==================== block 1
Block 1, met1 routing:
Bar = 50 microns. Cells faint in the background.
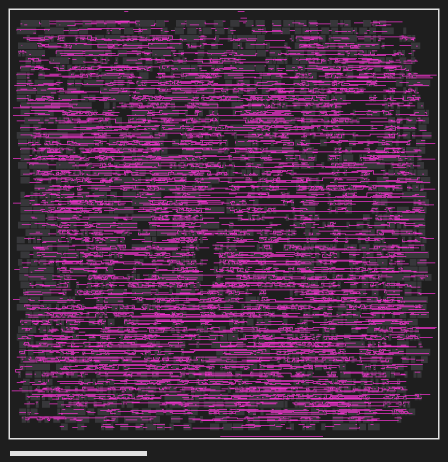

File: src/rtl/alu_seq_if.sv
// Request/response bundle for alu_seq: operation request with valid/ready, registered result
// with a one-cycle completion pulse and status flags.
interface alu_seq_if #(
   parameter int unsigned W = 32
);
   logic         in_valid;
   logic         in_ready;
   logic [3:0]   ctrl;
   logic [W-1:0] a;
   logic [W-1:0] b;
   logic         out_valid;
   logic [W-1:0] result;
   logic         zout;
   logic         neg;
   logic         overflow;
   logic         err;

   modport master (
      output in_valid, ctrl, a, b,
      input  in_ready, out_valid, result, zout, neg, overflow, err
   );

   modport slave (
      input  in_valid, ctrl, a, b,
      output in_ready, out_valid, result, zout, neg, overflow, err
   );
endinterface

File: src/rtl/alu_seq.sv
// Multi-cycle EX-stage ALU: single-cycle logic/arith ops, serial shifts, and an optional serial
// multiplier compiled in when ALU_MUL_EN is defined (otherwise code 1000 is illegal).
module alu_seq #(
   parameter int unsigned W   = 32,
   parameter int unsigned SHW = $clog2(W)
) (
   input logic     clk,
   input logic     reset,
   alu_seq_if.slave bus
);

   localparam int unsigned CW = SHW + 1;
   localparam logic [1:0] StIdle  = 2'd0;
   localparam logic [1:0] StShift = 2'd1;
`ifdef ALU_MUL_EN
   localparam logic [1:0] StMul   = 2'd2;
`endif

   logic [1:0]   state_q, state_d;
   logic [W-1:0] acc_q, acc_d;
   logic [CW-1:0] cnt_q, cnt_d;
   logic         dir_q, dir_d;  // 1: shift right
   logic [W-1:0] result_q, result_d;
   logic         zout_q, zout_d, neg_q, neg_d, ovf_q, ovf_d, err_q, err_d;
   logic         valid_q, valid_d;
`ifdef ALU_MUL_EN
   logic [W-1:0] mcand_q, mcand_d, mplier_q, mplier_d;
   logic [W-1:0] acc_add;
`endif

   logic [W-1:0]   sum, diff, acc_shift, fin_res;
   logic [SHW-1:0] shamt;
   logic           add_ovf, sub_ovf, slt, accept, fin, fin_ovf, fin_err;

   assign bus.in_ready  = (state_q == StIdle) && !reset;
   assign bus.out_valid = valid_q;
   assign bus.result    = result_q;
   assign bus.zout      = zout_q;
   assign bus.neg       = neg_q;
   assign bus.overflow  = ovf_q;
   assign bus.err       = err_q;

   assign accept    = bus.in_valid && bus.in_ready;
   assign sum       = bus.a + bus.b;
   assign diff      = bus.a + ~bus.b + W'(1);
   assign add_ovf   = (bus.a[W-1] == bus.b[W-1]) && (sum[W-1] != bus.a[W-1]);
   assign sub_ovf   = (bus.a[W-1] != bus.b[W-1]) && (diff[W-1] != bus.a[W-1]);
   assign slt       = diff[W-1] ^ sub_ovf;
   assign shamt     = bus.b[SHW-1:0];
   assign acc_shift = dir_q ? (acc_q >> 1) : (acc_q << 1);
`ifdef ALU_MUL_EN
   assign acc_add   = mplier_q[0] ? (acc_q + mcand_q) : acc_q;
`endif

   always_comb begin
      state_d  = state_q;
      acc_d    = acc_q;
      cnt_d    = cnt_q;
      dir_d    = dir_q;
`ifdef ALU_MUL_EN
      mcand_d  = mcand_q;
      mplier_d = mplier_q;
`endif
      fin      = 1'b0;
      fin_res  = '0;
      fin_ovf  = 1'b0;
      fin_err  = 1'b0;

      case (state_q)
         StIdle: begin
            if (accept) begin
               case (bus.ctrl)
                  4'b0000: begin fin = 1'b1; fin_res = bus.a & bus.b; end
                  4'b0001: begin fin = 1'b1; fin_res = bus.a | bus.b; end
                  4'b0010: begin fin = 1'b1; fin_res = sum;  fin_ovf = add_ovf; end
                  4'b0110: begin fin = 1'b1; fin_res = diff; fin_ovf = sub_ovf; end
                  4'b0111: begin fin = 1'b1; fin_res = {{(W-1){1'b0}}, slt}; end
                  4'b0011: begin fin = 1'b1; fin_res = {{(W-1){1'b0}}, bus.a[W-1]}; end
                  4'b0100, 4'b0101: begin
                     if (shamt == '0) begin
                        fin     = 1'b1;
                        fin_res = bus.a;
                     end else begin
                        state_d = StShift;
                        acc_d   = bus.a;
                        cnt_d   = {1'b0, shamt};
                        dir_d   = bus.ctrl[0];
                     end
                  end
`ifdef ALU_MUL_EN
                  4'b1000: begin
                     state_d  = StMul;
                     acc_d    = '0;
                     mcand_d  = bus.a;
                     mplier_d = bus.b;
                     cnt_d    = CW'(W);
                  end
`endif
                  default: begin fin = 1'b1; fin_err = 1'b1; end
               endcase
            end
         end
         StShift: begin
            acc_d = acc_shift;
            cnt_d = cnt_q - CW'(1);
            if (cnt_q == CW'(1)) begin
               fin     = 1'b1;
               fin_res = acc_shift;
               state_d = StIdle;
            end
         end
`ifdef ALU_MUL_EN
         StMul: begin
            acc_d    = acc_add;
            mcand_d  = mcand_q << 1;
            mplier_d = mplier_q >> 1;
            cnt_d    = cnt_q - CW'(1);
            if (cnt_q == CW'(1)) begin
               fin     = 1'b1;
               fin_res = acc_add;
               state_d = StIdle;
            end
         end
`endif
         default: state_d = StIdle;
      endcase
   end

   // Result and all flags change together, only on completion.
   always_comb begin
      result_d = result_q;
      zout_d   = zout_q;
      neg_d    = neg_q;
      ovf_d    = ovf_q;
      err_d    = err_q;
      valid_d  = fin;
      if (fin) begin
         result_d = fin_res;
         zout_d   = (fin_res == '0);
         neg_d    = fin_res[W-1];
         ovf_d    = fin_ovf;
         err_d    = fin_err;
      end
   end

   always_ff @(posedge clk) begin
      if (reset) begin
         state_q  <= StIdle;
         acc_q    <= '0;
         cnt_q    <= '0;
         dir_q    <= 1'b0;
         result_q <= '0;
         zout_q   <= 1'b0;
         neg_q    <= 1'b0;
         ovf_q    <= 1'b0;
         err_q    <= 1'b0;
         valid_q  <= 1'b0;
`ifdef ALU_MUL_EN
         mcand_q  <= '0;
         mplier_q <= '0;
`endif
      end else begin
         state_q  <= state_d;
         acc_q    <= acc_d;
         cnt_q    <= cnt_d;
         dir_q    <= dir_d;
         result_q <= result_d;
         zout_q   <= zout_d;
         neg_q    <= neg_d;
         ovf_q    <= ovf_d;
         err_q    <= err_d;
         valid_q  <= valid_d;
`ifdef ALU_MUL_EN
         mcand_q  <= mcand_d;
         mplier_q <= mplier_d;
`endif
      end
   end

endmodule

File: src/flat_wrapper.sv
// flat-port wrapper written by rule: the top's interface ports become plain ports
module alu_seq_flat 
#(
   parameter int unsigned W   = 32,
   parameter int unsigned SHW = $clog2(W)
)
  (clk, reset, bus_in_valid, bus_ctrl, bus_a, bus_b, bus_in_ready, bus_out_valid, bus_result, bus_zout, bus_neg, bus_overflow, bus_err);
  alu_seq_if #(.W(W)) bus_i ();
  input logic clk;
  input logic reset;
  input wire logic [$bits(bus_i.in_valid)-1:0] bus_in_valid;
  input wire logic [$bits(bus_i.ctrl)-1:0] bus_ctrl;
  input wire logic [$bits(bus_i.a)-1:0] bus_a;
  input wire logic [$bits(bus_i.b)-1:0] bus_b;
  output wire logic [$bits(bus_i.in_ready)-1:0] bus_in_ready;
  output wire logic [$bits(bus_i.out_valid)-1:0] bus_out_valid;
  output wire logic [$bits(bus_i.result)-1:0] bus_result;
  output wire logic [$bits(bus_i.zout)-1:0] bus_zout;
  output wire logic [$bits(bus_i.neg)-1:0] bus_neg;
  output wire logic [$bits(bus_i.overflow)-1:0] bus_overflow;
  output wire logic [$bits(bus_i.err)-1:0] bus_err;
  assign bus_i.in_valid = bus_in_valid;
  assign bus_i.ctrl = bus_ctrl;
  assign bus_i.a = bus_a;
  assign bus_i.b = bus_b;
  assign bus_in_ready = bus_i.in_ready;
  assign bus_out_valid = bus_i.out_valid;
  assign bus_result = bus_i.result;
  assign bus_zout = bus_i.zout;
  assign bus_neg = bus_i.neg;
  assign bus_overflow = bus_i.overflow;
  assign bus_err = bus_i.err;
  alu_seq #(.W(W), .SHW(SHW)) u_core (.clk(clk), .reset(reset), .bus(bus_i));
endmodule
File: config.mk
export PLATFORM = sky130hd
export DESIGN_NAME = alu_seq_flat
export DESIGN_NICKNAME = d
export VERILOG_FILES = /design/src/rtl/alu_seq_if.sv /design/src/rtl/alu_seq.sv /design/src/flat_wrapper.sv
export SDC_FILE = /design/constraint.sdc
export NUM_CORES = 1
export LEC_CHECK = 0
export ABC_AREA = 1
export CAP_MARGIN = 5
export CORE_MARGIN = 2
export CORE_UTILIZATION = 45
export CTS_BUF_LIST = sky130_fd_sc_hd__clkbuf_8
export DETAILED_ROUTE_END_ITERATION = 8
export PLACE_DENSITY = 0.65
export SLEW_MARGIN = 10
export SYNTH_ARGS = -nofsm -noshare
export SYNTH_HDL_FRONTEND = slang
export SYNTH_SLANG_ARGS = --single-unit
File: constraint.sdc
create_clock -name clk -period 3.53 [get_ports clk]
set_input_delay 0.706 -clock clk [delete_from_list [all_inputs] [get_ports clk]]
set_output_delay 0.706 -clock clk [all_outputs]
set_load 0.005 [all_outputs]
==================== block 2
`src/rtl/controlador_lote_pkg.sv`:
```
// controlador_lote_pkg
// Shared definitions for the bottling-line batch scheduler: FSM state
// encoding, dozen/count limits and the batch-target selection helper.
package controlador_lote_pkg;

  typedef enum logic [2:0] {
    OCIOSO      = 3'd0,
    DISPARO     = 3'd1,
    AGUARDA     = 3'd2,
    PAUSA_ROLHA = 3'd3,
    CONCLUIDO   = 3'd4,
    ERRO        = 3'd5
  } estado_t;

  localparam int GARRAFAS_POR_DUZIA = 12;
  localparam int MAX_CONTAGEM       = 99;

  // Last bottle index inside a dozen and the saturation value of the counters
  localparam logic [3:0] ULTIMA_GARRAFA  = 4'(GARRAFAS_POR_DUZIA - 1);
  localparam logic [6:0] LIMITE_CONTAGEM = 7'(MAX_CONTAGEM);

  // Operator target is accepted only in 1..99; anything else falls back to the default
  function automatic logic [6:0] selecionar_alvo(input logic [6:0] alvo,
                                                 input logic [6:0] padrao);
    logic [6:0] resultado;
    if ((alvo != 7'd0) && (alvo <= LIMITE_CONTAGEM)) begin
      resultado = alvo;
    end else begin
      resultado = padrao;
    end
    return resultado;
  endfunction

endpackage

```
`src/rtl/controlador_lote_watchdog.sv`:
```
// temporizador_watchdog
// Per-bottle stall watchdog. Counts enabled cycles since the last clear and
// flags when the count sits at TIMEOUT_CICLOS-1; the counter holds there so
// it never wraps while waiting for the controller to react.
// Ports:
//   clk       in   system clock
//   reset     in   synchronous, active-high
//   limpar    in   clear the count (wins over habilitar)
//   habilitar in   count this cycle
//   expirou   out  count has reached TIMEOUT_CICLOS-1
module temporizador_watchdog #(
  parameter int unsigned TIMEOUT_CICLOS = 500000000,
  parameter int          W_TIMEOUT      = 29
) (
  input  logic clk,
  input  logic reset,
  input  logic limpar,
  input  logic habilitar,
  output logic expirou
);

  localparam logic [W_TIMEOUT-1:0] LIMITE = W_TIMEOUT'(TIMEOUT_CICLOS - 32'd1);
  localparam logic [W_TIMEOUT-1:0] UM     = W_TIMEOUT'(1);

  logic [W_TIMEOUT-1:0] contador_r;

  // Cycle counter: clear has priority, counting stops at the limit
  always_ff @(posedge clk) begin
    if (reset) begin
      contador_r <= '0;
    end else if (limpar) begin
      contador_r <= '0;
    end else if (habilitar && (contador_r != LIMITE)) begin
      contador_r <= contador_r + UM;
    end else begin
      contador_r <= contador_r;
    end
  end

  assign expirou = (contador_r == LIMITE);

endmodule

```
`src/rtl/controlador_lote.sv`:
```
// controlador_lote
// Batch scheduler for the bottling line. Issues one start pulse per bottle to
// the master sequencer, tallies approved bottles in dozens and rejected
// bottles, stops at the latched target, pauses on cork alarm and flags a
// stalled bottle through the watchdog.
// Ports:
//   clk, reset            system clock, synchronous active-high reset
//   cmd_iniciar_lote      pulse: start a batch (from OCIOSO/CONCLUIDO/ERRO)
//   cmd_abortar           abort the running batch, counters are kept
//   alvo_duzias[6:0]      target dozens, sampled at batch start only
//   mestre_ocioso         master sequencer can accept a start
//   alarme_rolha          cork stock empty
//   pulso_aprovada        bottle finished, approved
//   pulso_reprovada       bottle finished, rejected
//   pulso_start_mestre    one-cycle start to the master sequencer
//   lote_ativo            batch in progress
//   solicita_reposicao    cork refill request
//   lote_concluido        target reached
//   erro_timeout          watchdog expired
//   duzias_produzidas[6:0], garrafas_na_duzia[3:0], reprovadas[6:0]  tallies
// All outputs are registered.
module controlador_lote
  import controlador_lote_pkg::*;
#(
  parameter int          LOTE_DUZIAS    = 10,
  parameter int unsigned TIMEOUT_CICLOS = 500000000,
  parameter int          W_TIMEOUT      = 29
) (
  input  logic       clk,
  input  logic       reset,
  input  logic       cmd_iniciar_lote,
  input  logic       cmd_abortar,
  input  logic [6:0] alvo_duzias,
  input  logic       mestre_ocioso,
  input  logic       alarme_rolha,
  input  logic       pulso_aprovada,
  input  logic       pulso_reprovada,
  output logic       pulso_start_mestre,
  output logic       lote_ativo,
  output logic       solicita_reposicao,
  output logic       lote_concluido,
  output logic       erro_timeout,
  output logic [6:0] duzias_produzidas,
  output logic [3:0] garrafas_na_duzia,
  output logic [6:0] reprovadas
);

  localparam logic [6:0] ALVO_PADRAO = 7'(LOTE_DUZIAS);

  estado_t    estado_r, estado_s;
  logic [3:0] garrafas_r, garrafas_s;
  logic [6:0] duzias_r, duzias_s;
  logic [6:0] reprovadas_r, reprovadas_s;
  logic [6:0] alvo_r, alvo_s;

  logic pulso_start_r;
  logic lote_ativo_r;
  logic solicita_r;
  logic concluido_r;
  logic erro_r;

  logic expirou_s;
  logic limpar_s;
  logic habilitar_s;

  // Watchdog runs only while a bottle is in flight and restarts on every entry to AGUARDA
  always_comb begin
    limpar_s    = (estado_r != AGUARDA);
    habilitar_s = (estado_r == AGUARDA);
  end

  temporizador_watchdog #(
    .TIMEOUT_CICLOS (TIMEOUT_CICLOS),
    .W_TIMEOUT      (W_TIMEOUT)
  ) u_watchdog (
    .clk       (clk),
    .reset     (reset),
    .limpar    (limpar_s),
    .habilitar (habilitar_s),
    .expirou   (expirou_s)
  );

  // Next-state and next-counter logic
  always_comb begin
    estado_s     = estado_r;
    garrafas_s   = garrafas_r;
    duzias_s     = duzias_r;
    reprovadas_s = reprovadas_r;
    alvo_s       = alvo_r;

    if (cmd_abortar) begin
      // Abort outranks every other event; it also blocks a start while idle
      if (estado_r != OCIOSO) begin
        estado_s = OCIOSO;
      end else begin
        estado_s = estado_r;
      end
    end else begin
      case (estado_r)
        OCIOSO, CONCLUIDO, ERRO: begin
          if (cmd_iniciar_lote) begin
            alvo_s       = selecionar_alvo(alvo_duzias, ALVO_PADRAO);
            garrafas_s   = 4'd0;
            duzias_s     = 7'd0;
            reprovadas_s = 7'd0;
            estado_s     = DISPARO;
          end else begin
            estado_s = estado_r;
          end
        end

        DISPARO: begin
          if (alarme_rolha) begin
            estado_s = PAUSA_ROLHA;
          end else if (mestre_ocioso) begin
            estado_s = AGUARDA;
          end else begin
            estado_s = DISPARO;
          end
        end

        AGUARDA: begin
          // Approval beats rejection, and any result beats the watchdog
          if (pulso_aprovada) begin
            if (garrafas_r == ULTIMA_GARRAFA) begin
              garrafas_s = 4'd0;
              duzias_s   = duzias_r + 7'd1;
              if (duzias_s == alvo_r) begin
                estado_s = CONCLUIDO;
              end else begin
                estado_s = DISPARO;
              end
            end else begin
              garrafas_s = garrafas_r + 4'd1;
              estado_s   = DISPARO;
            end
          end else if (pulso_reprovada) begin
            if (reprovadas_r < LIMITE_CONTAGEM) begin
              reprovadas_s = reprovadas_r + 7'd1;
            end else begin
              reprovadas_s = reprovadas_r;
            end
            estado_s = DISPARO;
          end else if (expirou_s) begin
            estado_s = ERRO;
          end else begin
            estado_s = AGUARDA;
          end
        end

        PAUSA_ROLHA: begin
          if (!alarme_rolha) begin
            estado_s = DISPARO;
          end else begin
            estado_s = PAUSA_ROLHA;
          end
        end

        default: begin
          estado_s = OCIOSO;
        end
      endcase
    end
  end

  // State, counters and registered outputs (outputs decoded from the next state)
  always_ff @(posedge clk) begin
    if (reset) begin
      estado_r      <= OCIOSO;
      garrafas_r    <= 4'd0;
      duzias_r      <= 7'd0;
      reprovadas_r  <= 7'd0;
      alvo_r        <= ALVO_PADRAO;
      pulso_start_r <= 1'b0;
      lote_ativo_r  <= 1'b0;
      solicita_r    <= 1'b0;
      concluido_r   <= 1'b0;
      erro_r        <= 1'b0;
    end else begin
      estado_r      <= estado_s;
      garrafas_r    <= garrafas_s;
      duzias_r      <= duzias_s;
      reprovadas_r  <= reprovadas_s;
      alvo_r        <= alvo_s;
      // High exactly during the first AGUARDA cycle
      pulso_start_r <= (estado_r == DISPARO) && (estado_s == AGUARDA);
      lote_ativo_r  <= (estado_s == DISPARO) || (estado_s == AGUARDA) ||
                       (estado_s == PAUSA_ROLHA);
      solicita_r    <= (estado_s == PAUSA_ROLHA);
      concluido_r   <= (estado_s == CONCLUIDO);
      erro_r        <= (estado_s == ERRO);
    end
  end

  assign pulso_start_mestre = pulso_start_r;
  assign lote_ativo         = lote_ativo_r;
  assign solicita_reposicao = solicita_r;
  assign lote_concluido     = concluido_r;
  assign erro_timeout       = erro_r;
  assign duzias_produzidas  = duzias_r;
  assign garrafas_na_duzia  = garrafas_r;
  assign reprovadas         = reprovadas_r;

endmodule

```
`config.mk`:
```
export PLATFORM = sky130hd
export DESIGN_NAME = controlador_lote
export DESIGN_NICKNAME = d
export VERILOG_FILES = /design/src/rtl/controlador_lote_pkg.sv /design/src/rtl/controlador_lote_watchdog.sv /design/src/rtl/controlador_lote.sv
export SDC_FILE = /design/constraint.sdc
export NUM_CORES = 1
export LEC_CHECK = 0
export ABC_AREA = 1
export CORE_ASPECT_RATIO = 1.4
export CORE_MARGIN = 8
export CORE_UTILIZATION = 57
export CTS_CLUSTER_DIAMETER = 30
export DETAILED_ROUTE_END_ITERATION = 16
export PLACE_DENSITY = 0.81
export SLEW_MARGIN = 20
export SYNTH_ARGS = -nofsm -noshare
export SYNTH_HDL_FRONTEND = slang
export SYNTH_SLANG_ARGS = --single-unit
```
`constraint.sdc`:
```
create_clock -name clk -period 2.1 [get_ports clk]
set_input_delay 0.315 -clock clk [delete_from_list [all_inputs] [get_ports clk]]
set_output_delay 0.315 -clock clk [all_outputs]
set_load 0.005 [all_outputs]
```
==================== block 3
## config.mk

```make
export PLATFORM = sky130hd
export DESIGN_NAME = byte_serial_add_ctrl
export DESIGN_NICKNAME = d
export VERILOG_FILES = /design/src/rtl/byte_serial_add_ctrl.sv
export SDC_FILE = /design/constraint.sdc
export NUM_CORES = 1
export LEC_CHECK = 0
export CAP_MARGIN = 10
export CELL_PAD_IN_SITES_DETAIL_PLACEMENT = 1
export CELL_PAD_IN_SITES_GLOBAL_PLACEMENT = 1
export CORE_MARGIN = 1
export CORE_UTILIZATION = 33
export DETAILED_ROUTE_END_ITERATION = 8
export HOLD_SLACK_MARGIN = 0.03
export PLACE_DENSITY = 0.86
export SYNTH_ARGS = -nofsm -noshare
export SYNTH_HDL_FRONTEND = slang
export SYNTH_SLANG_ARGS = --single-unit
export TNS_END_PERCENT = 10
```

## constraint.sdc

```tcl
create_clock -name clk -period 1.6 [get_ports clk]
set_input_delay 0.24 -clock clk [delete_from_list [all_inputs] [get_ports clk]]
set_output_delay 0.24 -clock clk [all_outputs]
set_load 0.05 [all_outputs]
```

## src/rtl/byte_serial_add_ctrl.sv

```systemverilog
// Byte-serial sequencer around an external 8-bit adder slice: feeds the slice one
// operand byte pair per cycle, chains carry across bytes and streams result bytes.
module byte_serial_add_ctrl #(
  parameter int NUM_BYTES = 4
) (
  input  logic       clk,
  input  logic       rst_n,
  input  logic       in_valid,
  output logic       in_ready,
  input  logic [7:0] in_a,
  input  logic [7:0] in_b,
  input  logic       in_sub,
  output logic [7:0] add_a,
  output logic [7:0] add_b,
  output logic       add_cin,
  input  logic [7:0] add_sum,
  input  logic       add_cout,
  output logic       out_valid,
  input  logic       out_ready,
  output logic [7:0] out_sum,
  output logic       out_last,
  output logic       out_cout,
  output logic       out_ovf
);

  localparam int              CNT_W    = (NUM_BYTES > 2) ? $clog2(NUM_BYTES) : 1;
  localparam logic [CNT_W-1:0] LAST_IDX = CNT_W'(NUM_BYTES - 1);

  typedef enum logic {
    IDLE = 1'b0,
    BUSY = 1'b1
  } state_t;

  state_t           state, state_d;
  logic [CNT_W-1:0] cnt, cnt_d;
  logic             is_first, is_last;

  // Operand stage (S0)
  logic       valid0;
  logic [7:0] a_q, b_q;
  logic       first_q, last_q, sub0_q;

  // Word-level chaining state
  logic carry_q, sub_q;

  logic s1_free, in_fire, s0_move;
  logic sub, ovf;

  assign s1_free  = !out_valid || out_ready;
  assign in_ready = !valid0 || s1_free;
  assign in_fire  = in_valid && in_ready;
  assign s0_move  = valid0 && s1_free;

  // ---------------------------------------------------------------------------
  // Word sequencing FSM
  // ---------------------------------------------------------------------------
  // NOTE: sequential state is written with non-blocking assignments so every
  // register samples its inputs from before the edge, whatever the block order.
  always_ff @(posedge clk or negedge rst_n) begin
    if (!rst_n) begin
      state <= IDLE;
      cnt   <= '0;
    end else begin
      state <= state_d;
      cnt   <= cnt_d;
    end
  end

  // NOTE: every always_comb output gets a default first; a path that leaves
  // one unassigned would infer a latch.
  always_comb begin
    state_d = state;
    cnt_d   = cnt;
    if (in_fire) begin
      if (is_last) begin
        state_d = IDLE;
        cnt_d   = '0;
      end else begin
        state_d = BUSY;
        cnt_d   = cnt + 1'b1;
      end
    end
  end

  always_comb begin
    is_first = (state == IDLE);
    is_last  = (state == BUSY) && (cnt == LAST_IDX);
  end

  // ---------------------------------------------------------------------------
  // S0: operand registers. A new byte may replace one leaving on the same edge.
  // ---------------------------------------------------------------------------
  always_ff @(posedge clk or negedge rst_n) begin
    if (!rst_n) begin
      valid0  <= 1'b0;
      a_q     <= '0;
      b_q     <= '0;
      first_q <= 1'b0;
      last_q  <= 1'b0;
      sub0_q  <= 1'b0;
    end else if (in_fire) begin
      valid0  <= 1'b1;
      a_q     <= in_a;
      b_q     <= in_b;
      first_q <= is_first;
      last_q  <= is_last;
      if (is_first) sub0_q <= in_sub;
    end else if (s0_move) begin
      valid0 <= 1'b0;
    end
  end

  // Slice drive: the first byte takes its mode from the operand stage and its
  // carry-in from the mode (two's-complement +1); later bytes use the chain.
  always_comb begin
    sub     = first_q ? sub0_q : sub_q;
    add_a   = a_q;
    add_b   = sub ? ~b_q : b_q;
    add_cin = first_q ? sub : carry_q;
    ovf     = (add_a[7] == add_b[7]) && (add_sum[7] != add_a[7]);
  end

  // ---------------------------------------------------------------------------
  // S1: result registers and carry/mode chain, updated as a byte leaves S0.
  // ---------------------------------------------------------------------------
  always_ff @(posedge clk or negedge rst_n) begin
    if (!rst_n) begin
      out_valid <= 1'b0;
      out_sum   <= '0;
      out_last  <= 1'b0;
      out_cout  <= 1'b0;
      out_ovf   <= 1'b0;
      carry_q   <= 1'b0;
      sub_q     <= 1'b0;
    end else if (s0_move) begin
      out_valid <= 1'b1;
      out_sum   <= add_sum;
      out_last  <= last_q;
      carry_q   <= add_cout;
      if (first_q) sub_q <= sub;
      if (last_q) begin
        out_cout <= add_cout;
        out_ovf  <= ovf;
      end else begin
        out_cout <= 1'b0;
        out_ovf  <= 1'b0;
      end
    end else if (out_ready) begin
      out_valid <= 1'b0;
    end
  end

  // ---------------------------------------------------------------------------
  // Structural invariants
  // ---------------------------------------------------------------------------
  a_flags_only_on_last : assert property (
    @(posedge clk) disable iff (!rst_n) (out_cout || out_ovf) |-> out_last);

  a_hold_under_backpressure : assert property (
    @(posedge clk) disable iff (!rst_n)
    (out_valid && !out_ready) |=> (out_valid && $stable(out_sum) && $stable(out_last)));

  a_idle_counter_clear : assert property (
    @(posedge clk) disable iff (!rst_n) (state == IDLE) |-> (cnt == '0));

endmodule

```


==> screenshots <==
Signal metal coverage by tile.
panel A
The die is cut into 16 by 22 equal tiles; white is low, dark blue is high, scaled to the fullest tile. Values are wire area over tile area, all layers added.
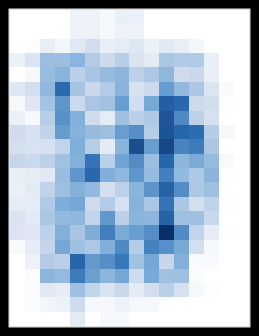
panel B
The die is cut into 14 by 14 equal tiles; white is low, dark blue is high, scaled to the fullest tile. Values are wire area over tile area, all layers added.
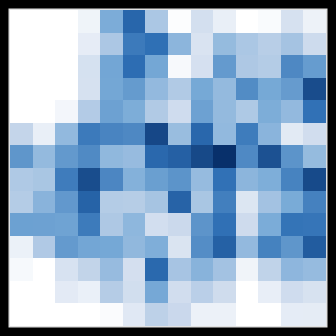
panel C
The die is cut into 31 by 31 equal tiles; white is low, dark blue is high, scaled to the fullest tile. Values are wire area over tile area, all layers added.
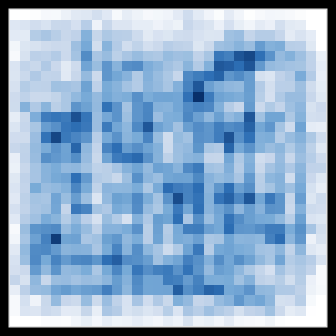
panel A: block 2
panel B: block 3
panel C: block 1

Key to panel C:
The fullest tile reaches 0.80. The mean over all tiles is 0.31. 2.3% of the tiles are nearly empty. The densest ninth of the die: middle. 30% of the tiles are over half the peak.

Block 3, routing congestion:
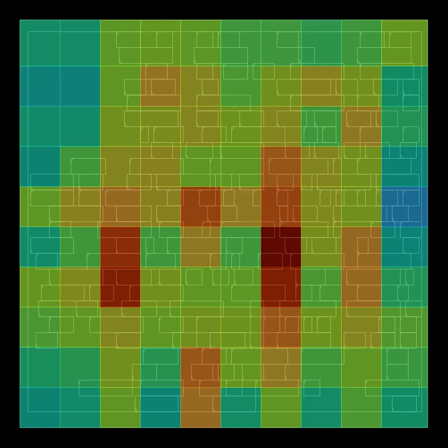
met1 track demand over resource: 0.204
Most Used Layer, Global Route: met2

==> PnR_summary.wiki, block 3 <==
=== Physical design figures ===
{| class="wikitable"
! Metric !! Value
|-
| Hold Buf Count CTS || 1
|-
| Layout Cells excl Fill || approximately 230
|-
| Via density || around 4.8
|-
| Die extent in y || ~70 microns
|-
| Worst reg2reg path startpoint || first_q
|-
| Status || finished, violations left
|-
| Share of the core filled with cells || 0.558
|-
| Overall fraction of global-route tracks in use || 0.167
|-
| Count of final setup violators || 8
|-
| Xor/xnor share || 0.0508
|-
| Post-route minimum period || approximately 1.7 ns
|-
| Number of synthesized flops with an enable pin || 0
|-
| Top-area cell share || 0.607
|-
| Setup repair after global routing missed its margin || true
|-
| Fraction of synthesis flops using an asynchronous set or reset pin || 1.00
|-
| Pre-CTS setup slack || -0.0801 ns
|-
| Wire length per cell after detailed routing || roughly 16 microns
|-
| Violated checks || negative setup slack
|-
| Total I/O pin count || roughly 60
|-
| Area fraction in compound gates after synthesis || 0.0205
|-
| PnR worst setup slack || -0.105 ns
|}
block 3: layer usage:
| layer | global-route usage | vias to the layer above |
|---|---|---|
| met1 | 0.204 | 556 |
| met2 | 0.287 | 42 |
| met5 | 0 | - |
| li1 | - | 509 |
| met4 | 0.0644 | 0 |
| met3 | 0.0390 | 6 |
block 3: area by class of cell:
cell class,instances,area (sq um)
well taps,52,65.1
multi-input cells,65,652
clock buffers,8,80.1
fillers,444,1950
repair buffers,70,737
flip-flops and latches,37,928
block 3: worst max-delay path: stages, from the launching register on:
cell	delay, ns
sky130_fd_sc_hd__dfrtp_2	0.44
sky130_fd_sc_hd__mux2i_4	0.21
sky130_fd_sc_hd__buf_12	0.16
sky130_fd_sc_hd__xnor2_2	0.20
sky130_fd_sc_hd__buf_12	0.17
block 3: where the power goes:
group	internal, mW	switching (mW)
clock network	0.309	0.310
registers	1.15	0.172
logic	1.44	1.58
total	2.89	2.06
block 3: sequential cells by signal (all words and copies together) (netlist names):
signal,count
out_valid,1
sub_q,1
last_q,1
out_sum,8
b_q,8
sub0_q,1
cnt,2
out_ovf,1
carry_q,1
out_cout,1
out_last,1
state,1
add_a,8
first_q,1
valid0,1
Block 1, routing congestion:
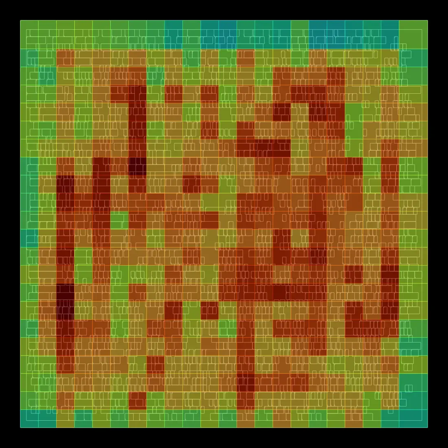
share of the core filled with cells: 0.666
overall fraction of global-route tracks in use: 0.360
GR met2 Demand/Resource: 0.604
Most Used Layer, Global Route: met2
met1 track demand over resource: 0.452

## Picture notes: 'met1 routing' of block 1
The longest straight run is 62.6 microns. The wires run mostly horizontal.

==> PnR_summary.wiki, block 1 <==
=== Physical design figures ===
{| class="wikitable"
! Metric !! Value
|-
| Worst R2R Setup Slack || around 1.1 ns
|-
| TritonCTS buffer count || 9
|-
| Status || completed
|-
| Area fraction in full adders, half adders and majority gates || 0.131
|-
| Primary flip-flop cell chosen by synthesis mapping || sky130_fd_sc_hd__dfxtp_1
|-
| Post-Place Cell Area || around 14,000 sq um
|-
| Total I/O pin count || between 100 and 150
|-
| Setup_tns || 0 ns
|-
| Core Area || between 20,000 and 25,000 sq um
|-
| Post-layout net count || roughly 2,500
|-
| Leading post-synthesis cells by cell area || sky130_fd_sc_hd__nand2_1, sky130_fd_sc_hd__dfxtp_1, sky130_fd_sc_hd__inv_1, sky130_fd_sc_hd__ha_1, sky130_fd_sc_hd__a21oi_1
|-
| Sum of buffers and inverters on the critical path || 3
|-
| Fin. Hold Viols || 0
|-
| PnR worst setup slack || 0.127 ns
|-
| Count of final setup violators || 0
|-
| Pleak || around 8.1 nW
|-
| Cell variety after synth || ~42
|-
| Type of the worst setup path || primary input to flop
|-
| Endpoint of the lowest-slack register-to-register path || u_core.bus.zout
|-
| Worst path most repeated cell || sky130_fd_sc_hd__nand2_2
|-
| Largest net degree at the start of global routing || ~42
|}
==> block 1: power by group <==
| group | switching [mW] | internal, mW |
|---|---|---|
| registers | 0.0180 | 0.884 |
| logic | 0.993 | 0.783 |
| clock network | 0.342 | 0.395 |
==> block 1: registers in the layout, summed over array words and instances, names as in the netlist <==
name	flops
u_core.dir_q	1
u_core.acc_q	32
u_core.cnt_q	6
u_core.bus.err	1
u_core.bus.overflow	1
u_core.bus.result	31
u_core.bus.neg	1
u_core.bus.out_valid	1
u_core.bus.zout	1
u_core.state_q	1
==> block 1: cell usage after synthesis, drive strengths merged (2+ instances only) <==
library cell    n
dfxtp          76
o21bai          9
a221oi          2
nor4            3
o22ai          26
o21ai          82
nand3b          6
clkinv          2
nor3           19
nand2         524
a21oi         164
nand3         151
or2            22
clkbuf         27
and3            2
ha            104
buf            49
a211oi          6
nor2          206
o211ai          3
o221ai          4
nand4          24
fa              3
a31oi           8
inv           351
==> block 1: metal layers <==
layer	wire length, microns	track usage	up-vias	share of wire
met3	4020	0.0653	133	0.090
met2	20500	0.604	596	0.46
met1	18000	0.452	6133	0.40
li1	-	-	6713	-
met4	2120	0.158	0	0.047
met5	0	0	-	0
Block 2, layout detail:
Bar = 5 microns. Window x 51 to 71, y 71 to 91 microns. Cells in grey, sequential cells in the stronger grey; small squares are vias.
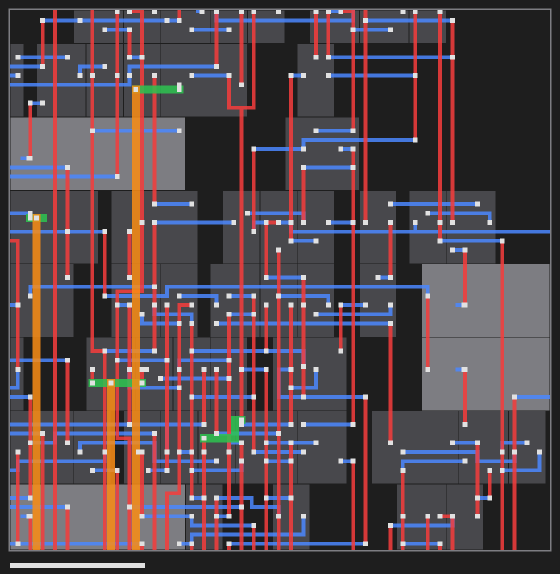
Key: green = met3; orange = met4; blue = met1; red = met2
Most frequent: nand2_1 (16). Netlist names of flops here include u_watchdog.contador_r (4). Sequential cells in the window: 4. 44 logic cells have their middle in the window.

==> PnR_summary.wiki, block 2 <==
=== Physical design figures ===
{| class="wikitable"
! Metric !! Value
|-
| Net Sw Power || about 0.60 mW
|-
| Most frequently placed logic cells in the final layout || sky130_fd_sc_hd__nand2_1, sky130_fd_sc_hd__dfxtp_1, sky130_fd_sc_hd__inv_1, sky130_fd_sc_hd__nor2_1, sky130_fd_sc_hd__a21oi_1
|-
| Pleak || 1.65 nW
|-
| Total I/O pin count || 38
|-
| Largest net degree at the start of global routing || 18
|-
| Area growth from synthesis to layout || 21.2%
|-
| Final period utilization || 0.901
|-
| Kind of cell adding the most delay to the critical path || simple AND/OR/NAND/NOR gates
|-
| Layout Cells excl Fill || between 600 and 700
|-
| Worst reg2reg path startpoint || duzias_produzidas[0]
|-
| Max Fanout on Critical Path || 4
|-
| Share of the core filled with cells || 0.718
|-
| Cell total in the yosys stat output || ~530
|-
| Combinational share of power || 0.073
|-
| Non-Filler Cell Area, Final || 4210 sq um
|-
| H-tree levels || 3
|-
| Crit path launch || duzias_produzidas[0]
|-
| Status || completed
|-
| Syn Area/Cell || 6.60 sq um
|-
| Via count of the first global-routing pass || roughly 3,600
|-
| TritonCTS buffer count || 9
|}
block 2: cells by family (layout without fill, tap and decap cells):
kind of cell / Yosys count / after routing / share of synthesized area
flops: 62 / 62 / 0.357
fa+ha+maj: 4 / 4 / 0.0144
simple gates: 293 / 293 / 0.377
xor+xnor: 17 / 17 / 0.0429
compound gates: 79 / 79 / 0.128
buf+inv: 71 / 127 / 0.0807
block 2: path summary, 6_finish.rpt:
kind	end	slack [ns]	cells past startpoint
max	lote_ativo	0.21	14
min	u_watchdog.contador_r[1]	0.50	2
max reg2reg	lote_ativo	0.21	14
min reg2reg	u_watchdog.contador_r[1]	0.50	2
block 2: final cells by class:
class | count | area [sq um]
inverters | 62 | 235
flip-flops and latches | 62 | 1240
repair buffers | 50 | 468
clock buffers | 11 | 151
well taps | 70 | 87.6
clock inverters | 4 | 70.1
multi-input cells | 393 | 1960
fillers | 520 | 1650
block 2: sequential cells by signal, indices dropped and copies added, names as in the netlist:
name,flops
u_watchdog.contador_r,29
garrafas_na_duzia,4
lote_concluido,1
lote_ativo,1
pulso_start_mestre,1
erro_timeout,1
duzias_produzidas,7
reprovadas,7
estado_r,3
solicita_reposicao,1
alvo_r,7

==================== block 4
Block 4, signal metal coverage by tile:
The die is cut into 20 by 13 equal tiles; white is low, dark blue is high, scaled to the fullest tile. Values are wire area over tile area, all layers added.
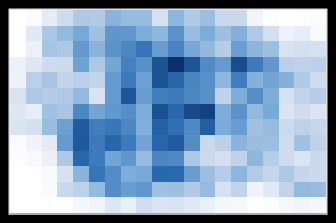

===== src/rtl/me_control_if.sv =====
// me_control_if: start/status handshake, memory addresses and comparator-result
// bundle between the motion-estimation controller and its datapath.
interface me_control_if;
    logic        go;
    logic        busy;
    logic        done;
    logic        CompStart;
    logic [15:0] PEready;
    logic [3:0]  VectorX;
    logic [3:0]  VectorY;
    logic [15:0] NewDist;
    logic [7:0]  AddressR;
    logic [9:0]  AddressS1;
    logic [9:0]  AddressS2;
    logic [15:0] S1S2mux;
    modport master (
        input  go,
        output busy, done, CompStart, PEready, VectorX, VectorY,
               NewDist, AddressR, AddressS1, AddressS2, S1S2mux
    );
    modport slave (
        output go,
        input  busy, done, CompStart, PEready, VectorX, VectorY,
               NewDist, AddressR, AddressS1, AddressS2, S1S2mux
    );
endinterface


===== src/rtl/me_control.sv =====
// me_control: sequences one 16x16 full search over 256 candidate vectors on 16 PEs,
// driving R/S memory addresses, PE clears/selects and comparator result lines.
module me_control (
    input logic          clock,
    input logic          reset_n,
    me_control_if.master bus
);
    typedef enum logic [1:0] {IDLE, CLEAR, RUN, DONE} state_t;
    localparam logic [12:0] LAST = 13'd4111;
    state_t      state;
    logic [12:0] c;
    logic        comp_start;
    logic        run;
    logic        in_blk;
    logic        ready;
    logic [4:0]  srow;
    logic [15:0] new_dist;
    logic [15:0] s1s2;
    always_ff @(posedge clock) begin
        if (!reset_n) begin
            state      <= IDLE;
            c          <= '0;
            comp_start <= 1'b0;
        end else begin
            case (state)
                IDLE: if (bus.go) begin
                    state      <= CLEAR;
                    comp_start <= 1'b0;
                end
                CLEAR: begin
                    state      <= RUN;
                    c          <= '0;
                    comp_start <= 1'b1;
                end
                RUN: begin
                    state <= c == LAST ? DONE : RUN;
                    c     <= c == LAST ? '0 : c + 13'd1;
                end
                default: state <= IDLE;
            endcase
        end
    end
    assign run    = state == RUN;
    assign in_blk = run && !c[12];
    // a PE's SAD is ready the cycle after its 256-pixel window closes
    assign ready  = run && c[12:8] != 5'd0 && c[7:4] == 4'd0;
    assign srow   = 5'(c[11:8]) + 5'(c[7:4]);
    for (genvar k = 0; k < 16; k++) begin : g_pe
        assign new_dist[k] = in_blk && c[7:0] == 8'(k);
        // PE k reads S1 while its current window column k + (pixel column) stays below 16
        assign s1s2[k] = run && (5'(4'(c[3:0] - 4'(k))) + 5'(k) < 5'd16) && c < 13'd4096 + 13'(k);
    end
    assign bus.busy      = state == CLEAR || run;
    assign bus.done      = state == DONE;
    assign bus.CompStart = comp_start;
    assign bus.PEready   = ready ? 16'd1 << c[3:0] : '0;
    assign bus.VectorX   = ready ? c[3:0] : '0;
    assign bus.VectorY   = ready ? c[11:8] - 4'd1 : '0;
    assign bus.NewDist   = new_dist;
    assign bus.AddressR  = in_blk ? c[7:0] : '0;
    assign bus.AddressS1 = in_blk ? {srow, 1'b0, c[3:0]} : '0;
    assign bus.AddressS2 = in_blk ? {srow, 1'b1, c[3:0]} : '0;
    assign bus.S1S2mux   = s1s2;
endmodule


===== src/flat_wrapper.sv =====
// flat-port wrapper written by rule: the top's interface ports become plain ports
module me_control_flat 
  (clock, reset_n, bus_go, bus_busy, bus_done, bus_CompStart, bus_PEready, bus_VectorX, bus_VectorY, bus_NewDist, bus_AddressR, bus_AddressS1, bus_AddressS2, bus_S1S2mux);
  me_control_if bus_i ();
  input logic clock;
  input logic reset_n;
  input wire logic [$bits(bus_i.go)-1:0] bus_go;
  output wire logic [$bits(bus_i.busy)-1:0] bus_busy;
  output wire logic [$bits(bus_i.done)-1:0] bus_done;
  output wire logic [$bits(bus_i.CompStart)-1:0] bus_CompStart;
  output wire logic [$bits(bus_i.PEready)-1:0] bus_PEready;
  output wire logic [$bits(bus_i.VectorX)-1:0] bus_VectorX;
  output wire logic [$bits(bus_i.VectorY)-1:0] bus_VectorY;
  output wire logic [$bits(bus_i.NewDist)-1:0] bus_NewDist;
  output wire logic [$bits(bus_i.AddressR)-1:0] bus_AddressR;
  output wire logic [$bits(bus_i.AddressS1)-1:0] bus_AddressS1;
  output wire logic [$bits(bus_i.AddressS2)-1:0] bus_AddressS2;
  output wire logic [$bits(bus_i.S1S2mux)-1:0] bus_S1S2mux;
  assign bus_i.go = bus_go;
  assign bus_busy = bus_i.busy;
  assign bus_done = bus_i.done;
  assign bus_CompStart = bus_i.CompStart;
  assign bus_PEready = bus_i.PEready;
  assign bus_VectorX = bus_i.VectorX;
  assign bus_VectorY = bus_i.VectorY;
  assign bus_NewDist = bus_i.NewDist;
  assign bus_AddressR = bus_i.AddressR;
  assign bus_AddressS1 = bus_i.AddressS1;
  assign bus_AddressS2 = bus_i.AddressS2;
  assign bus_S1S2mux = bus_i.S1S2mux;
  me_control u_core (.clock(clock), .reset_n(reset_n), .bus(bus_i));
endmodule

===== config.mk =====
export PLATFORM = sky130hd
export DESIGN_NAME = me_control_flat
export DESIGN_NICKNAME = d
export VERILOG_FILES = /design/src/rtl/me_control_if.sv /design/src/rtl/me_control.sv /design/src/flat_wrapper.sv
export SDC_FILE = /design/constraint.sdc
export NUM_CORES = 1
export LEC_CHECK = 0
export CAP_MARGIN = 10
export CORE_AREA = 2 2 99 63
export CTS_CLUSTER_SIZE = 14
export DETAILED_ROUTE_END_ITERATION = 8
export DIE_AREA = 0 0 101 65
export PLACE_DENSITY_LB_ADDON = 0.3
export SYNTH_ARGS = -nofsm -noshare
export SYNTH_HDL_FRONTEND = slang
export SYNTH_SLANG_ARGS = --single-unit

===== constraint.sdc =====
create_clock -name clock -period 1.7 [get_ports clock]
set_input_delay 0.255 -clock clock [delete_from_list [all_inputs] [get_ports clock]]
set_output_delay 0.255 -clock clock [all_outputs]
set_load 0.01 [all_outputs]

==================== block 5
File: config.mk
export PLATFORM = sky130hd
export DESIGN_NAME = frame_capture_ctrl
export DESIGN_NICKNAME = d
export VERILOG_FILES = /design/src/rtl/frame_capture_ctrl.sv
export SDC_FILE = /design/constraint.sdc
export NUM_CORES = 1
export LEC_CHECK = 0
export CAP_MARGIN = 20
export CORE_ASPECT_RATIO = 0.5
export CORE_MARGIN = 5
export CORE_UTILIZATION = 51
export CTS_CLUSTER_DIAMETER = 60
export CTS_CLUSTER_SIZE = 12
export DETAILED_ROUTE_END_ITERATION = 10
export GPL_ROUTABILITY_DRIVEN = 0
export PLACE_DENSITY = 0.91
export RECOVER_POWER = 100
export SYNTH_ARGS = -nofsm -noshare
export SYNTH_HDL_FRONTEND = slang
export SYNTH_SLANG_ARGS = --single-unit
File: constraint.sdc
create_clock -name clk -period 2.6 [get_ports clk]
set_input_delay 0.65 -clock clk [delete_from_list [all_inputs] [get_ports clk]]
set_output_delay 0.65 -clock clk [all_outputs]
set_load 0.03 [all_outputs]
File: src/rtl/frame_capture_ctrl.sv
// rtl/frame_capture_ctrl.sv - UART-commanded single-frame capture into RAM and byte-wise UART readout
//
// Ports:
//   clk, rst_n                      system clock, asynchronous active-low reset
//   rx_data, rx_ready               received UART byte and its one-cycle valid pulse
//   cam_frame_valid, cam_line_valid camera sync inputs (already in clk domain)
//   cam_data                        10-bit camera pixel; the 8 MSBs are stored
//   wr_en, wr_addr, wr_data         frame RAM write port (registered)
//   rd_addr, rd_data                frame RAM read port; rd_data lags rd_addr by one cycle
//   tx_data, tx_start, tx_busy      UART transmitter handshake
//   busy                            high whenever the sequencer is not idle
//   error                           sticky short-frame flag, cleared by the next accepted command

module frame_capture_ctrl #(
    parameter int          WIDTH       = 2,
    parameter int          HEIGHT      = 3,
    parameter int          ADDR_W      = 3,
    parameter logic [7:0]  CMD_CAPTURE = 8'h55
) (
    input  logic              clk,
    input  logic              rst_n,
    input  logic [7:0]        rx_data,
    input  logic              rx_ready,
    input  logic              cam_frame_valid,
    input  logic              cam_line_valid,
    input  logic [9:0]        cam_data,
    output logic              wr_en,
    output logic [ADDR_W-1:0] wr_addr,
    output logic [7:0]        wr_data,
    output logic [ADDR_W-1:0] rd_addr,
    input  logic [7:0]        rd_data,
    output logic [7:0]        tx_data,
    output logic              tx_start,
    input  logic              tx_busy,
    output logic              busy,
    output logic              error
);

    localparam int COL_W = $clog2(WIDTH + 1);
    localparam int ROW_W = $clog2(HEIGHT + 1);
    localparam logic [COL_W-1:0]  COL_MAX   = COL_W'(WIDTH);
    localparam logic [ROW_W-1:0]  ROW_MAX   = ROW_W'(HEIGHT);
    localparam logic [ADDR_W:0]   PIX_TOTAL = (ADDR_W + 1)'(WIDTH * HEIGHT);
    localparam logic [ADDR_W:0]   PIX_LAST  = PIX_TOTAL - 1'b1;

    typedef enum logic [2:0] {
        IDLE,
        SKIP,
        WAIT_FV,
        CAPTURE,
        RD_REQ,
        RD_LOAD,
        TX_PULSE,
        TX_WAIT
    } state_t;

    state_t           state;
    logic [COL_W-1:0] col;
    logic [ROW_W-1:0] row;
    logic [ADDR_W:0]  pix;
    logic [ADDR_W:0]  rd;
    logic [ADDR_W:0]  rd_inc;
    logic             lv_q;
    logic             tx_busy_q;
    logic             tx_first;

    assign rd_inc = rd + 1'b1;

    always_ff @(posedge clk or negedge rst_n) begin
        if (!rst_n) begin
            state     <= IDLE;
            col       <= '0;
            row       <= '0;
            pix       <= '0;
            rd        <= '0;
            lv_q      <= 1'b0;
            tx_busy_q <= 1'b0;
            tx_first  <= 1'b0;
            wr_en     <= 1'b0;
            wr_addr   <= '0;
            wr_data   <= '0;
            rd_addr   <= '0;
            tx_data   <= '0;
            tx_start  <= 1'b0;
            busy      <= 1'b0;
            error     <= 1'b0;
        end else begin
            wr_en     <= 1'b0;
            tx_start  <= 1'b0;
            lv_q      <= cam_line_valid;
            tx_busy_q <= tx_busy;

            case (state)
                IDLE: begin
                    if (rx_ready && rx_data == CMD_CAPTURE) begin
                        error <= 1'b0;
                        busy  <= 1'b1;
                        state <= SKIP;
                    end
                end

                // Never start mid-frame: wait for the current frame (if any) to end.
                SKIP: begin
                    if (!cam_frame_valid) state <= WAIT_FV;
                end

                WAIT_FV: begin
                    if (cam_frame_valid) begin
                        col   <= '0;
                        row   <= '0;
                        pix   <= '0;
                        state <= CAPTURE;
                    end
                end

                CAPTURE: begin
                    if (!cam_frame_valid) begin
                        // Frame end takes priority over any simultaneous line end.
                        if (pix == PIX_TOTAL) begin
                            rd      <= '0;
                            rd_addr <= '0;
                            state   <= RD_REQ;
                        end else begin
                            error <= 1'b1;
                            busy  <= 1'b0;
                            state <= IDLE;
                        end
                    end else if (cam_line_valid) begin
                        if (col < COL_MAX && row < ROW_MAX) begin
                            wr_en   <= 1'b1;
                            wr_addr <= pix[ADDR_W-1:0];
                            wr_data <= cam_data[9:2];
                            pix     <= pix + 1'b1;
                        end
                        if (col < COL_MAX) col <= col + 1'b1;
                    end else if (lv_q) begin
                        if (row < ROW_MAX) row <= row + 1'b1;
                        col <= '0;
                    end
                end

                // rd_addr is already set on entry so the RAM's one-cycle read
                // latency lands the data in RD_LOAD.
                RD_REQ: begin
                    rd_addr <= rd[ADDR_W-1:0];
                    state   <= RD_LOAD;
                end

                RD_LOAD: begin
                    tx_data <= rd_data;
                    state   <= TX_PULSE;
                end

                TX_PULSE: begin
                    if (!tx_busy) begin
                        tx_start <= 1'b1;
                        tx_first <= 1'b1;
                        state    <= TX_WAIT;
                    end
                end

                // The cycle right after the pulse is skipped so a transmitter
                // that raises busy one cycle late is not taken as finished.
                TX_WAIT: begin
                    if (tx_first) begin
                        tx_first <= 1'b0;
                    end else if (tx_busy_q && !tx_busy) begin
                        if (rd == PIX_LAST) begin
                            busy  <= 1'b0;
                            state <= IDLE;
                        end else begin
                            rd      <= rd_inc;
                            rd_addr <= rd_inc[ADDR_W-1:0];
                            state   <= RD_REQ;
                        end
                    end
                end

                default: begin
                    busy  <= 1'b0;
                    state <= IDLE;
                end
            endcase
        end
    end

endmodule

==================== block 6
==> src/rtl/fwd_hazard_unit_pkg.sv <==
// fwd_hazard_unit_pkg: opcode/ALU-op constants, bypass select encodings and hazard FSM states.
// Latency: n/a (declarations only).
// Backpressure: n/a. Shared by fwd_hazard_unit, fwd_select and the interface users.
package fwd_hazard_unit_pkg;

  // Major opcodes, instruction bits [31:27]
  localparam logic [4:0] OP_RTYPE = 5'b00000;
  localparam logic [4:0] OP_BNE   = 5'b00010;
  localparam logic [4:0] OP_JR    = 5'b00100;
  localparam logic [4:0] OP_ADDI  = 5'b00101;
  localparam logic [4:0] OP_BLT   = 5'b00110;
  localparam logic [4:0] OP_SW    = 5'b00111;
  localparam logic [4:0] OP_LW    = 5'b01000;

  // R-type ALU sub-ops, instruction bits [6:2]
  localparam logic [4:0] ALU_MUL  = 5'b00110;
  localparam logic [4:0] ALU_DIV  = 5'b00111;

  // Operand bypass mux encodings
  localparam logic [1:0] BYP_XM   = 2'b00;
  localparam logic [1:0] BYP_MW   = 2'b01;
  localparam logic [1:0] BYP_RF   = 2'b10;

  typedef enum logic [1:0] {
    IDLE       = 2'd0,
    LOAD_STALL = 2'd1,
    MD_WAIT    = 2'd2
  } hz_state_e;

  // Opcodes that write the register file (rd / valid qualification is done by the caller)
  function automatic logic is_writer_op(input logic [4:0] op);
    return (op == OP_RTYPE) || (op == OP_ADDI) || (op == OP_LW);
  endfunction

endpackage

==> src/rtl/fwd_hazard_unit_if.sv <==
// fwd_hazard_unit_if: pipeline-latch IRs, valids and multdiv ready in; bypass/stall/multdiv controls out.
// Latency: n/a (wiring only). slave = hazard unit, master = pipeline / testbench.
// Backpressure: none; with FWD_HAZARD_PERF_EN defined, carries stall_cycle_count and bypass_hit_count.
interface fwd_hazard_unit_if #(
  parameter int INSTR_W = 32
);
  logic [INSTR_W-1:0] decode_instruction;
  logic [INSTR_W-1:0] execute_instruction;
  logic [INSTR_W-1:0] memory_instruction;
  logic [INSTR_W-1:0] write_instruction;
  logic               memory_valid;
  logic               write_valid;
  logic               muldiv_result_ready;

  logic [1:0]         bypass_A_mux_selector;
  logic [1:0]         bypass_B_mux_selector;
  logic               bypass_ram_en;
  logic               stall_front;
  logic               stall_execute;
  logic               insert_bubble;
  logic               muldiv_start;
  logic               muldiv_error;
`ifdef FWD_HAZARD_PERF_EN
  logic [31:0]        stall_cycle_count;
  logic [31:0]        bypass_hit_count;
`endif

  modport slave (
    input  decode_instruction, execute_instruction, memory_instruction, write_instruction,
    input  memory_valid, write_valid, muldiv_result_ready,
    output bypass_A_mux_selector, bypass_B_mux_selector, bypass_ram_en,
    output stall_front, stall_execute, insert_bubble, muldiv_start, muldiv_error
`ifdef FWD_HAZARD_PERF_EN
    , output stall_cycle_count, bypass_hit_count
`endif
  );

  modport master (
    output decode_instruction, execute_instruction, memory_instruction, write_instruction,
    output memory_valid, write_valid, muldiv_result_ready,
    input  bypass_A_mux_selector, bypass_B_mux_selector, bypass_ram_en,
    input  stall_front, stall_execute, insert_bubble, muldiv_start, muldiv_error
`ifdef FWD_HAZARD_PERF_EN
    , input stall_cycle_count, bypass_hit_count
`endif
  );

endinterface

==> src/rtl/fwd_hazard_unit_fwd_select.sv <==
// fwd_select: priority bypass select for one ALU operand (X/M over M/W over regfile).
// Latency: 0 cycles, purely combinational. Ports: src_addr_i, xm/mw rd + writer flags in; sel_o out.
// Backpressure: none. Writer flags must already exclude r0 and invalid stages.
module fwd_select
  import fwd_hazard_unit_pkg::*;
#(
  parameter int ADDR_W = 5
) (
  input  logic [ADDR_W-1:0] src_addr_i,
  input  logic [ADDR_W-1:0] xm_rd_i,
  input  logic              xm_wr_i,
  input  logic [ADDR_W-1:0] mw_rd_i,
  input  logic              mw_wr_i,
  output logic [1:0]        sel_o
);

  always_comb begin
    sel_o = BYP_RF;
    if (xm_wr_i && (xm_rd_i == src_addr_i)) begin
      sel_o = BYP_XM;
    end else if (mw_wr_i && (mw_rd_i == src_addr_i)) begin
      sel_o = BYP_MW;
    end
  end

endmodule

==> src/rtl/fwd_hazard_unit.sv <==
// fwd_hazard_unit: operand/store-data bypass selects plus load-use stall and multdiv wait FSM.
// Latency: bypass selects, load-use stall/bubble are 0-cycle; muldiv_start/muldiv_error registered.
// Backpressure: stall_front/stall_execute freeze the pipe while the multdiv unit is busy.
// Ports: clock, reset_n (async, active-low), bus (fwd_hazard_unit_if.slave).
// Optional macro FWD_HAZARD_PERF_EN adds saturating stall_cycle_count / bypass_hit_count.
module fwd_hazard_unit
  import fwd_hazard_unit_pkg::*;
#(
  parameter int INSTR_W        = 32,
  parameter int ADDR_W         = 5,
  parameter int MULDIV_TIMEOUT = 40,  // >= 2
  parameter int CNT_W          = 6    // 2**CNT_W > MULDIV_TIMEOUT
) (
  input logic              clock,
  input logic              reset_n,
  fwd_hazard_unit_if.slave bus
);

  localparam logic [CNT_W-1:0] CNT_LAST = CNT_W'(MULDIV_TIMEOUT - 1);

  logic [INSTR_W-1:0] fd_ir, dx_ir, xm_ir, mw_ir;
  assign fd_ir = bus.decode_instruction;
  assign dx_ir = bus.execute_instruction;
  assign xm_ir = bus.memory_instruction;
  assign mw_ir = bus.write_instruction;

  logic [4:0]        fd_op, dx_op, xm_op, mw_op, dx_aluop;
  logic [ADDR_W-1:0] fd_rd, fd_rs, fd_rt, dx_rd, dx_rs, dx_rt, xm_rd, mw_rd;

  assign fd_op    = fd_ir[31:27];
  assign dx_op    = dx_ir[31:27];
  assign xm_op    = xm_ir[31:27];
  assign mw_op    = mw_ir[31:27];
  assign dx_aluop = dx_ir[6:2];
  assign fd_rd    = fd_ir[22 +: ADDR_W];
  assign fd_rs    = fd_ir[17 +: ADDR_W];
  assign fd_rt    = fd_ir[12 +: ADDR_W];
  assign dx_rd    = dx_ir[22 +: ADDR_W];
  assign dx_rs    = dx_ir[17 +: ADDR_W];
  assign dx_rt    = dx_ir[12 +: ADDR_W];
  assign xm_rd    = xm_ir[22 +: ADDR_W];
  assign mw_rd    = mw_ir[22 +: ADDR_W];

  logic unused_ir_bits;
  assign unused_ir_bits = ^{fd_ir[11:0], dx_ir[11:7], dx_ir[1:0], xm_ir[21:0], mw_ir[21:0]};

  // r0 is hardwired zero, so a write to it must never be forwarded
  logic xm_wr, mw_wr;
  assign xm_wr = bus.memory_valid && is_writer_op(xm_op) && (xm_rd != '0);
  assign mw_wr = bus.write_valid  && is_writer_op(mw_op) && (mw_rd != '0);

  logic [1:0] sel_a, sel_b;

  fwd_select #(.ADDR_W(ADDR_W)) u_sel_a (
    .src_addr_i (dx_rs),
    .xm_rd_i    (xm_rd),
    .xm_wr_i    (xm_wr),
    .mw_rd_i    (mw_rd),
    .mw_wr_i    (mw_wr),
    .sel_o      (sel_a)
  );

  fwd_select #(.ADDR_W(ADDR_W)) u_sel_b (
    .src_addr_i (dx_rt),
    .xm_rd_i    (xm_rd),
    .xm_wr_i    (xm_wr),
    .mw_rd_i    (mw_rd),
    .mw_wr_i    (mw_wr),
    .sel_o      (sel_b)
  );

  assign bus.bypass_A_mux_selector = sel_a;
  assign bus.bypass_B_mux_selector = sel_b;
  // Store in X/M needs the value M/W is about to write back
  assign bus.bypass_ram_en = (xm_op == OP_SW) && mw_wr && (xm_rd == mw_rd);

  // Which register fields the instruction in decode actually reads
  logic fd_reads_rt, fd_reads_rd, load_use, md_req;
  assign fd_reads_rt = (fd_op == OP_RTYPE);
  assign fd_reads_rd = (fd_op == OP_SW) || (fd_op == OP_BNE) ||
                       (fd_op == OP_BLT) || (fd_op == OP_JR);
  assign load_use = (dx_op == OP_LW) && (dx_rd != '0) &&
                    ((dx_rd == fd_rs) ||
                     (fd_reads_rt && (dx_rd == fd_rt)) ||
                     (fd_reads_rd && (dx_rd == fd_rd)));
  assign md_req = (dx_op == OP_RTYPE) && ((dx_aluop == ALU_MUL) || (dx_aluop == ALU_DIV));

  hz_state_e        state_q;
  logic [CNT_W-1:0] cnt_q;
  logic             start_q, error_q;

  always_ff @(posedge clock or negedge reset_n) begin
    if (!reset_n) begin
      state_q <= IDLE;
      cnt_q   <= '0;
      start_q <= 1'b0;
      error_q <= 1'b0;
    end else begin
      start_q <= 1'b0;
      case (state_q)
        IDLE: begin
          // multdiv checked first; muldiv_result_ready is ignored here
          if (md_req) begin
            state_q <= MD_WAIT;
            cnt_q   <= '0;
            start_q <= 1'b1;
          end else if (load_use) begin
            state_q <= LOAD_STALL;
          end
        end
        // The bubble has replaced the lw in D/X, so no hazard check here
        LOAD_STALL: state_q <= IDLE;
        MD_WAIT: begin
          // ready takes precedence over a timeout in the same cycle
          if (bus.muldiv_result_ready) begin
            state_q <= IDLE;
            cnt_q   <= '0;
          end else if (cnt_q == CNT_LAST) begin
            state_q <= IDLE;
            cnt_q   <= '0;
            error_q <= 1'b1;
          end else begin
            cnt_q <= cnt_q + CNT_W'(1);
          end
        end
        default: state_q <= IDLE;
      endcase
    end
  end

  logic lu_stall, stall_front_w;
  assign lu_stall      = (state_q == IDLE) && !md_req && load_use;
  assign stall_front_w = (state_q == MD_WAIT) || lu_stall;

  assign bus.stall_front   = stall_front_w;
  assign bus.stall_execute = (state_q == MD_WAIT);
  assign bus.insert_bubble = lu_stall;
  assign bus.muldiv_start  = start_q;
  assign bus.muldiv_error  = error_q;

`ifdef FWD_HAZARD_PERF_EN
  logic [31:0] stall_cnt_q, stall_cnt_d, hit_cnt_q, hit_cnt_d;

  always_comb begin
    stall_cnt_d = stall_cnt_q;
    hit_cnt_d   = hit_cnt_q;
    if (stall_front_w && (stall_cnt_q != '1)) begin
      stall_cnt_d = stall_cnt_q + 32'd1;
    end
    if (((sel_a != BYP_RF) || (sel_b != BYP_RF)) && (hit_cnt_q != '1)) begin
      hit_cnt_d = hit_cnt_q + 32'd1;
    end
  end

  always_ff @(posedge clock or negedge reset_n) begin
    if (!reset_n) begin
      stall_cnt_q <= '0;
      hit_cnt_q   <= '0;
    end else begin
      stall_cnt_q <= stall_cnt_d;
      hit_cnt_q   <= hit_cnt_d;
    end
  end

  assign bus.stall_cycle_count = stall_cnt_q;
  assign bus.bypass_hit_count  = hit_cnt_q;
`endif

endmodule

==> src/flat_wrapper.sv <==
// flat-port wrapper written by rule: the top's interface ports become plain ports
module fwd_hazard_unit_flat import fwd_hazard_unit_pkg::*;
#(
  parameter int INSTR_W        = 32,
  parameter int ADDR_W         = 5,
  parameter int MULDIV_TIMEOUT = 40,         
  parameter int CNT_W          = 6                                
)
  (clock, reset_n, bus_decode_instruction, bus_execute_instruction, bus_memory_instruction, bus_write_instruction, bus_memory_valid, bus_write_valid, bus_muldiv_result_ready, bus_bypass_A_mux_selector, bus_bypass_B_mux_selector, bus_bypass_ram_en, bus_stall_front, bus_stall_execute, bus_insert_bubble, bus_muldiv_start, bus_muldiv_error);
  fwd_hazard_unit_if #(.INSTR_W(INSTR_W)) bus_i ();
  input logic clock;
  input logic reset_n;
  input wire logic [$bits(bus_i.decode_instruction)-1:0] bus_decode_instruction;
  input wire logic [$bits(bus_i.execute_instruction)-1:0] bus_execute_instruction;
  input wire logic [$bits(bus_i.memory_instruction)-1:0] bus_memory_instruction;
  input wire logic [$bits(bus_i.write_instruction)-1:0] bus_write_instruction;
  input wire logic [$bits(bus_i.memory_valid)-1:0] bus_memory_valid;
  input wire logic [$bits(bus_i.write_valid)-1:0] bus_write_valid;
  input wire logic [$bits(bus_i.muldiv_result_ready)-1:0] bus_muldiv_result_ready;
  output wire logic [$bits(bus_i.bypass_A_mux_selector)-1:0] bus_bypass_A_mux_selector;
  output wire logic [$bits(bus_i.bypass_B_mux_selector)-1:0] bus_bypass_B_mux_selector;
  output wire logic [$bits(bus_i.bypass_ram_en)-1:0] bus_bypass_ram_en;
  output wire logic [$bits(bus_i.stall_front)-1:0] bus_stall_front;
  output wire logic [$bits(bus_i.stall_execute)-1:0] bus_stall_execute;
  output wire logic [$bits(bus_i.insert_bubble)-1:0] bus_insert_bubble;
  output wire logic [$bits(bus_i.muldiv_start)-1:0] bus_muldiv_start;
  output wire logic [$bits(bus_i.muldiv_error)-1:0] bus_muldiv_error;
  assign bus_i.decode_instruction = bus_decode_instruction;
  assign bus_i.execute_instruction = bus_execute_instruction;
  assign bus_i.memory_instruction = bus_memory_instruction;
  assign bus_i.write_instruction = bus_write_instruction;
  assign bus_i.memory_valid = bus_memory_valid;
  assign bus_i.write_valid = bus_write_valid;
  assign bus_i.muldiv_result_ready = bus_muldiv_result_ready;
  assign bus_bypass_A_mux_selector = bus_i.bypass_A_mux_selector;
  assign bus_bypass_B_mux_selector = bus_i.bypass_B_mux_selector;
  assign bus_bypass_ram_en = bus_i.bypass_ram_en;
  assign bus_stall_front = bus_i.stall_front;
  assign bus_stall_execute = bus_i.stall_execute;
  assign bus_insert_bubble = bus_i.insert_bubble;
  assign bus_muldiv_start = bus_i.muldiv_start;
  assign bus_muldiv_error = bus_i.muldiv_error;
  fwd_hazard_unit #(.INSTR_W(INSTR_W), .ADDR_W(ADDR_W), .MULDIV_TIMEOUT(MULDIV_TIMEOUT), .CNT_W(CNT_W)) u_core (.clock(clock), .reset_n(reset_n), .bus(bus_i));
endmodule
==> config.mk <==
export PLATFORM = sky130hd
export DESIGN_NAME = fwd_hazard_unit_flat
export DESIGN_NICKNAME = d
export VERILOG_FILES = /design/src/rtl/fwd_hazard_unit_pkg.sv /design/src/rtl/fwd_hazard_unit_if.sv /design/src/rtl/fwd_hazard_unit_fwd_select.sv /design/src/rtl/fwd_hazard_unit.sv /design/src/flat_wrapper.sv
export SDC_FILE = /design/constraint.sdc
export NUM_CORES = 1
export LEC_CHECK = 0
export CAP_MARGIN = 20
export CORE_MARGIN = 2
export CORE_UTILIZATION = 26
export CTS_CLUSTER_SIZE = 10
export DETAILED_ROUTE_END_ITERATION = 10
export PLACE_DENSITY_LB_ADDON = 0.1
export SETUP_SLACK_MARGIN = 0.4
export SYNTH_ARGS = -nofsm -noshare
export SYNTH_HDL_FRONTEND = slang
export SYNTH_SLANG_ARGS = --single-unit
==> constraint.sdc <==
create_clock -name clock -period 2 [get_ports clock]
set_input_delay 0.4 -clock clock [delete_from_list [all_inputs] [get_ports clock]]
set_output_delay 0.4 -clock clock [all_outputs]
set_load 0.05 [all_outputs]
Block 4, met1 routing:
Bar = 20 microns. Cells faint in the background.
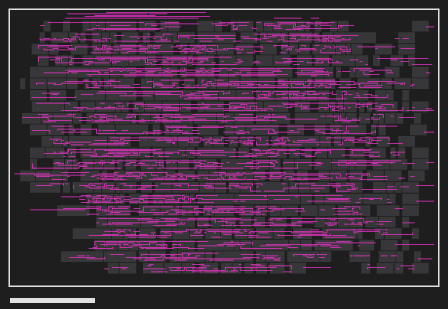
The longest straight run is 47.4 microns. The layer carries 4,590 microns of wire. The wires run mostly horizontal. The layer holds 40% of the routed length.

About 'signal metal coverage by tile' of block 4:
The mean over all tiles is 0.30. 33% of the tiles are over half the peak. 6.5% of the tiles are nearly empty.
overall fraction of global-route tracks in use: 0.290
DRT Wirelength: 11,500 microns

==> PnR_summary.wiki, block 4 <==
=== Physical design figures ===
{| class="wikitable"
! Metric !! Value
|-
| CTS Root Buffer Type || sky130_fd_sc_hd__clkbuf_8
|-
| PnR worst setup slack || -0.557 ns
|-
| Setup_tns || -28.97 ns
|-
| Max Root-Sink Buffers || 2
|-
| Number of synthesis warnings || 0
|-
| Pleak || approximately 2.1 nW
|-
| TritonCTS clock tree || done
|-
| Number of buffer cells added on primary ports || ~88
|-
| Count of final setup violators || roughly 84
|-
| Post-route minimum period || around 2.3 ns
|-
| Post-cts repair resize count || 472
|-
| Inverters, non-clock || 15
|-
| Top reg by flops || u_core.c
|-
| Max reg flops || 13
|-
| Status || finished, violations left
|-
| Chip width || 101 microns
|-
| Clock network share of area || 0.0119
|-
| Violated checks || negative setup slack
|-
| Primary flip-flop cell chosen by synthesis mapping || sky130_fd_sc_hd__dfxtp_1
|-
| Arrival time of data at the critical path endpoint || about 2.0 ns
|-
| Combinational gate area || ~2300 sq um
|-
| Simple-gate portion of the synthesized area || 0.371
|-
| Routability congestion estimate from global placement || between 0.9 and 1
|}
[block 4: report_power, final]
part	total [mW]	switching, mW	internal [mW]
sequential	0.391	0.0109	0.380
clock	0.370	0.163	0.207
combinational	0.566	0.290	0.276
[block 4: worst max-delay path, stage by stage (launching register included)]
cell	delay [ns]
sky130_fd_sc_hd__dfxtp_4	0.38
sky130_fd_sc_hd__or4_4	0.55
sky130_fd_sc_hd__o31ai_4	0.20
sky130_fd_sc_hd__nand2_2	0.14
sky130_fd_sc_hd__buf_6	0.15
sky130_fd_sc_hd__a221oi_2	0.16
sky130_fd_sc_hd__buf_2	0.16
[block 4: how the worst min path moves through the flow]
stage | startpoint | endpoint | cells after the start
after global placement | u_core.bus.CompStart | u_core.bus.CompStart | 2
after global routing | u_core.bus.CompStart | u_core.bus.CompStart | 2
final | u_core.bus.CompStart | u_core.bus.CompStart | 2
after detailed placement | u_core.bus.CompStart | u_core.bus.CompStart | 2
after CTS | u_core.bus.CompStart | u_core.bus.CompStart | 2
after floorplan | bus_go | u_core.state[0] | 2
Block 5, metal layers overlaid:
Bar = 20 microns. Only two layers are drawn.
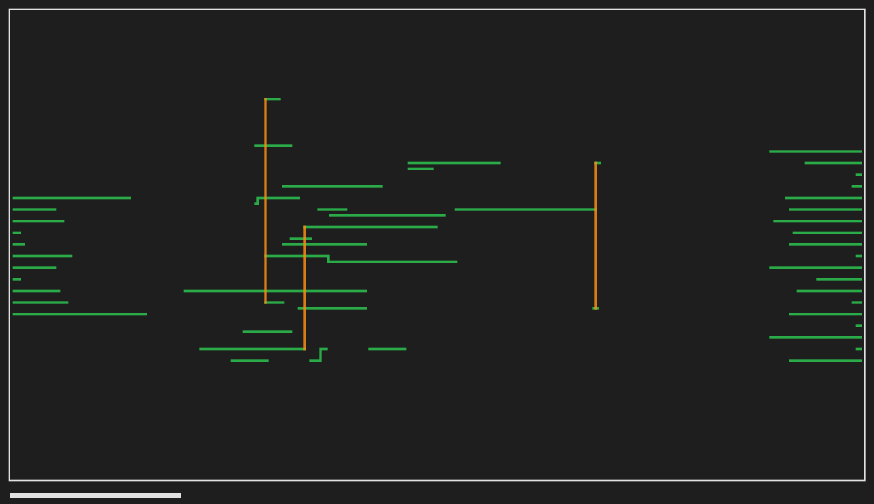
Key: green = met3 [wire length 359 microns]; orange = met4 [wire length 55.1 microns]
DRT Wirelength: 4430 microns
overall fraction of global-route tracks in use: 0.180
wire length per cell after detailed routing: 15.6 microns

==> PnR_summary.wiki, block 5 <==
=== Physical design figures ===
{| class="wikitable"
! Metric !! Value
|-
| Area growth from synthesis to layout || 32.1%
|-
| Summed standard-cell area reported by yosys || between 2000 and 2500 sq um
|-
| Crit path launch || tx_busy
|-
| Clock Skew || ~0.0037 ns
|-
| Routed length on met2 || about 2100 microns
|-
| Layout Cells excl Fill || 285
|-
| Count of final setup violators || 0
|-
| Met3 track demand over resource || 0.0451
|-
| Share of power burned in registers || 0.405
|-
| Endpoint of the lowest-slack register-to-register path || wr_data[0]
|-
| Seq cells || ~44
|-
| Logic power comb || between 1 and 1.5 mW
|-
| Core Area || 3900 sq um
|-
| Iteration count of the initial detailed-routing pass || 4
|-
| Total I/O pin count || 58
|-
| Leftover overflow at the end of global routing || 0
|-
| Status || completed
|-
| Post-layout net count || roughly 270
|-
| Number of well taps || 54
|-
| #FFs+latches synth || about 44
|}
block 5: Yosys cell counts (3+ instances only):
cell                      instances  share of area
sky130_fd_sc_hd__a21o_1           3          0.011
sky130_fd_sc_hd__a21oi_1          6          0.015
sky130_fd_sc_hd__a31oi_1          4          0.012
sky130_fd_sc_hd__a32o_1           4          0.019
sky130_fd_sc_hd__dfrtp_1         44           0.53
sky130_fd_sc_hd__ha_1             5          0.030
sky130_fd_sc_hd__inv_1            4         0.0073
sky130_fd_sc_hd__mux2_1          13          0.071
sky130_fd_sc_hd__mux2_2           3          0.016
sky130_fd_sc_hd__mux2_4           5          0.036
sky130_fd_sc_hd__nand2_1         15          0.027
sky130_fd_sc_hd__nor2_1          11          0.020
sky130_fd_sc_hd__nor4_1           3         0.0091
sky130_fd_sc_hd__o21ai_0          4         0.0097
sky130_fd_sc_hd__o21ai_1          4         0.0097
block 5: state kept, by name, summed over array words and instances, names as in the netlist, 2 cells and up:
register	cells
wr_addr	3
wr_data	8
tx_data	8
row	2
pix	4
rd	4
col	2
state	3
rd_addr	3
Block 6, signal metal coverage by tile:
The die is cut into 14 by 14 equal tiles; white is low, dark blue is high, scaled to the fullest tile. Values are wire area over tile area, all layers added.
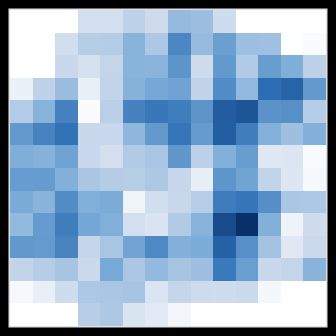
12% of the tiles are nearly empty. The emptiest ninth of the die: top left. 28% of the tiles are over half the peak. The fullest tile reaches 0.40. The mean over all tiles is 0.14.
DRT Wirelength: 4420 microns
count of vias placed by the detailed router: 1,472

Block 6, met1 routing:
Bar = 20 microns. Cells faint in the background.
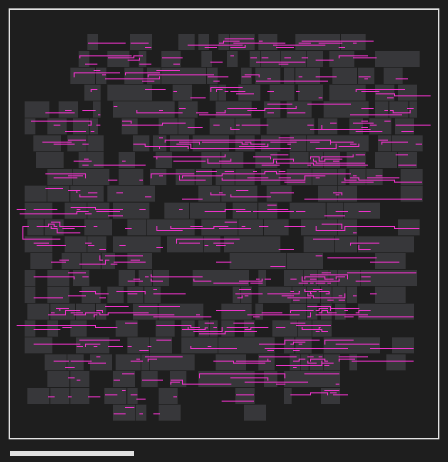
The longest straight run is 26.7 microns. The wires run mostly horizontal. 278 nets have wire on it. The layer carries 1,560 microns of wire. The layer holds 35% of the routed length.
met1 track demand over resource: 0.190

==> PnR_summary.wiki, block 6 <==
=== Physical design figures ===
{| class="wikitable"
! Metric !! Value
|-
| Status || finished, violations left
|-
| Violated checks || negative setup slack
|-
| Largest vdd supply drop || between 0.15 and 0.2 mV
|-
| Routability congestion estimate from global placement || 0.814
|-
| Endpoint of the lowest-slack register-to-register path || u_core.cnt_q[3]
|-
| Area growth from synthesis to layout || 145%
|-
| Number of filler cells placed in the layout || roughly 350
|-
| Mapped cell area || ~1100 sq um
|-
| Commonest non-fill, non-tap cell in the layout || sky130_fd_sc_hd__buf_4
|-
| Count of final setup violators || 5
|-
| Required @ worst endpoint || between 1.5 and 2 ns
|-
| Pwr dens || 308 nW/um^2
|-
| Combinational share of power || 0.446
|-
| Number of well taps || around 50
|-
| Pre-CTS setup slack || -0.751 ns
|-
| Library cell with the largest summed area after synthesis || sky130_fd_sc_hd__dfrtp_1
|-
| Post-DRT Antenna Nets || 0
|-
| Post-cts repair resize count || 140
|-
| CP Capture Type || output port
|-
| PnR worst setup slack || -0.310 ns
|-
| Share of the core filled with cells || 0.670
|-
| CTS Root Buffer Type || sky130_fd_sc_hd__clkbuf_8
|-
| Number of cells traversed by the worst register-to-register path || 6
|-
| Via density || between 4 and 5
|-
| Summed standard-cell area reported by yosys || between 1000 and 1500 sq um
|-
| TritonCTS buffer count || 3
|-
| Clock-pin slew reported for the worst setup and hold paths after clock tree synthesis || around 0.050 ns
|}
## block 6: through the flow
step,std cells,hold WS (ns),instance area (sq um)
final,312,0.473,2700
after global routing,312,0.526,2700
after CTS,306,0.491,2580
after detailed placement,295,0.499,2340
after global placement,295,0.449,2340
after floorplan,135,0.104,1190
## block 6: state kept, by name, summed over array words and instances, names as in the netlist
register and flops:
u_core.bus.muldiv_error 1, u_core.state_q 2, u_core.bus.muldiv_start 1, u_core.cnt_q 6
## block 6: power groups by stage
stage               combinational [mW]  sequential [mW]  clock [mW]
global placement                 0.322            0.210           0
global route                     0.400            0.207       0.273
CTS                              0.352            0.207       0.261
detailed placement               0.329            0.210           0
finish                           0.371            0.207       0.254
floorplan                       0.0982            0.210           0
## block 6: cells by family (layout without fill, tap and decap cells)
| family | after synthesis | in the layout | share of synthesized area |
|---|---|---|---|
| AOI/OAI and AO/OA | 24 | 24 | 0.132 |
| xor gates and xnor gates | 40 | 40 | 0.318 |
| adders and majority gates | 1 | 1 | 0.0113 |
| buffers and inverters | 3 | 130 | 0.0102 |
| DFF | 10 | 10 | 0.227 |
| and+or+nand+nor | 57 | 57 | 0.302 |

==================== block 7
Block 7, met1 routing:
Bar = 20 microns. Cells faint in the background.
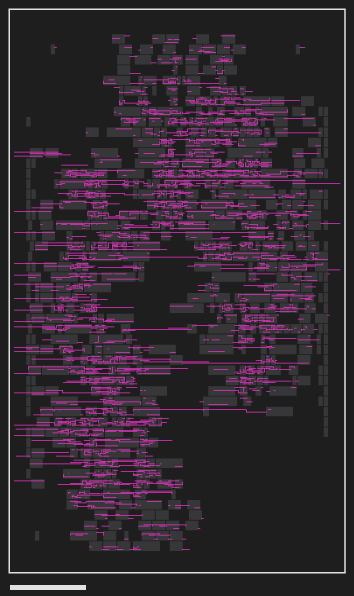

==> config.mk <==
export PLATFORM = sky130hd
export DESIGN_NAME = sd_burst_sequencer_flat
export DESIGN_NICKNAME = d
export VERILOG_FILES = /design/src/rtl/sd_test_pkg.sv /design/src/rtl/sd_burst_sequencer_if.sv /design/src/rtl/sd_pattern_checker.sv /design/src/rtl/sd_burst_sequencer.sv /design/src/flat_wrapper.sv
export SDC_FILE = /design/constraint.sdc
export NUM_CORES = 1
export LEC_CHECK = 0
export CAP_MARGIN = 20
export CORE_ASPECT_RATIO = 1.75
export CORE_MARGIN = 4
export CORE_UTILIZATION = 40
export DETAILED_ROUTE_END_ITERATION = 16
export PLACE_DENSITY = 0.83
export SLEW_MARGIN = 20
export SYNTH_ARGS = -nofsm -noshare
export SYNTH_HDL_FRONTEND = slang
export SYNTH_HIERARCHICAL = 1
export SYNTH_SLANG_ARGS = --single-unit
export TNS_END_PERCENT = 10
==> constraint.sdc <==
create_clock -name clk -period 2.8 [get_ports clk]
set_input_delay 0.56 -clock clk [delete_from_list [all_inputs] [get_ports clk]]
set_output_delay 0.56 -clock clk [all_outputs]
set_load 0.02 [all_outputs]
==> src/rtl/sd_test_pkg.sv <==
// Shared definitions for the SD burst test sequencer: FSM state encoding,
// run modes, command/status byte codes and the test pattern generator.
package sd_test_pkg;

  typedef enum logic [2:0] {
    ST_IDLE,
    ST_WR_REQ,
    ST_WR_DATA,
    ST_RD_REQ,
    ST_RD_DATA,
    ST_NEXT,
    ST_REPORT
  } seq_state_t;

  typedef enum logic [1:0] {
    MODE_WRITE,
    MODE_READ,
    MODE_VERIFY
  } run_mode_t;

  localparam logic [7:0] CMD_WRITE  = 8'h7A;  // "z"
  localparam logic [7:0] CMD_READ   = 8'h6F;  // "o"
  localparam logic [7:0] CMD_VERIFY = 8'h76;  // "v"
  localparam logic [7:0] CMD_ABORT  = 8'h73;  // "s"
  localparam logic [7:0] STAT_OK    = 8'h4B;  // "K"
  localparam logic [7:0] STAT_ERR   = 8'h45;  // "E"
  localparam logic [7:0] STAT_ABORT = 8'h53;  // "S"

  function automatic logic is_run_cmd(input logic [7:0] cmd);
    return (cmd == CMD_WRITE) || (cmd == CMD_READ) || (cmd == CMD_VERIFY);
  endfunction

  // Byte n of a run carries seed + n, wrapping modulo 256.
  function automatic logic [7:0] pattern_byte(input logic [7:0] seed, input logic [7:0] idx);
    return seed + idx;
  endfunction

endpackage

==> src/rtl/sd_burst_sequencer_if.sv <==
// Signal bundle between the burst sequencer, the UART command/status path
// and card_driver. master = sequencer side, slave = environment side.
interface sd_burst_sequencer_if #(parameter int ADDR_W = 32);
  // Handshakes: wr_stb/rd_stb/wd_stb are level requests held until the
  // matching *_ack is sampled high on a clock edge; that edge completes the
  // transfer. cmd_stb and res_stb are single-cycle pushes with no back-pressure
  // (res_busy is always 0). stat_stb pulses for one cycle only while stat_rdy.
  logic              cmd_stb;
  logic [7:0]        cmd_dat;
  logic              wr_stb;
  logic [ADDR_W-1:0] wr_addr;
  logic [ADDR_W-1:0] wr_length;
  logic              wr_ack;
  logic              wd_stb;
  logic [7:0]        wd_data;
  logic              wd_ack;
  logic              rd_stb;
  logic [ADDR_W-1:0] rd_addr;
  logic [ADDR_W-1:0] rd_length;
  logic              rd_ack;
  logic              res_stb;
  logic [7:0]        res_data;
  logic              res_busy;
  logic              stat_stb;
  logic [7:0]        stat_dat;
  logic              stat_rdy;
  logic              running;

  modport master (
    input  cmd_stb, cmd_dat, wr_ack, wd_ack, rd_ack, res_stb, res_data, stat_rdy,
    output wr_stb, wr_addr, wr_length, wd_stb, wd_data, rd_stb, rd_addr, rd_length,
           res_busy, stat_stb, stat_dat, running
  );

  modport slave (
    output cmd_stb, cmd_dat, wr_ack, wd_ack, rd_ack, res_stb, res_data, stat_rdy,
    input  wr_stb, wr_addr, wr_length, wd_stb, wd_data, rd_stb, rd_addr, rd_length,
           res_busy, stat_stb, stat_dat, running
  );
endinterface

==> src/rtl/sd_pattern_checker.sv <==
// Expected-pattern generator and read-back comparator with sticky error flag.
// SD_SEQ_ERRCNT_EN adds a 32-bit saturating mismatch counter.
module sd_pattern_checker
  import sd_test_pkg::*;
#(
  parameter logic [7:0] SEED = 8'h41
) (
  input  logic       clk,
  input  logic       rst,
  input  logic       clear,
  input  logic       check,
  input  logic [7:0] idx,
  input  logic [7:0] data,
  output logic [7:0] exp_byte,
  output logic       err_flag
`ifdef SD_SEQ_ERRCNT_EN
  ,
  output logic [31:0] err_cnt
`endif
);

  logic mismatch;

  assign exp_byte = pattern_byte(SEED, idx);
  assign mismatch = check && (data != exp_byte);

  always_ff @(posedge clk) begin
    if (rst || clear) begin
      err_flag <= 1'b0;
    end else if (mismatch) begin
      err_flag <= 1'b1;
    end
  end

`ifdef SD_SEQ_ERRCNT_EN
  always_ff @(posedge clk) begin
    if (rst || clear) begin
      err_cnt <= '0;
    end else if (mismatch && (err_cnt != '1)) begin
      err_cnt <= err_cnt + 32'd1;
    end
  end
`endif

endmodule

==> src/rtl/sd_burst_sequencer.sv <==
// SD-card burst test sequencer: write / read / write-then-verify runs over
// consecutive card addresses, reporting a status byte. Option: SD_SEQ_ERRCNT_EN.
module sd_burst_sequencer
  import sd_test_pkg::*;
#(
  parameter int         BURST_SIZE  = 10000,
  parameter int         BURST_COUNT = 16,
  parameter int         ADDR_W      = 32,
  parameter logic [7:0] SEED        = 8'h41
) (
  input  logic                 clk,
  input  logic                 rst,
  sd_burst_sequencer_if.master bus,
  output seq_state_t           state
);

  localparam int                  BYTE_W     = $clog2(BURST_SIZE + 1);
  localparam int                  BURST_W    = $clog2(BURST_COUNT + 1);
  localparam logic [BYTE_W-1:0]   LAST_BYTE  = BYTE_W'(BURST_SIZE - 1);
  localparam logic [BURST_W-1:0]  LAST_BURST = BURST_W'(BURST_COUNT - 1);
  localparam logic [ADDR_W-1:0]   ADDR_STEP  = ADDR_W'(BURST_SIZE);
  localparam logic [7:0]          IDX_STEP   = 8'(BURST_SIZE);
`ifdef SD_SEQ_ERRCNT_EN
  localparam logic [2:0]          LAST_RPT   = 3'd4;
`else
  localparam logic [2:0]          LAST_RPT   = 3'd0;
`endif

  seq_state_t         state_q, state_d;
  run_mode_t          mode;
  logic [ADDR_W-1:0]  addr;
  logic [BURST_W-1:0] burst_cnt;
  logic [BYTE_W-1:0]  byte_cnt;
  logic [7:0]         base_idx;
  logic [7:0]         pat_idx;
  logic [2:0]         rpt_idx;
  logic               aborted;
  logic               abort, accept, run_clear, byte_last, burst_last;
  logic               wd_take, res_take, stat_send, err_flag;
  logic [7:0]         exp_byte, status, stat_byte;
`ifdef SD_SEQ_ERRCNT_EN
  logic [31:0]        err_cnt;
`endif

  // Abort wins over any acknowledge or read byte arriving on the same edge.
  assign abort      = bus.cmd_stb && (bus.cmd_dat == CMD_ABORT) &&
                      (state_q != ST_IDLE) && (state_q != ST_REPORT);
  assign accept     = (state_q == ST_IDLE) && bus.cmd_stb && is_run_cmd(bus.cmd_dat);
  assign run_clear  = (state_q == ST_IDLE);
  assign byte_last  = (byte_cnt == LAST_BYTE);
  assign burst_last = (burst_cnt == LAST_BURST);
  assign wd_take    = (state_q == ST_WR_DATA) && bus.wd_ack && !abort;
  assign res_take   = (state_q == ST_RD_DATA) && bus.res_stb && !abort;
  assign stat_send  = (state_q == ST_REPORT) && bus.stat_rdy;
  // Run byte index mod 256; a verify read-back reuses base_idx of its write burst.
  assign pat_idx    = base_idx + 8'(byte_cnt);

  sd_pattern_checker #(.SEED(SEED)) u_checker (
    .clk      (clk),
    .rst      (rst),
    .clear    (run_clear),
    .check    (res_take),
    .idx      (pat_idx),
    .data     (bus.res_data),
    .exp_byte (exp_byte),
    .err_flag (err_flag)
`ifdef SD_SEQ_ERRCNT_EN
    ,
    .err_cnt  (err_cnt)
`endif
  );

  always_ff @(posedge clk) begin
    if (rst) begin
      state_q <= ST_IDLE;
    end else begin
      state_q <= state_d;
    end
  end

  always_comb begin
    state_d      = state_q;
    bus.wr_stb   = 1'b0;
    bus.wd_stb   = 1'b0;
    bus.rd_stb   = 1'b0;
    bus.stat_stb = 1'b0;
    case (state_q)
      ST_IDLE:    if (accept) state_d = (bus.cmd_dat == CMD_READ) ? ST_RD_REQ : ST_WR_REQ;
      ST_WR_REQ: begin
        bus.wr_stb = 1'b1;
        if (bus.wr_ack) state_d = ST_WR_DATA;
      end
      ST_WR_DATA: begin
        bus.wd_stb = 1'b1;
        if (wd_take && byte_last) state_d = (mode == MODE_VERIFY) ? ST_RD_REQ : ST_NEXT;
      end
      ST_RD_REQ: begin
        bus.rd_stb = 1'b1;
        if (bus.rd_ack) state_d = ST_RD_DATA;
      end
      ST_RD_DATA: if (res_take && byte_last) state_d = ST_NEXT;
      ST_NEXT: begin
        if (burst_last)              state_d = ST_REPORT;
        else if (mode == MODE_READ)  state_d = ST_RD_REQ;
        else                         state_d = ST_WR_REQ;
      end
      ST_REPORT: begin
        bus.stat_stb = bus.stat_rdy;
        if (stat_send && (rpt_idx == LAST_RPT)) state_d = ST_IDLE;
      end
      default:    state_d = ST_IDLE;
    endcase
    if (abort) state_d = ST_REPORT;
  end

  always_ff @(posedge clk) begin
    if (rst) begin
      mode      <= MODE_WRITE;
      addr      <= '0;
      burst_cnt <= '0;
      byte_cnt  <= '0;
      base_idx  <= '0;
      rpt_idx   <= '0;
      aborted   <= 1'b0;
    end else begin
      if (state_q == ST_IDLE) begin
        addr      <= '0;
        burst_cnt <= '0;
        byte_cnt  <= '0;
        base_idx  <= '0;
        rpt_idx   <= '0;
        aborted   <= 1'b0;
        if (accept) begin
          if (bus.cmd_dat == CMD_READ)        mode <= MODE_READ;
          else if (bus.cmd_dat == CMD_VERIFY) mode <= MODE_VERIFY;
          else                                mode <= MODE_WRITE;
        end
      end
      if (abort) aborted <= 1'b1;
      if (wd_take || res_take) byte_cnt <= byte_last ? '0 : byte_cnt + BYTE_W'(1);
      if (state_q == ST_NEXT) begin
        addr      <= addr + ADDR_STEP;
        burst_cnt <= burst_cnt + BURST_W'(1);
        base_idx  <= base_idx + IDX_STEP;
      end
      if (stat_send) rpt_idx <= rpt_idx + 3'd1;
    end
  end

  always_comb begin
    status = STAT_OK;
    if (aborted)       status = STAT_ABORT;
    else if (err_flag) status = STAT_ERR;
  end

`ifdef SD_SEQ_ERRCNT_EN
  // Status byte first, then the mismatch count most significant byte first.
  always_comb begin
    case (rpt_idx)
      3'd0:    stat_byte = status;
      3'd1:    stat_byte = err_cnt[31:24];
      3'd2:    stat_byte = err_cnt[23:16];
      3'd3:    stat_byte = err_cnt[15:8];
      default: stat_byte = err_cnt[7:0];
    endcase
  end
`else
  assign stat_byte = status;
`endif

  assign bus.wr_addr   = addr;
  assign bus.rd_addr   = addr;
  assign bus.wr_length = ADDR_W'(BURST_SIZE);
  assign bus.rd_length = ADDR_W'(BURST_SIZE);
  assign bus.wd_data   = exp_byte;
  assign bus.res_busy  = 1'b0;
  assign bus.stat_dat  = stat_byte;
  assign bus.running   = (state_q != ST_IDLE);
  assign state         = state_q;

endmodule

==> src/flat_wrapper.sv <==
// flat-port wrapper written by rule: the top's interface ports become plain ports
module sd_burst_sequencer_flat import sd_test_pkg::*;
#(
  parameter int         BURST_SIZE  = 10000,
  parameter int         BURST_COUNT = 16,
  parameter int         ADDR_W      = 32,
  parameter logic [7:0] SEED        = 8'h41
)
  (clk, rst, state, bus_cmd_stb, bus_cmd_dat, bus_wr_ack, bus_wd_ack, bus_rd_ack, bus_res_stb, bus_res_data, bus_stat_rdy, bus_wr_stb, bus_wr_addr, bus_wr_length, bus_wd_stb, bus_wd_data, bus_rd_stb, bus_rd_addr, bus_rd_length, bus_res_busy, bus_stat_stb, bus_stat_dat, bus_running);
  sd_burst_sequencer_if #(.ADDR_W(ADDR_W)) bus_i ();
  input  logic clk;
  input  logic rst;
  output seq_state_t state;
  input wire logic [$bits(bus_i.cmd_stb)-1:0] bus_cmd_stb;
  input wire logic [$bits(bus_i.cmd_dat)-1:0] bus_cmd_dat;
  input wire logic [$bits(bus_i.wr_ack)-1:0] bus_wr_ack;
  input wire logic [$bits(bus_i.wd_ack)-1:0] bus_wd_ack;
  input wire logic [$bits(bus_i.rd_ack)-1:0] bus_rd_ack;
  input wire logic [$bits(bus_i.res_stb)-1:0] bus_res_stb;
  input wire logic [$bits(bus_i.res_data)-1:0] bus_res_data;
  input wire logic [$bits(bus_i.stat_rdy)-1:0] bus_stat_rdy;
  output wire logic [$bits(bus_i.wr_stb)-1:0] bus_wr_stb;
  output wire logic [$bits(bus_i.wr_addr)-1:0] bus_wr_addr;
  output wire logic [$bits(bus_i.wr_length)-1:0] bus_wr_length;
  output wire logic [$bits(bus_i.wd_stb)-1:0] bus_wd_stb;
  output wire logic [$bits(bus_i.wd_data)-1:0] bus_wd_data;
  output wire logic [$bits(bus_i.rd_stb)-1:0] bus_rd_stb;
  output wire logic [$bits(bus_i.rd_addr)-1:0] bus_rd_addr;
  output wire logic [$bits(bus_i.rd_length)-1:0] bus_rd_length;
  output wire logic [$bits(bus_i.res_busy)-1:0] bus_res_busy;
  output wire logic [$bits(bus_i.stat_stb)-1:0] bus_stat_stb;
  output wire logic [$bits(bus_i.stat_dat)-1:0] bus_stat_dat;
  output wire logic [$bits(bus_i.running)-1:0] bus_running;
  assign bus_i.cmd_stb = bus_cmd_stb;
  assign bus_i.cmd_dat = bus_cmd_dat;
  assign bus_i.wr_ack = bus_wr_ack;
  assign bus_i.wd_ack = bus_wd_ack;
  assign bus_i.rd_ack = bus_rd_ack;
  assign bus_i.res_stb = bus_res_stb;
  assign bus_i.res_data = bus_res_data;
  assign bus_i.stat_rdy = bus_stat_rdy;
  assign bus_wr_stb = bus_i.wr_stb;
  assign bus_wr_addr = bus_i.wr_addr;
  assign bus_wr_length = bus_i.wr_length;
  assign bus_wd_stb = bus_i.wd_stb;
  assign bus_wd_data = bus_i.wd_data;
  assign bus_rd_stb = bus_i.rd_stb;
  assign bus_rd_addr = bus_i.rd_addr;
  assign bus_rd_length = bus_i.rd_length;
  assign bus_res_busy = bus_i.res_busy;
  assign bus_stat_stb = bus_i.stat_stb;
  assign bus_stat_dat = bus_i.stat_dat;
  assign bus_running = bus_i.running;
  sd_burst_sequencer #(.BURST_SIZE(BURST_SIZE), .BURST_COUNT(BURST_COUNT), .ADDR_W(ADDR_W), .SEED(SEED)) u_core (.clk(clk), .rst(rst), .bus(bus_i), .state(state));
endmodule
==================== block 8
### config.mk
export PLATFORM = sky130hd
export DESIGN_NAME = byte_serial_adder
export DESIGN_NICKNAME = d
export VERILOG_FILES = /design/src/rtl/byte_serial_adder.sv
export SDC_FILE = /design/constraint.sdc
export NUM_CORES = 1
export LEC_CHECK = 0
export ABC_AREA = 1
export CAP_MARGIN = 30
export CORE_MARGIN = 2
export CORE_UTILIZATION = 30
export DETAILED_ROUTE_END_ITERATION = 12
export PLACE_DENSITY = 0.57
export SLEW_MARGIN = 0
export SYNTH_ARGS = -nofsm -noshare
export SYNTH_HDL_FRONTEND = slang
export SYNTH_SLANG_ARGS = --single-unit
### constraint.sdc
create_clock -name clk -period 3.4 [get_ports clk]
set_input_delay 0.34 -clock clk [delete_from_list [all_inputs] [get_ports clk]]
set_output_delay 0.34 -clock clk [all_outputs]
set_load 0.02 [all_outputs]
### src/rtl/byte_serial_adder.sv
// byte_serial_adder: WIDTH-bit add/subtract streamed one byte per cycle
// through a single 8-bit Kogge-Stone adder with a registered carry chain.

module kogge_stone_adder8bit (
    input  logic [7:0] A,
    input  logic [7:0] B,
    input  logic       Cin,
    output logic [7:0] S,
    output logic       Cout
);

    logic [7:0] g0, p0, g1, p1, g2, p2, g3, p3;
    logic [8:0] c;

    assign g0 = A & B;
    assign p0 = A ^ B;

    genvar i;
    generate
        for (i = 0; i < 8; i++) begin : g_prefix
            if (i >= 1) begin : g_d1
                assign g1[i] = g0[i] | (p0[i] & g0[i-1]);
                assign p1[i] = p0[i] & p0[i-1];
            end else begin : g_d1_pass
                assign g1[i] = g0[i];
                assign p1[i] = p0[i];
            end
            if (i >= 2) begin : g_d2
                assign g2[i] = g1[i] | (p1[i] & g1[i-2]);
                assign p2[i] = p1[i] & p1[i-2];
            end else begin : g_d2_pass
                assign g2[i] = g1[i];
                assign p2[i] = p1[i];
            end
            if (i >= 4) begin : g_d4
                assign g3[i] = g2[i] | (p2[i] & g2[i-4]);
                assign p3[i] = p2[i] & p2[i-4];
            end else begin : g_d4_pass
                assign g3[i] = g2[i];
                assign p3[i] = p2[i];
            end
            // Group [i:0] folded with the incoming carry.
            assign c[i+1] = g3[i] | (p3[i] & Cin);
        end
    endgenerate

    assign c[0] = Cin;
    assign S    = p0 ^ c[7:0];
    assign Cout = c[8];

endmodule

module byte_serial_adder #(
    parameter int WIDTH = 32
) (
    input  logic             clk,
    input  logic             rst_n,
    input  logic             in_valid,
    output logic             in_ready,
    input  logic [WIDTH-1:0] a,
    input  logic [WIDTH-1:0] b,
    input  logic             sub,
    output logic             out_valid,
    input  logic             out_ready,
    output logic [WIDTH-1:0] sum,
    output logic             cout,
    output logic             ovf,
    output logic             zero
);

    localparam int N  = WIDTH / 8;
    localparam int IW = (N > 1) ? $clog2(N) : 1;
    localparam logic [IW-1:0] LAST = IW'(N - 1);

    typedef enum logic [1:0] {
        IDLE,
        RUN,
        DONE
    } state_e;

    state_e              state_q, state_d;
    logic [IW-1:0]       idx_q, idx_d;
    logic                carry_q, carry_d;
    logic [N-1:0][7:0]   a_q, a_d;
    logic [N-1:0][7:0]   b_q, b_d;
    logic [N-1:0][7:0]   sum_q, sum_d;
    logic                cout_q, cout_d;
    logic                ovf_q, ovf_d;
    logic                zero_q, zero_d;

    logic [7:0]          ks_a, ks_b, ks_s;
    logic                ks_cout;

    assign ks_a = a_q[idx_q];
    assign ks_b = b_q[idx_q];

    kogge_stone_adder8bit u_ks (
        .A    (ks_a),
        .B    (ks_b),
        .Cin  (carry_q),
        .S    (ks_s),
        .Cout (ks_cout)
    );

    // Next-state, operand capture and per-byte result accumulation.
    always_comb begin
        state_d = state_q;
        idx_d   = idx_q;
        carry_d = carry_q;
        a_d     = a_q;
        b_d     = b_q;
        sum_d   = sum_q;
        cout_d  = cout_q;
        ovf_d   = ovf_q;
        zero_d  = zero_q;
        unique case (state_q)
            IDLE: begin
                if (in_valid) begin
                    a_d     = a;
                    b_d     = sub ? ~b : b;
                    carry_d = sub;
                    idx_d   = '0;
                    state_d = RUN;
                end
            end
            RUN: begin
                sum_d[idx_q] = ks_s;
                carry_d      = ks_cout;
                if (idx_q == LAST) begin
                    state_d = DONE;
                    cout_d  = ks_cout;
                    ovf_d   = (a_q[N-1][7] == b_q[N-1][7]) &&
                              (ks_s[7] != a_q[N-1][7]);
                    zero_d  = ~|sum_d;
                end else begin
                    idx_d = idx_q + 1'b1;
                end
            end
            DONE: begin
                if (out_ready) begin
                    state_d = IDLE;
                end
            end
            default: state_d = IDLE;
        endcase
    end

    // State and datapath registers, cleared asynchronously.
    always_ff @(posedge clk or negedge rst_n) begin
        if (!rst_n) begin
            state_q <= IDLE;
            idx_q   <= '0;
            carry_q <= 1'b0;
            a_q     <= '0;
            b_q     <= '0;
            sum_q   <= '0;
            cout_q  <= 1'b0;
            ovf_q   <= 1'b0;
            zero_q  <= 1'b0;
        end else begin
            state_q <= state_d;
            idx_q   <= idx_d;
            carry_q <= carry_d;
            a_q     <= a_d;
            b_q     <= b_d;
            sum_q   <= sum_d;
            cout_q  <= cout_d;
            ovf_q   <= ovf_d;
            zero_q  <= zero_d;
        end
    end

    assign in_ready  = (state_q == IDLE);
    assign out_valid = (state_q == DONE);
    assign sum       = sum_q;
    assign cout      = cout_q;
    assign ovf       = ovf_q;
    assign zero      = zero_q;

endmodule

Block 8, metal layers overlaid:
Bar = 50 microns. Only two layers are drawn.
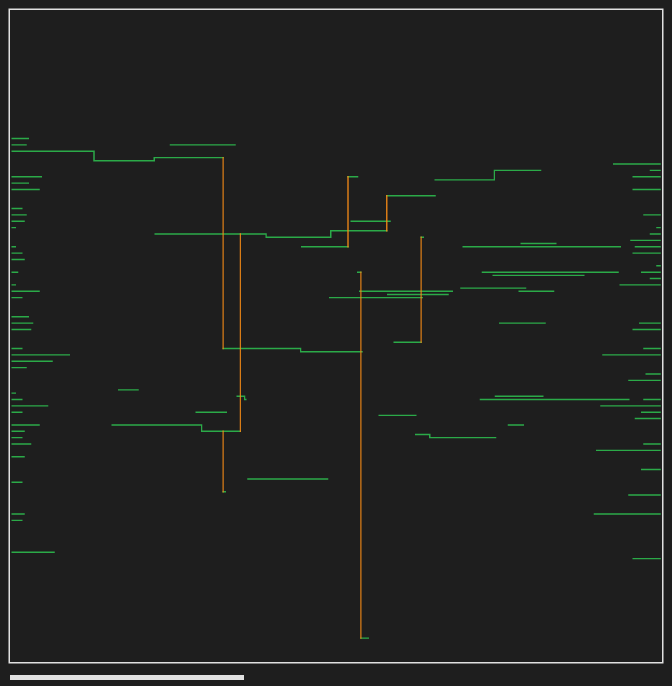
Key: green = met3 [wire length 807 microns]; orange = met4 [wire length 219 microns]
wire length per cell after detailed routing: 14.3 microns
overall fraction of global-route tracks in use: 0.159
count of vias placed by the detailed router: 4,845
DRT Wirelength: 14,800 microns

Block 8, layout detail:
Bar = 5 microns. Window x 94 to 114, y 94 to 114 microns. Cells in grey, sequential cells in the stronger grey; small squares are vias.
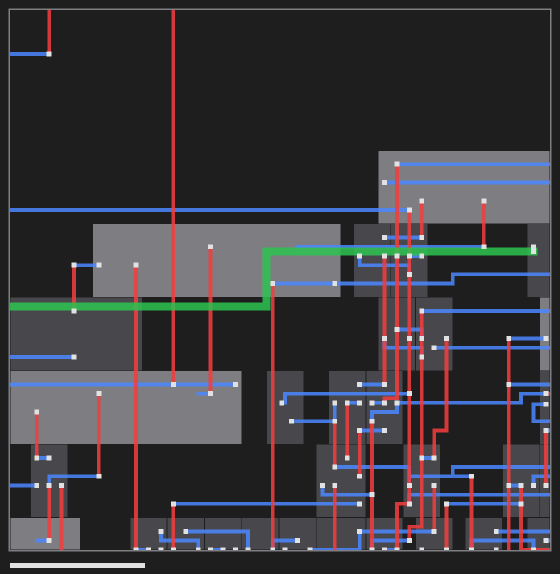
Key: blue = met1; green = met3; red = met2
Sequential cells in the window: 3. 15 logic cells have their middle in the window. Most frequent: nand2_1 (8), dfrtp_1 (3). Netlist names of flops here include sum (2), zero (1).

==> PnR_summary.wiki, block 8 <==
=== Physical design figures ===
{| class="wikitable"
! Metric !! Value
|-
| Net Sw Power || slightly below 4 mW
|-
| Cell total in the yosys stat output || a little over 700
|-
| Pre-CTS setup slack || roughly 0.52 ns
|-
| DPL Wire Length || 11,000 microns
|-
| Area fraction in full adders, half adders and majority gates || 0.0310
|-
| Share of the yosys chip area belonging to registers || 0.474
|-
| TritonCTS buffer count || 9
|-
| Number of synthesized flops with an enable pin || 0
|-
| Most frequently placed logic cells in the final layout || sky130_fd_sc_hd__nand2_1, sky130_fd_sc_hd__dfrtp_1, sky130_fd_sc_hd__clkdlybuf4s50_1, sky130_fd_sc_hd__o21ai_0, sky130_fd_sc_hd__nor2_1
|-
| Non-Filler Cell Area, Final || between 7000 and 8000 sq um
|-
| Startpoint class of the critical path || flop
|-
| Leftover overflow at the end of global routing || 0
|-
| Post-cts repair resize count || 0
|-
| Synth top cells by count || sky130_fd_sc_hd__nand2_1, sky130_fd_sc_hd__dfrtp_1, sky130_fd_sc_hd__o21ai_0
|-
| Number of cells traversed by the worst register-to-register path || 15
|-
| TritonCTS clock tree || done
|-
| Clock-pin slew reported for the worst setup and hold paths after clock tree synthesis || 0.07 ns
|-
| Combinational gate area || around 2600 sq um
|-
| Status || completed
|-
| CP Capture Type || flop
|-
| Most popular library cell in the synthesized design by count || sky130_fd_sc_hd__nand2_1
|-
| Library cell with the largest summed area after synthesis || sky130_fd_sc_hd__dfrtp_1
|-
| Arrival time of data at the critical path endpoint || about 3.2 ns
|-
| Highest signal layer in the routed design || met4
|-
| Setup_tns || 0 ns
|-
| Clock Skew || about 0.013 ns
|-
| Post-Place Cell Area || about 6800 sq um
|}
==> block 8: cell type report <==
class                      count  share of cell area
clock inverter                 7              0.0112
sequential                   104               0.368
tap                          229              0.0405
inverter                      35              0.0186
multi-input combinational    543               0.371
clock buffer                   9              0.0319
timing repair buffer         114               0.159
==> block 8: critical path: stages, from the launching register on <==
cell	delay [ns]
sky130_fd_sc_hd__dfrtp_1	0.38
sky130_fd_sc_hd__inv_1	0.39
sky130_fd_sc_hd__o21ai_0	0.18
sky130_fd_sc_hd__o22ai_1	0.28
sky130_fd_sc_hd__fa_1	0.47
sky130_fd_sc_hd__inv_1	0.14
sky130_fd_sc_hd__nand2_1	0.06
sky130_fd_sc_hd__o21ai_0	0.10
sky130_fd_sc_hd__nand3_1	0.11
sky130_fd_sc_hd__nor2_1	0.10
sky130_fd_sc_hd__nand3_1	0.08
sky130_fd_sc_hd__nor2_1	0.15
sky130_fd_sc_hd__nand3_1	0.11
sky130_fd_sc_hd__nor2_1	0.12
sky130_fd_sc_hd__nand3_1	0.09
sky130_fd_sc_hd__nand2_1	0.06
Block 7, signal metal coverage by tile:
The die is cut into 18 by 30 equal tiles; white is low, dark blue is high, scaled to the fullest tile. Values are wire area over tile area, all layers added.
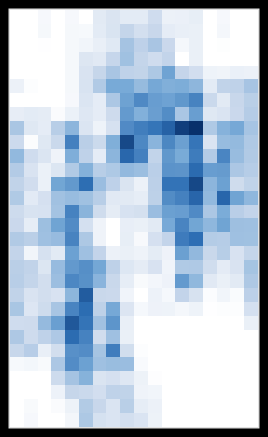
The mean over all tiles is 0.16. 15% of the tiles are over half the peak. The emptiest ninth of the die: bottom right. 23% of the tiles are nearly empty.

## Picture notes: 'met1 routing' of block 7
The wires run mostly horizontal. The layer carries 4,060 microns of wire. The layer holds 34% of the routed length.
count of vias placed by the detailed router: 4,215
DRT Wirelength: 11,800 microns
met1 track demand over resource: 0.180

==> PnR_summary.wiki, block 7 <==
=== Physical design figures ===
{| class="wikitable"
! Metric !! Value
|-
| Wire length per cell after detailed routing || ~15 microns
|-
| Hold Buf Count CTS || 0
|-
| Total internal power || ~1.5 mW
|-
| Core Area || approximately 11,000 sq um
|-
| Initial antenna violation count || 0
|-
| Violation count after the first detailed-route iteration || approximately 220
|-
| TritonCTS clock tree || done
|-
| Main kind of combinational logic by area || simple AND/OR/NAND/NOR gates
|-
| Setup repair after global routing missed its margin || true
|-
| Clock share of power || 0.489
|-
| Post-route minimum period || between 2 and 3 ns
|-
| Leading power group || the clock network
|-
| Critical hold path startpoint || u_core/byte_cnt[13]
|-
| H-tree levels || 3
|-
| Post-cts repair resize count || 2
|-
| Mapped cell area || 4460 sq um
|-
| Top-area cell share || 0.274
|-
| Maximum single-stage delay on the critical path || 0.64 ns
|-
| Crit path launch || u_core/byte_cnt[5]
|-
| Status || completed
|-
| Skew-Pair Late Insertion Delay || between 0.3 and 0.4 ns
|-
| Sum of buffers and inverters on the critical path || 2
|-
| Max-capacitance violation count || 0
|-
| Iteration count of the initial detailed-routing pass || 4
|-
| Chip width || approximately 90 microns
|-
| Cell variety after synth || 55
|}
block 7: sequential cells by signal (all words and copies together), names as in the netlist:
signal,count
u_core/bus.rd_addr,28
u_core/base_idx,4
u_core/rpt_idx,3
u_core/mode,2
u_core/u_checker/err_flag,1
u_core/state,3
u_core/burst_cnt,5
u_core/aborted,1
u_core/byte_cnt,14
block 7: cell type report:
cell class	instances	area [sq um]	area share
clock inverter	2	10.0	0.00186
sequential	61	1220	0.227
clock buffer	12	256	0.0477
timing repair buffer	116	1110	0.207
inverter	17	63.8	0.0119
tap	130	163	0.0302
multi-input combinational	431	2550	0.474
block 7: stage by stage:
stage | util | total power [mW] | cells
after floorplan | - | 1.09 | 643
after global placement | 0.472 | 1.05 | 755
after detailed placement | 0.472 | 1.05 | 755
after CTS | 0.497 | 2.06 | 769
after global routing | 0.497 | 2.10 | 769
final | 0.497 | 2.03 | 769
block 7: routing by layer:
metal,vias to the layer above,global-route usage,part of all wire
met5,-,0,0
met4,0,0.127,0.052
met2,248,0.320,0.52
met1,1954,0.180,0.34
li1,1967,-,-
met3,46,0.0290,0.085

==================== block 9
Block 9, met1 routing:
Bar = 20 microns. Cells faint in the background.
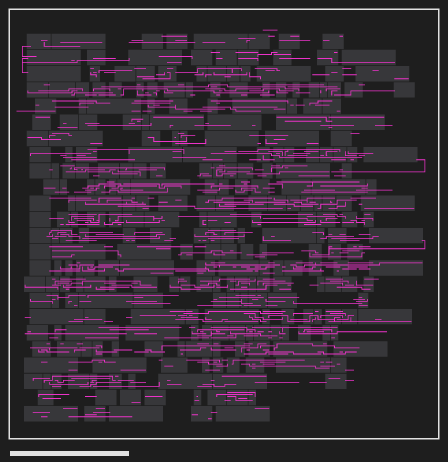

## config.mk

```make
export PLATFORM = sky130hd
export DESIGN_NAME = lenet_frame_sequencer
export DESIGN_NICKNAME = d
export VERILOG_FILES = /design/src/rtl/lenet_frame_sequencer.sv
export SDC_FILE = /design/constraint.sdc
export NUM_CORES = 1
export LEC_CHECK = 0
export CAP_MARGIN = 20
export CORE_MARGIN = 2
export CORE_UTILIZATION = 55
export CTS_BUF_LIST = sky130_fd_sc_hd__clkbuf_8
export DETAILED_ROUTE_END_ITERATION = 10
export HOLD_SLACK_MARGIN = 0.05
export MAX_ROUTING_LAYER = met4
export PLACE_DENSITY = 0.8
export SYNTH_ARGS = -nofsm -noshare
export SYNTH_HDL_FRONTEND = slang
export SYNTH_SLANG_ARGS = --single-unit
```

## constraint.sdc

```tcl
create_clock -name clk -period 3.8 [get_ports clk]
set_input_delay 0.38 -clock clk [delete_from_list [all_inputs] [get_ports clk]]
set_output_delay 0.38 -clock clk [all_outputs]
set_load 0.02 [all_outputs]
```

## src/rtl/lenet_frame_sequencer.sv

```systemverilog
// ---------------------------------------------------------------------------
// lenet_frame_sequencer
//   Frame-level controller in front of the two-set LeNet core. It hands the
//   two input image banks back and forth between the host loader and the
//   core, launches the core with conv_start, and follows the core through
//   conv_done -> fc1_done -> fc2_done. Each of those three waits is guarded
//   by a watchdog. It reports frame completion, a frame count and sticky
//   error flags.
//
// Ports
//   clk, rst          clock (rising edge), asynchronous active-high reset
//   enable            level; allows a new frame to launch from IDLE
//   host_load_done    pulse; host finished writing bank host_bank
//   host_load_ready   bank host_bank is free for the host
//   host_bank         bank the host must write next
//   mem_sel           bank the core reads
//   conv_start        one-cycle start pulse to the core
//   conv_done, fc1_done, fc2_done   stage completion pulses from the core
//   frame_done        one-cycle pulse for each completed frame
//   frame_count       completed frames, modulo 2^FCNT_W
//   busy              controller is not IDLE
//   clear_err         pulse; clears error flags and leaves ERROR
//   err_timeout, err_order, err_overrun   sticky error flags
// ---------------------------------------------------------------------------
module lenet_frame_sequencer #(
    parameter int unsigned TIMEOUT_CYCLES = 1048575,
    parameter int unsigned TO_W           = 20,
    parameter int unsigned FCNT_W         = 16
) (
    input  logic              clk,
    input  logic              rst,
    input  logic              enable,
    input  logic              host_load_done,
    output logic              host_load_ready,
    output logic              host_bank,
    output logic              mem_sel,
    output logic              conv_start,
    input  logic              conv_done,
    input  logic              fc1_done,
    input  logic              fc2_done,
    output logic              frame_done,
    output logic [FCNT_W-1:0] frame_count,
    output logic              busy,
    input  logic              clear_err,
    output logic              err_timeout,
    output logic              err_order,
    output logic              err_overrun
);

    typedef enum logic [2:0] {
        S_IDLE, S_START, S_CONV, S_FC1, S_FC2, S_DONE, S_ERROR
    } state_t;

    // Watchdog value on the last allowed cycle of a stage.
    localparam logic [TO_W-1:0] WD_LAST = TO_W'(TIMEOUT_CYCLES - 1);

    state_t            state, state_nx;
    logic [1:0]        bank_full, bank_full_nx;
    logic              host_bank_nx;
    logic              core_bank, core_bank_nx;
    logic [TO_W-1:0]   wd, wd_nx;
    logic [FCNT_W-1:0] fcnt_nx;
    logic              err_to_nx, err_ord_nx, err_ovr_nx;
    logic [2:0]        done_vec, exp_vec;
    logic              exp_hit, stray;

    assign host_load_ready = ~bank_full[host_bank];
    assign mem_sel         = core_bank;
    assign busy            = (state != S_IDLE);

    always_ff @(posedge clk or posedge rst) begin
        if (rst) begin
            state       <= S_IDLE;
            bank_full   <= '0;
            host_bank   <= 1'b0;
            core_bank   <= 1'b0;
            wd          <= '0;
            frame_count <= '0;
            err_timeout <= 1'b0;
            err_order   <= 1'b0;
            err_overrun <= 1'b0;
        end else begin
            state       <= state_nx;
            bank_full   <= bank_full_nx;
            host_bank   <= host_bank_nx;
            core_bank   <= core_bank_nx;
            wd          <= wd_nx;
            frame_count <= fcnt_nx;
            err_timeout <= err_to_nx;
            err_order   <= err_ord_nx;
            err_overrun <= err_ovr_nx;
        end
    end

    always_comb begin
        state_nx     = state;
        bank_full_nx = bank_full;
        host_bank_nx = host_bank;
        core_bank_nx = core_bank;
        wd_nx        = wd;
        fcnt_nx      = frame_count;
        err_to_nx    = err_timeout;
        err_ord_nx   = err_order;
        err_ovr_nx   = err_overrun;
        conv_start   = 1'b0;
        frame_done   = 1'b0;

        // Only the wait states expect a done; everywhere else any done is
        // stray. An expected done together with a stray one counts as stray.
        done_vec = {fc2_done, fc1_done, conv_done};
        case (state)
            S_CONV:  exp_vec = 3'b001;
            S_FC1:   exp_vec = 3'b010;
            S_FC2:   exp_vec = 3'b100;
            default: exp_vec = 3'b000;
        endcase
        exp_hit = |(done_vec & exp_vec);
        stray   = |(done_vec & ~exp_vec);

        // Clear first so that an error raised in the same cycle survives.
        if (clear_err) begin
            err_to_nx  = 1'b0;
            err_ord_nx = 1'b0;
            err_ovr_nx = 1'b0;
        end

        // Host side works off registered bank state. The core only ever
        // frees a full bank and the host only fills an empty one, so both
        // updates can land in the same cycle without colliding.
        if (host_load_done) begin
            if (!bank_full[host_bank]) begin
                bank_full_nx[host_bank] = 1'b1;
                host_bank_nx            = ~host_bank;
            end else begin
                err_ovr_nx = 1'b1;
            end
        end

        case (state)
            S_IDLE: begin
                if (stray) err_ord_nx = 1'b1;
                if (enable && bank_full[core_bank]) state_nx = S_START;
            end
            S_START: begin
                conv_start = 1'b1;
                wd_nx      = '0;
                if (stray) err_ord_nx = 1'b1;
                state_nx   = S_CONV;
            end
            S_CONV, S_FC1, S_FC2: begin
                if (stray) begin
                    err_ord_nx = 1'b1;
                    state_nx   = S_ERROR;
                end else if (exp_hit) begin
                    // An expected done beats a watchdog expiring this cycle.
                    wd_nx    = '0;
                    state_nx = (state == S_CONV) ? S_FC1 :
                               (state == S_FC1)  ? S_FC2 : S_DONE;
                end else if (wd == WD_LAST) begin
                    err_to_nx = 1'b1;
                    state_nx  = S_ERROR;
                end else begin
                    wd_nx = wd + TO_W'(1);
                end
            end
            S_DONE: begin
                frame_done              = 1'b1;
                if (stray) err_ord_nx   = 1'b1;
                bank_full_nx[core_bank] = 1'b0;
                core_bank_nx            = ~core_bank;
                fcnt_nx                 = frame_count + FCNT_W'(1);
                state_nx                = S_IDLE;
            end
            S_ERROR: begin
                // The frame in flight is dropped: release its bank without
                // counting it.
                if (clear_err) begin
                    bank_full_nx[core_bank] = 1'b0;
                    core_bank_nx            = ~core_bank;
                    state_nx                = S_IDLE;
                end
            end
            default: state_nx = S_IDLE;
        endcase
    end

endmodule

```

==================== block 10
### src/rtl/mips_pkg.sv
// ---------------------------------------------------------------------------
// mips_pkg
// Shared constants for the 5-stage MIPS pipeline: the NOP encoding, the
// rs/rt field positions, the WB/M/EX control-field widths, and the IF/ID
// register update action.
// ---------------------------------------------------------------------------
package mips_pkg;

    // sll $0,$0,0 encodes as all zeros
    localparam logic [31:0] NOP_INSTR = 32'h0000_0000;

    // Register-number fields of an R/I-type instruction
    localparam int RS_HI = 25;
    localparam int RS_LO = 21;
    localparam int RT_HI = 20;
    localparam int RT_LO = 16;

    // Control-field widths carried through ID/EX
    localparam int WB_W = 2;
    localparam int M_W  = 2;
    localparam int EX_W = 3;

    // Position of MemRead inside the M control field
    localparam int M_MEMREAD_BIT = 1;

    // What the IF/ID register does on a given edge, in priority order
    typedef enum logic [1:0] {
        IFID_LOAD  = 2'd0,
        IFID_STALL = 2'd1,
        IFID_FLUSH = 2'd2
    } ifid_action_e;

endpackage

### src/rtl/hazard_detect_unit.sv
// ---------------------------------------------------------------------------
// hazard_detect_unit
// Combinational load-use detector. Flags a hazard when the instruction in
// ID/EX is a load whose destination (rt) is read by the instruction in IF/ID.
// rs and rt are compared for every opcode, so a false stall on an
// instruction that ignores rt is possible and harmless.
//
// Ports:
//   valid         in   1  IF/ID holds a real instruction
//   idex_memread  in   1  MemRead bit of the ID/EX M field
//   idex_rt       in   5  destination register of the load in ID/EX
//   ifid_rs       in   5  rs field of the instruction in IF/ID
//   ifid_rt       in   5  rt field of the instruction in IF/ID
//   hazard        out  1  stall IF/ID and PC, bubble ID/EX
// ---------------------------------------------------------------------------
module hazard_detect_unit (
    input  logic       valid,
    input  logic       idex_memread,
    input  logic [4:0] idex_rt,
    input  logic [4:0] ifid_rs,
    input  logic [4:0] ifid_rt,
    output logic       hazard
);

    // $zero is never a real dependency
    assign hazard = valid && idex_memread && (idex_rt != 5'd0) &&
                    ((idex_rt == ifid_rs) || (idex_rt == ifid_rt));

endmodule

### src/rtl/if_id_hazard_stage.sv
// ---------------------------------------------------------------------------
// if_id_hazard_stage
// IF/ID pipeline register with load-use stall and branch flush. Produces the
// PC write enable and the control bubble for ID/EX, and keeps saturating
// stall/flush event counters for performance debug.
//
// Ports:
//   clk            in   1      pipeline clock, rising edge
//   rst            in   1      asynchronous active-high reset
//   pc_plus4_in    in   32     PC+4 from IF
//   instr_in       in   32     fetched instruction from IF
//   branch_taken   in   1      resolved taken branch/jump; flush IF/ID
//   idex_memread   in   1      MemRead of the instruction in ID/EX
//   idex_rt        in   5      rt of the instruction in ID/EX
//   pc_plus4_out   out  32     registered PC+4 to ID
//   instr_out      out  32     registered instruction to ID
//   valid_out      out  1      instr_out is a real instruction
//   pc_write       out  1      PC update enable
//   ctrl_bubble    out  1      zero the WB/M/EX control entering ID/EX
//   stall_count    out  CNT_W  saturating load-use stall cycles
//   flush_count    out  CNT_W  saturating flush cycles
// ---------------------------------------------------------------------------
module if_id_hazard_stage
    import mips_pkg::*;
#(
    parameter int          CNT_W     = 16,
    parameter logic [31:0] NOP_INSTR = mips_pkg::NOP_INSTR
) (
    input  logic             clk,
    input  logic             rst,
    input  logic [31:0]      pc_plus4_in,
    input  logic [31:0]      instr_in,
    input  logic             branch_taken,
    input  logic             idex_memread,
    input  logic [4:0]       idex_rt,
    output logic [31:0]      pc_plus4_out,
    output logic [31:0]      instr_out,
    output logic             valid_out,
    output logic             pc_write,
    output logic             ctrl_bubble,
    output logic [CNT_W-1:0] stall_count,
    output logic [CNT_W-1:0] flush_count
);

    logic         hazard;
    ifid_action_e action;

    hazard_detect_unit u_hazard (
        .valid        (valid_out),
        .idex_memread (idex_memread),
        .idex_rt      (idex_rt),
        .ifid_rs      (instr_out[RS_HI:RS_LO]),
        .ifid_rt      (instr_out[RT_HI:RT_LO]),
        .hazard       (hazard)
    );

    // Flush outranks a stall: the held instruction is on the wrong path anyway
    always_comb begin
        // NOTE: default first so every path assigns action and no latch is inferred
        action = IFID_LOAD;
        if (branch_taken)
            action = IFID_FLUSH;
        else if (hazard)
            action = IFID_STALL;
    end

    assign pc_write    = ~hazard | branch_taken;
    assign ctrl_bubble = hazard | ~valid_out;

    // NOTE: sequential state uses non-blocking assignments so every register
    // samples pre-edge values regardless of statement order
    always_ff @(posedge clk or posedge rst) begin
        if (rst) begin
            pc_plus4_out <= 32'd0;
            instr_out    <= NOP_INSTR;
            valid_out    <= 1'b0;
            stall_count  <= '0;
            flush_count  <= '0;
        end else begin
            unique case (action)
                IFID_FLUSH: begin
                    pc_plus4_out <= 32'd0;
                    instr_out    <= NOP_INSTR;
                    valid_out    <= 1'b0;
                    if (flush_count != '1)
                        flush_count <= flush_count + 1'b1;
                end
                IFID_STALL: begin
                    if (stall_count != '1)
                        stall_count <= stall_count + 1'b1;
                end
                default: begin
                    pc_plus4_out <= pc_plus4_in;
                    instr_out    <= instr_in;
                    valid_out    <= 1'b1;
                end
            endcase
        end
    end

endmodule

### config.mk
export PLATFORM = sky130hd
export DESIGN_NAME = if_id_hazard_stage
export DESIGN_NICKNAME = d
export VERILOG_FILES = /design/src/rtl/mips_pkg.sv /design/src/rtl/hazard_detect_unit.sv /design/src/rtl/if_id_hazard_stage.sv
export SDC_FILE = /design/constraint.sdc
export NUM_CORES = 1
export LEC_CHECK = 0
export CAP_MARGIN = 10
export CORE_MARGIN = 2
export CORE_UTILIZATION = 48
export DETAILED_ROUTE_END_ITERATION = 10
export PLACE_DENSITY = 0.86
export REMOVE_ABC_BUFFERS = 1
export SYNTH_ARGS = -nofsm -noshare
export SYNTH_HDL_FRONTEND = slang
export SYNTH_SLANG_ARGS = --single-unit
### constraint.sdc
create_clock -name clk -period 7.14 [get_ports clk]
set_input_delay 0.714 -clock clk [delete_from_list [all_inputs] [get_ports clk]]
set_output_delay 0.714 -clock clk [all_outputs]
set_load 0.03 [all_outputs]
Block 9, signal metal coverage by tile:
The die is cut into 14 by 14 equal tiles; white is low, dark blue is high, scaled to the fullest tile. Values are wire area over tile area, all layers added.
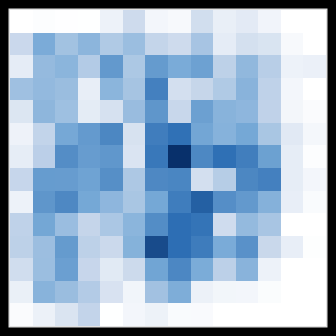
The fullest tile reaches 0.50. 26% of the tiles are over half the peak. The mean over all tiles is 0.16.

Block 9, layout detail:
Bar = 5 microns. Window x 44 to 64, y 44 to 64 microns. Cells in grey, sequential cells in the stronger grey; small squares are vias.
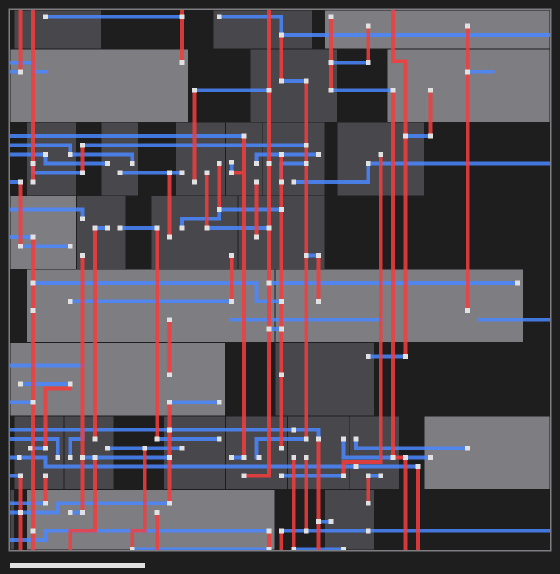
Key: red = met2; blue = met1
Most frequent: dfrtp_1 (8), a21oi_1 (3), xnor2_1 (3). Sequential cells in the window: 8. Netlist names of flops here include frame_count (5), wd (3). 28 logic cells have their middle in the window.

Notes on 'met1 routing' of block 9 above:
The wires run mostly horizontal. The longest straight run is 17.9 microns. The layer holds 48% of the routed length.
met1 track demand over resource: 0.319
DRT Wirelength: 5240 microns
count of vias placed by the detailed router: 2,053

==> PnR_summary.wiki, block 9 <==
=== Physical design figures ===
{| class="wikitable"
! Metric !! Value
|-
| Status || completed
|-
| Non-Filler Cell Area, Final || slightly below 3000 sq um
|-
| Worst R2R Setup Slack || ~1.2 ns
|-
| Max reg flops || 20
|-
| Hold Buf Count CTS || 0
|-
| Number of well taps || between 50 and 60
|-
| Combinational share of cell area || 0.435
|-
| Seq cells || about 46
|-
| Largest vdd supply drop || about 0.46 mV
|-
| Total I/O pin count || 33
|-
| H-tree levels || 2
|-
| Critical hold path startpoint || frame_count[15]
|-
| Simple-gate portion of the synthesized area || 0.230
|-
| Setup_tns || 0 ns
|-
| Sum of buffers and inverters on the critical path || 1
|-
| DPL Wire Length || 3630 microns
|}
block 9: power breakdown:
part	total, mW	switching [mW]	internal (mW)
Combinational	0.611	0.325	0.286
Sequential	0.773	0.177	0.596
Clock	0.283	0.159	0.124
Total	1.67	0.661	1.01
block 9: per-stage QoR:
step	cells	power (mW)
6_report	341	1.67
5_1_grt	341	1.78
4_1_cts	341	1.68
3_5_place_dp	334	1.39
3_3_place_gp	334	1.37
2_1_floorplan	258	1.19
Block 10, met1 routing:
Bar = 20 microns. Cells faint in the background.
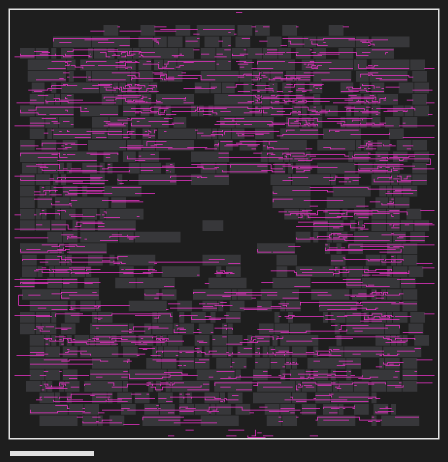
585 nets have wire on it. The longest straight run is 26.7 microns. The layer holds 42% of the routed length. The layer carries 4,630 microns of wire.

Block 10, layout detail:
Bar = 5 microns. Window x 66 to 86, y 66 to 86 microns. Cells in grey, sequential cells in the stronger grey; small squares are vias.
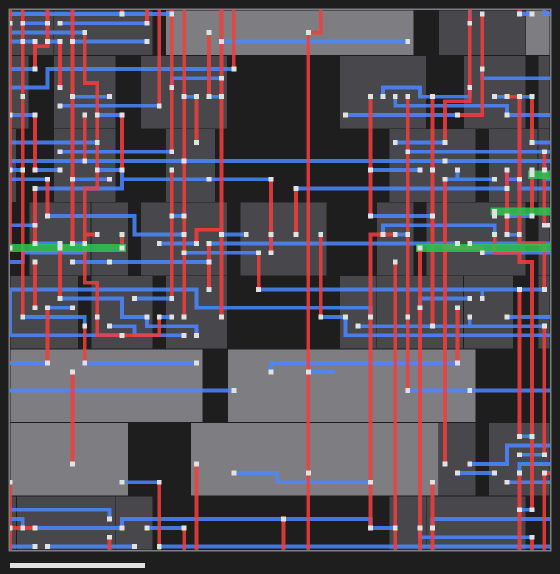
Key: red = met2; green = met3; blue = met1
Netlist names of flops here include stall_count (3), valid_out (1). Most frequent: nand2_1 (6), nor4_1 (5). 33 logic cells have their middle in the window. Sequential cells in the window: 4.

==> PnR_summary.wiki, block 10 <==
=== Physical design figures ===
{| class="wikitable"
! Metric !! Value
|-
| Status || completed
|-
| # Post-CTS Setup Buffers || 0
|-
| FF/Latch Area || roughly 2400 sq um
|-
| Xor/xnor share || 0.0769
|-
| Fraction of area in registers || 0.373
|-
| Wire length per cell after detailed routing || 15.0 microns
|-
| Fin. Hold Viols || 0
|-
| Highest signal layer in the routed design || met4
|-
| Combinational share of power || 0.258
|-
| Routability congestion estimate from global placement || 0.822
|-
| Total DRC errors in the routed layout || 0
|-
| Total I/O pin count || 172
|-
| Tot Pwr || about 1.3 mW
|-
| Combinational share of cell area || 0.304
|}
==> block 10: path summary, 6_finish.rpt <==
kind                                start                to  slack (ns)
setup reg to reg            instr_out[23]     instr_out[10]        4.58
hold reg to reg            stall_count[5]    stall_count[5]        0.50
hold / removal             stall_count[5]    stall_count[5]        0.50
max in group asynchronous             rst  pc_plus4_out[28]        5.32
setup / recovery               idex_rt[2]          pc_write        3.36
min in group asynchronous             rst    stall_count[4]        0.76
==> block 10: sequential cells by signal (all words and copies together), names as in the netlist <==
register      cells
instr_out        32
pc_plus4_out     32
flush_count      16
stall_count      16
valid_out         1

==> layout pictures side by side <==
Metal layers overlaid.
Bar = 20 microns. Only two layers are drawn.
picture 1
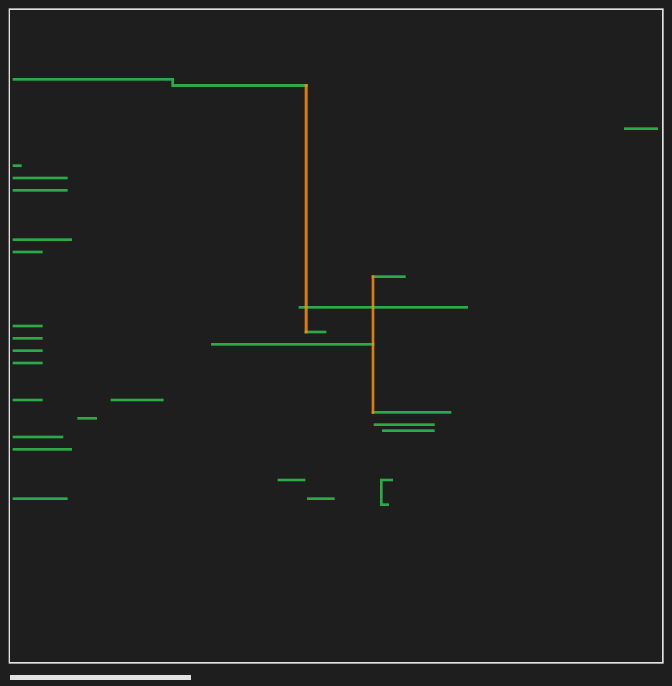
picture 2
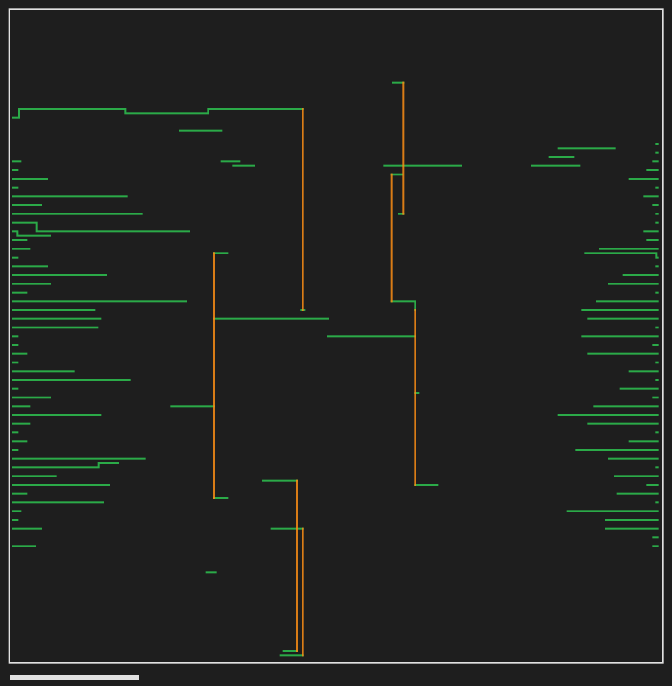
- largest die: picture 2
- most wire: picture 2
| from | picture |
|---|---|
| block 10 | picture 2 |
| block 9 | picture 1 |



==> notes/layouts.md <==
Pictures saved along the way, in no particular order.

Signal metal coverage by tile.
(a)
The die is cut into 20 by 20 equal tiles; white is low, dark blue is high, scaled to the fullest tile. Values are wire area over tile area, all layers added.
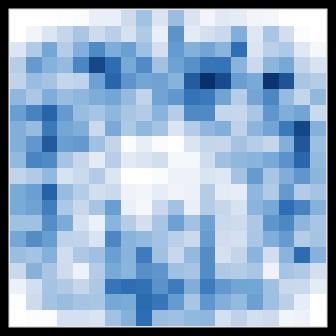
(b)
The die is cut into 28 by 28 equal tiles; white is low, dark blue is high, scaled to the fullest tile. Values are wire area over tile area, all layers added.
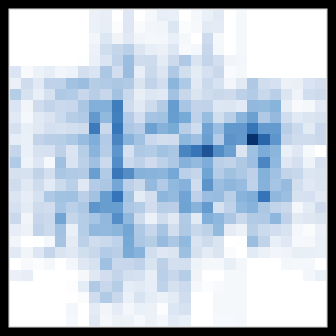
(c)
The die is cut into 20 by 11 equal tiles; white is low, dark blue is high, scaled to the fullest tile. Values are wire area over tile area, all layers added.
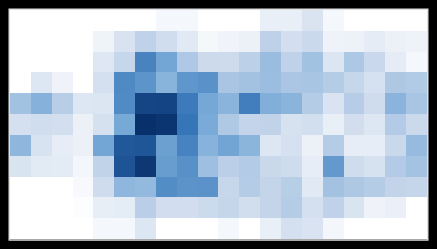
| from | picture |
|---|---|
| block 5 | (c) |
| block 10 | (a) |
| block 8 | (b) |


==> screenshots <==
Met1 routing.
Plate I
Bar = 20 microns. Cells faint in the background.
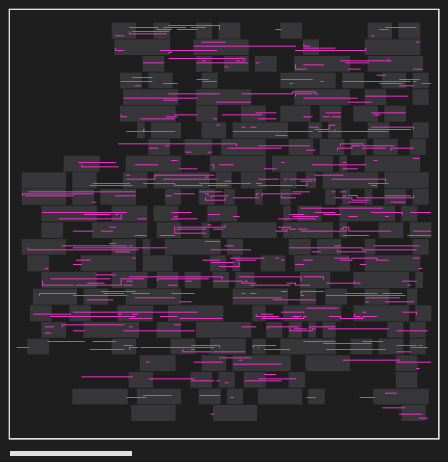
Plate II
Bar = 50 microns. Cells faint in the background.
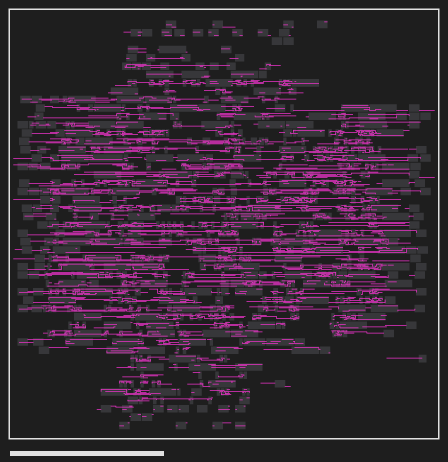
Plate III
Bar = 20 microns. Cells faint in the background.
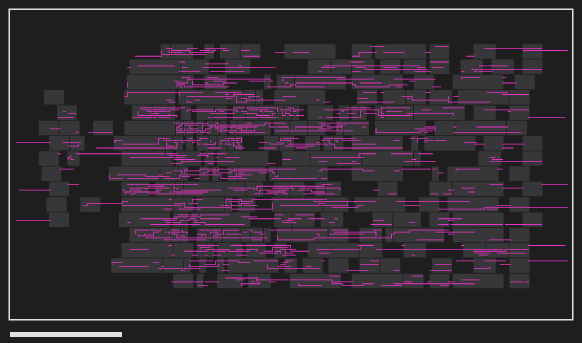
Plate IV
Bar = 20 microns. Cells faint in the background.
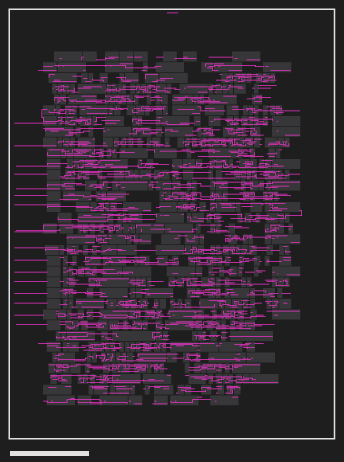
| from | picture |
|---|---|
| block 3 | Plate I |
| block 5 | Plate III |
| block 2 | Plate IV |
| block 8 | Plate II |

Key to Plate IV:
The wires run mostly horizontal. The layer holds 40% of the routed length.

No activity file was given, so power comes from the tool's default toggle rates.
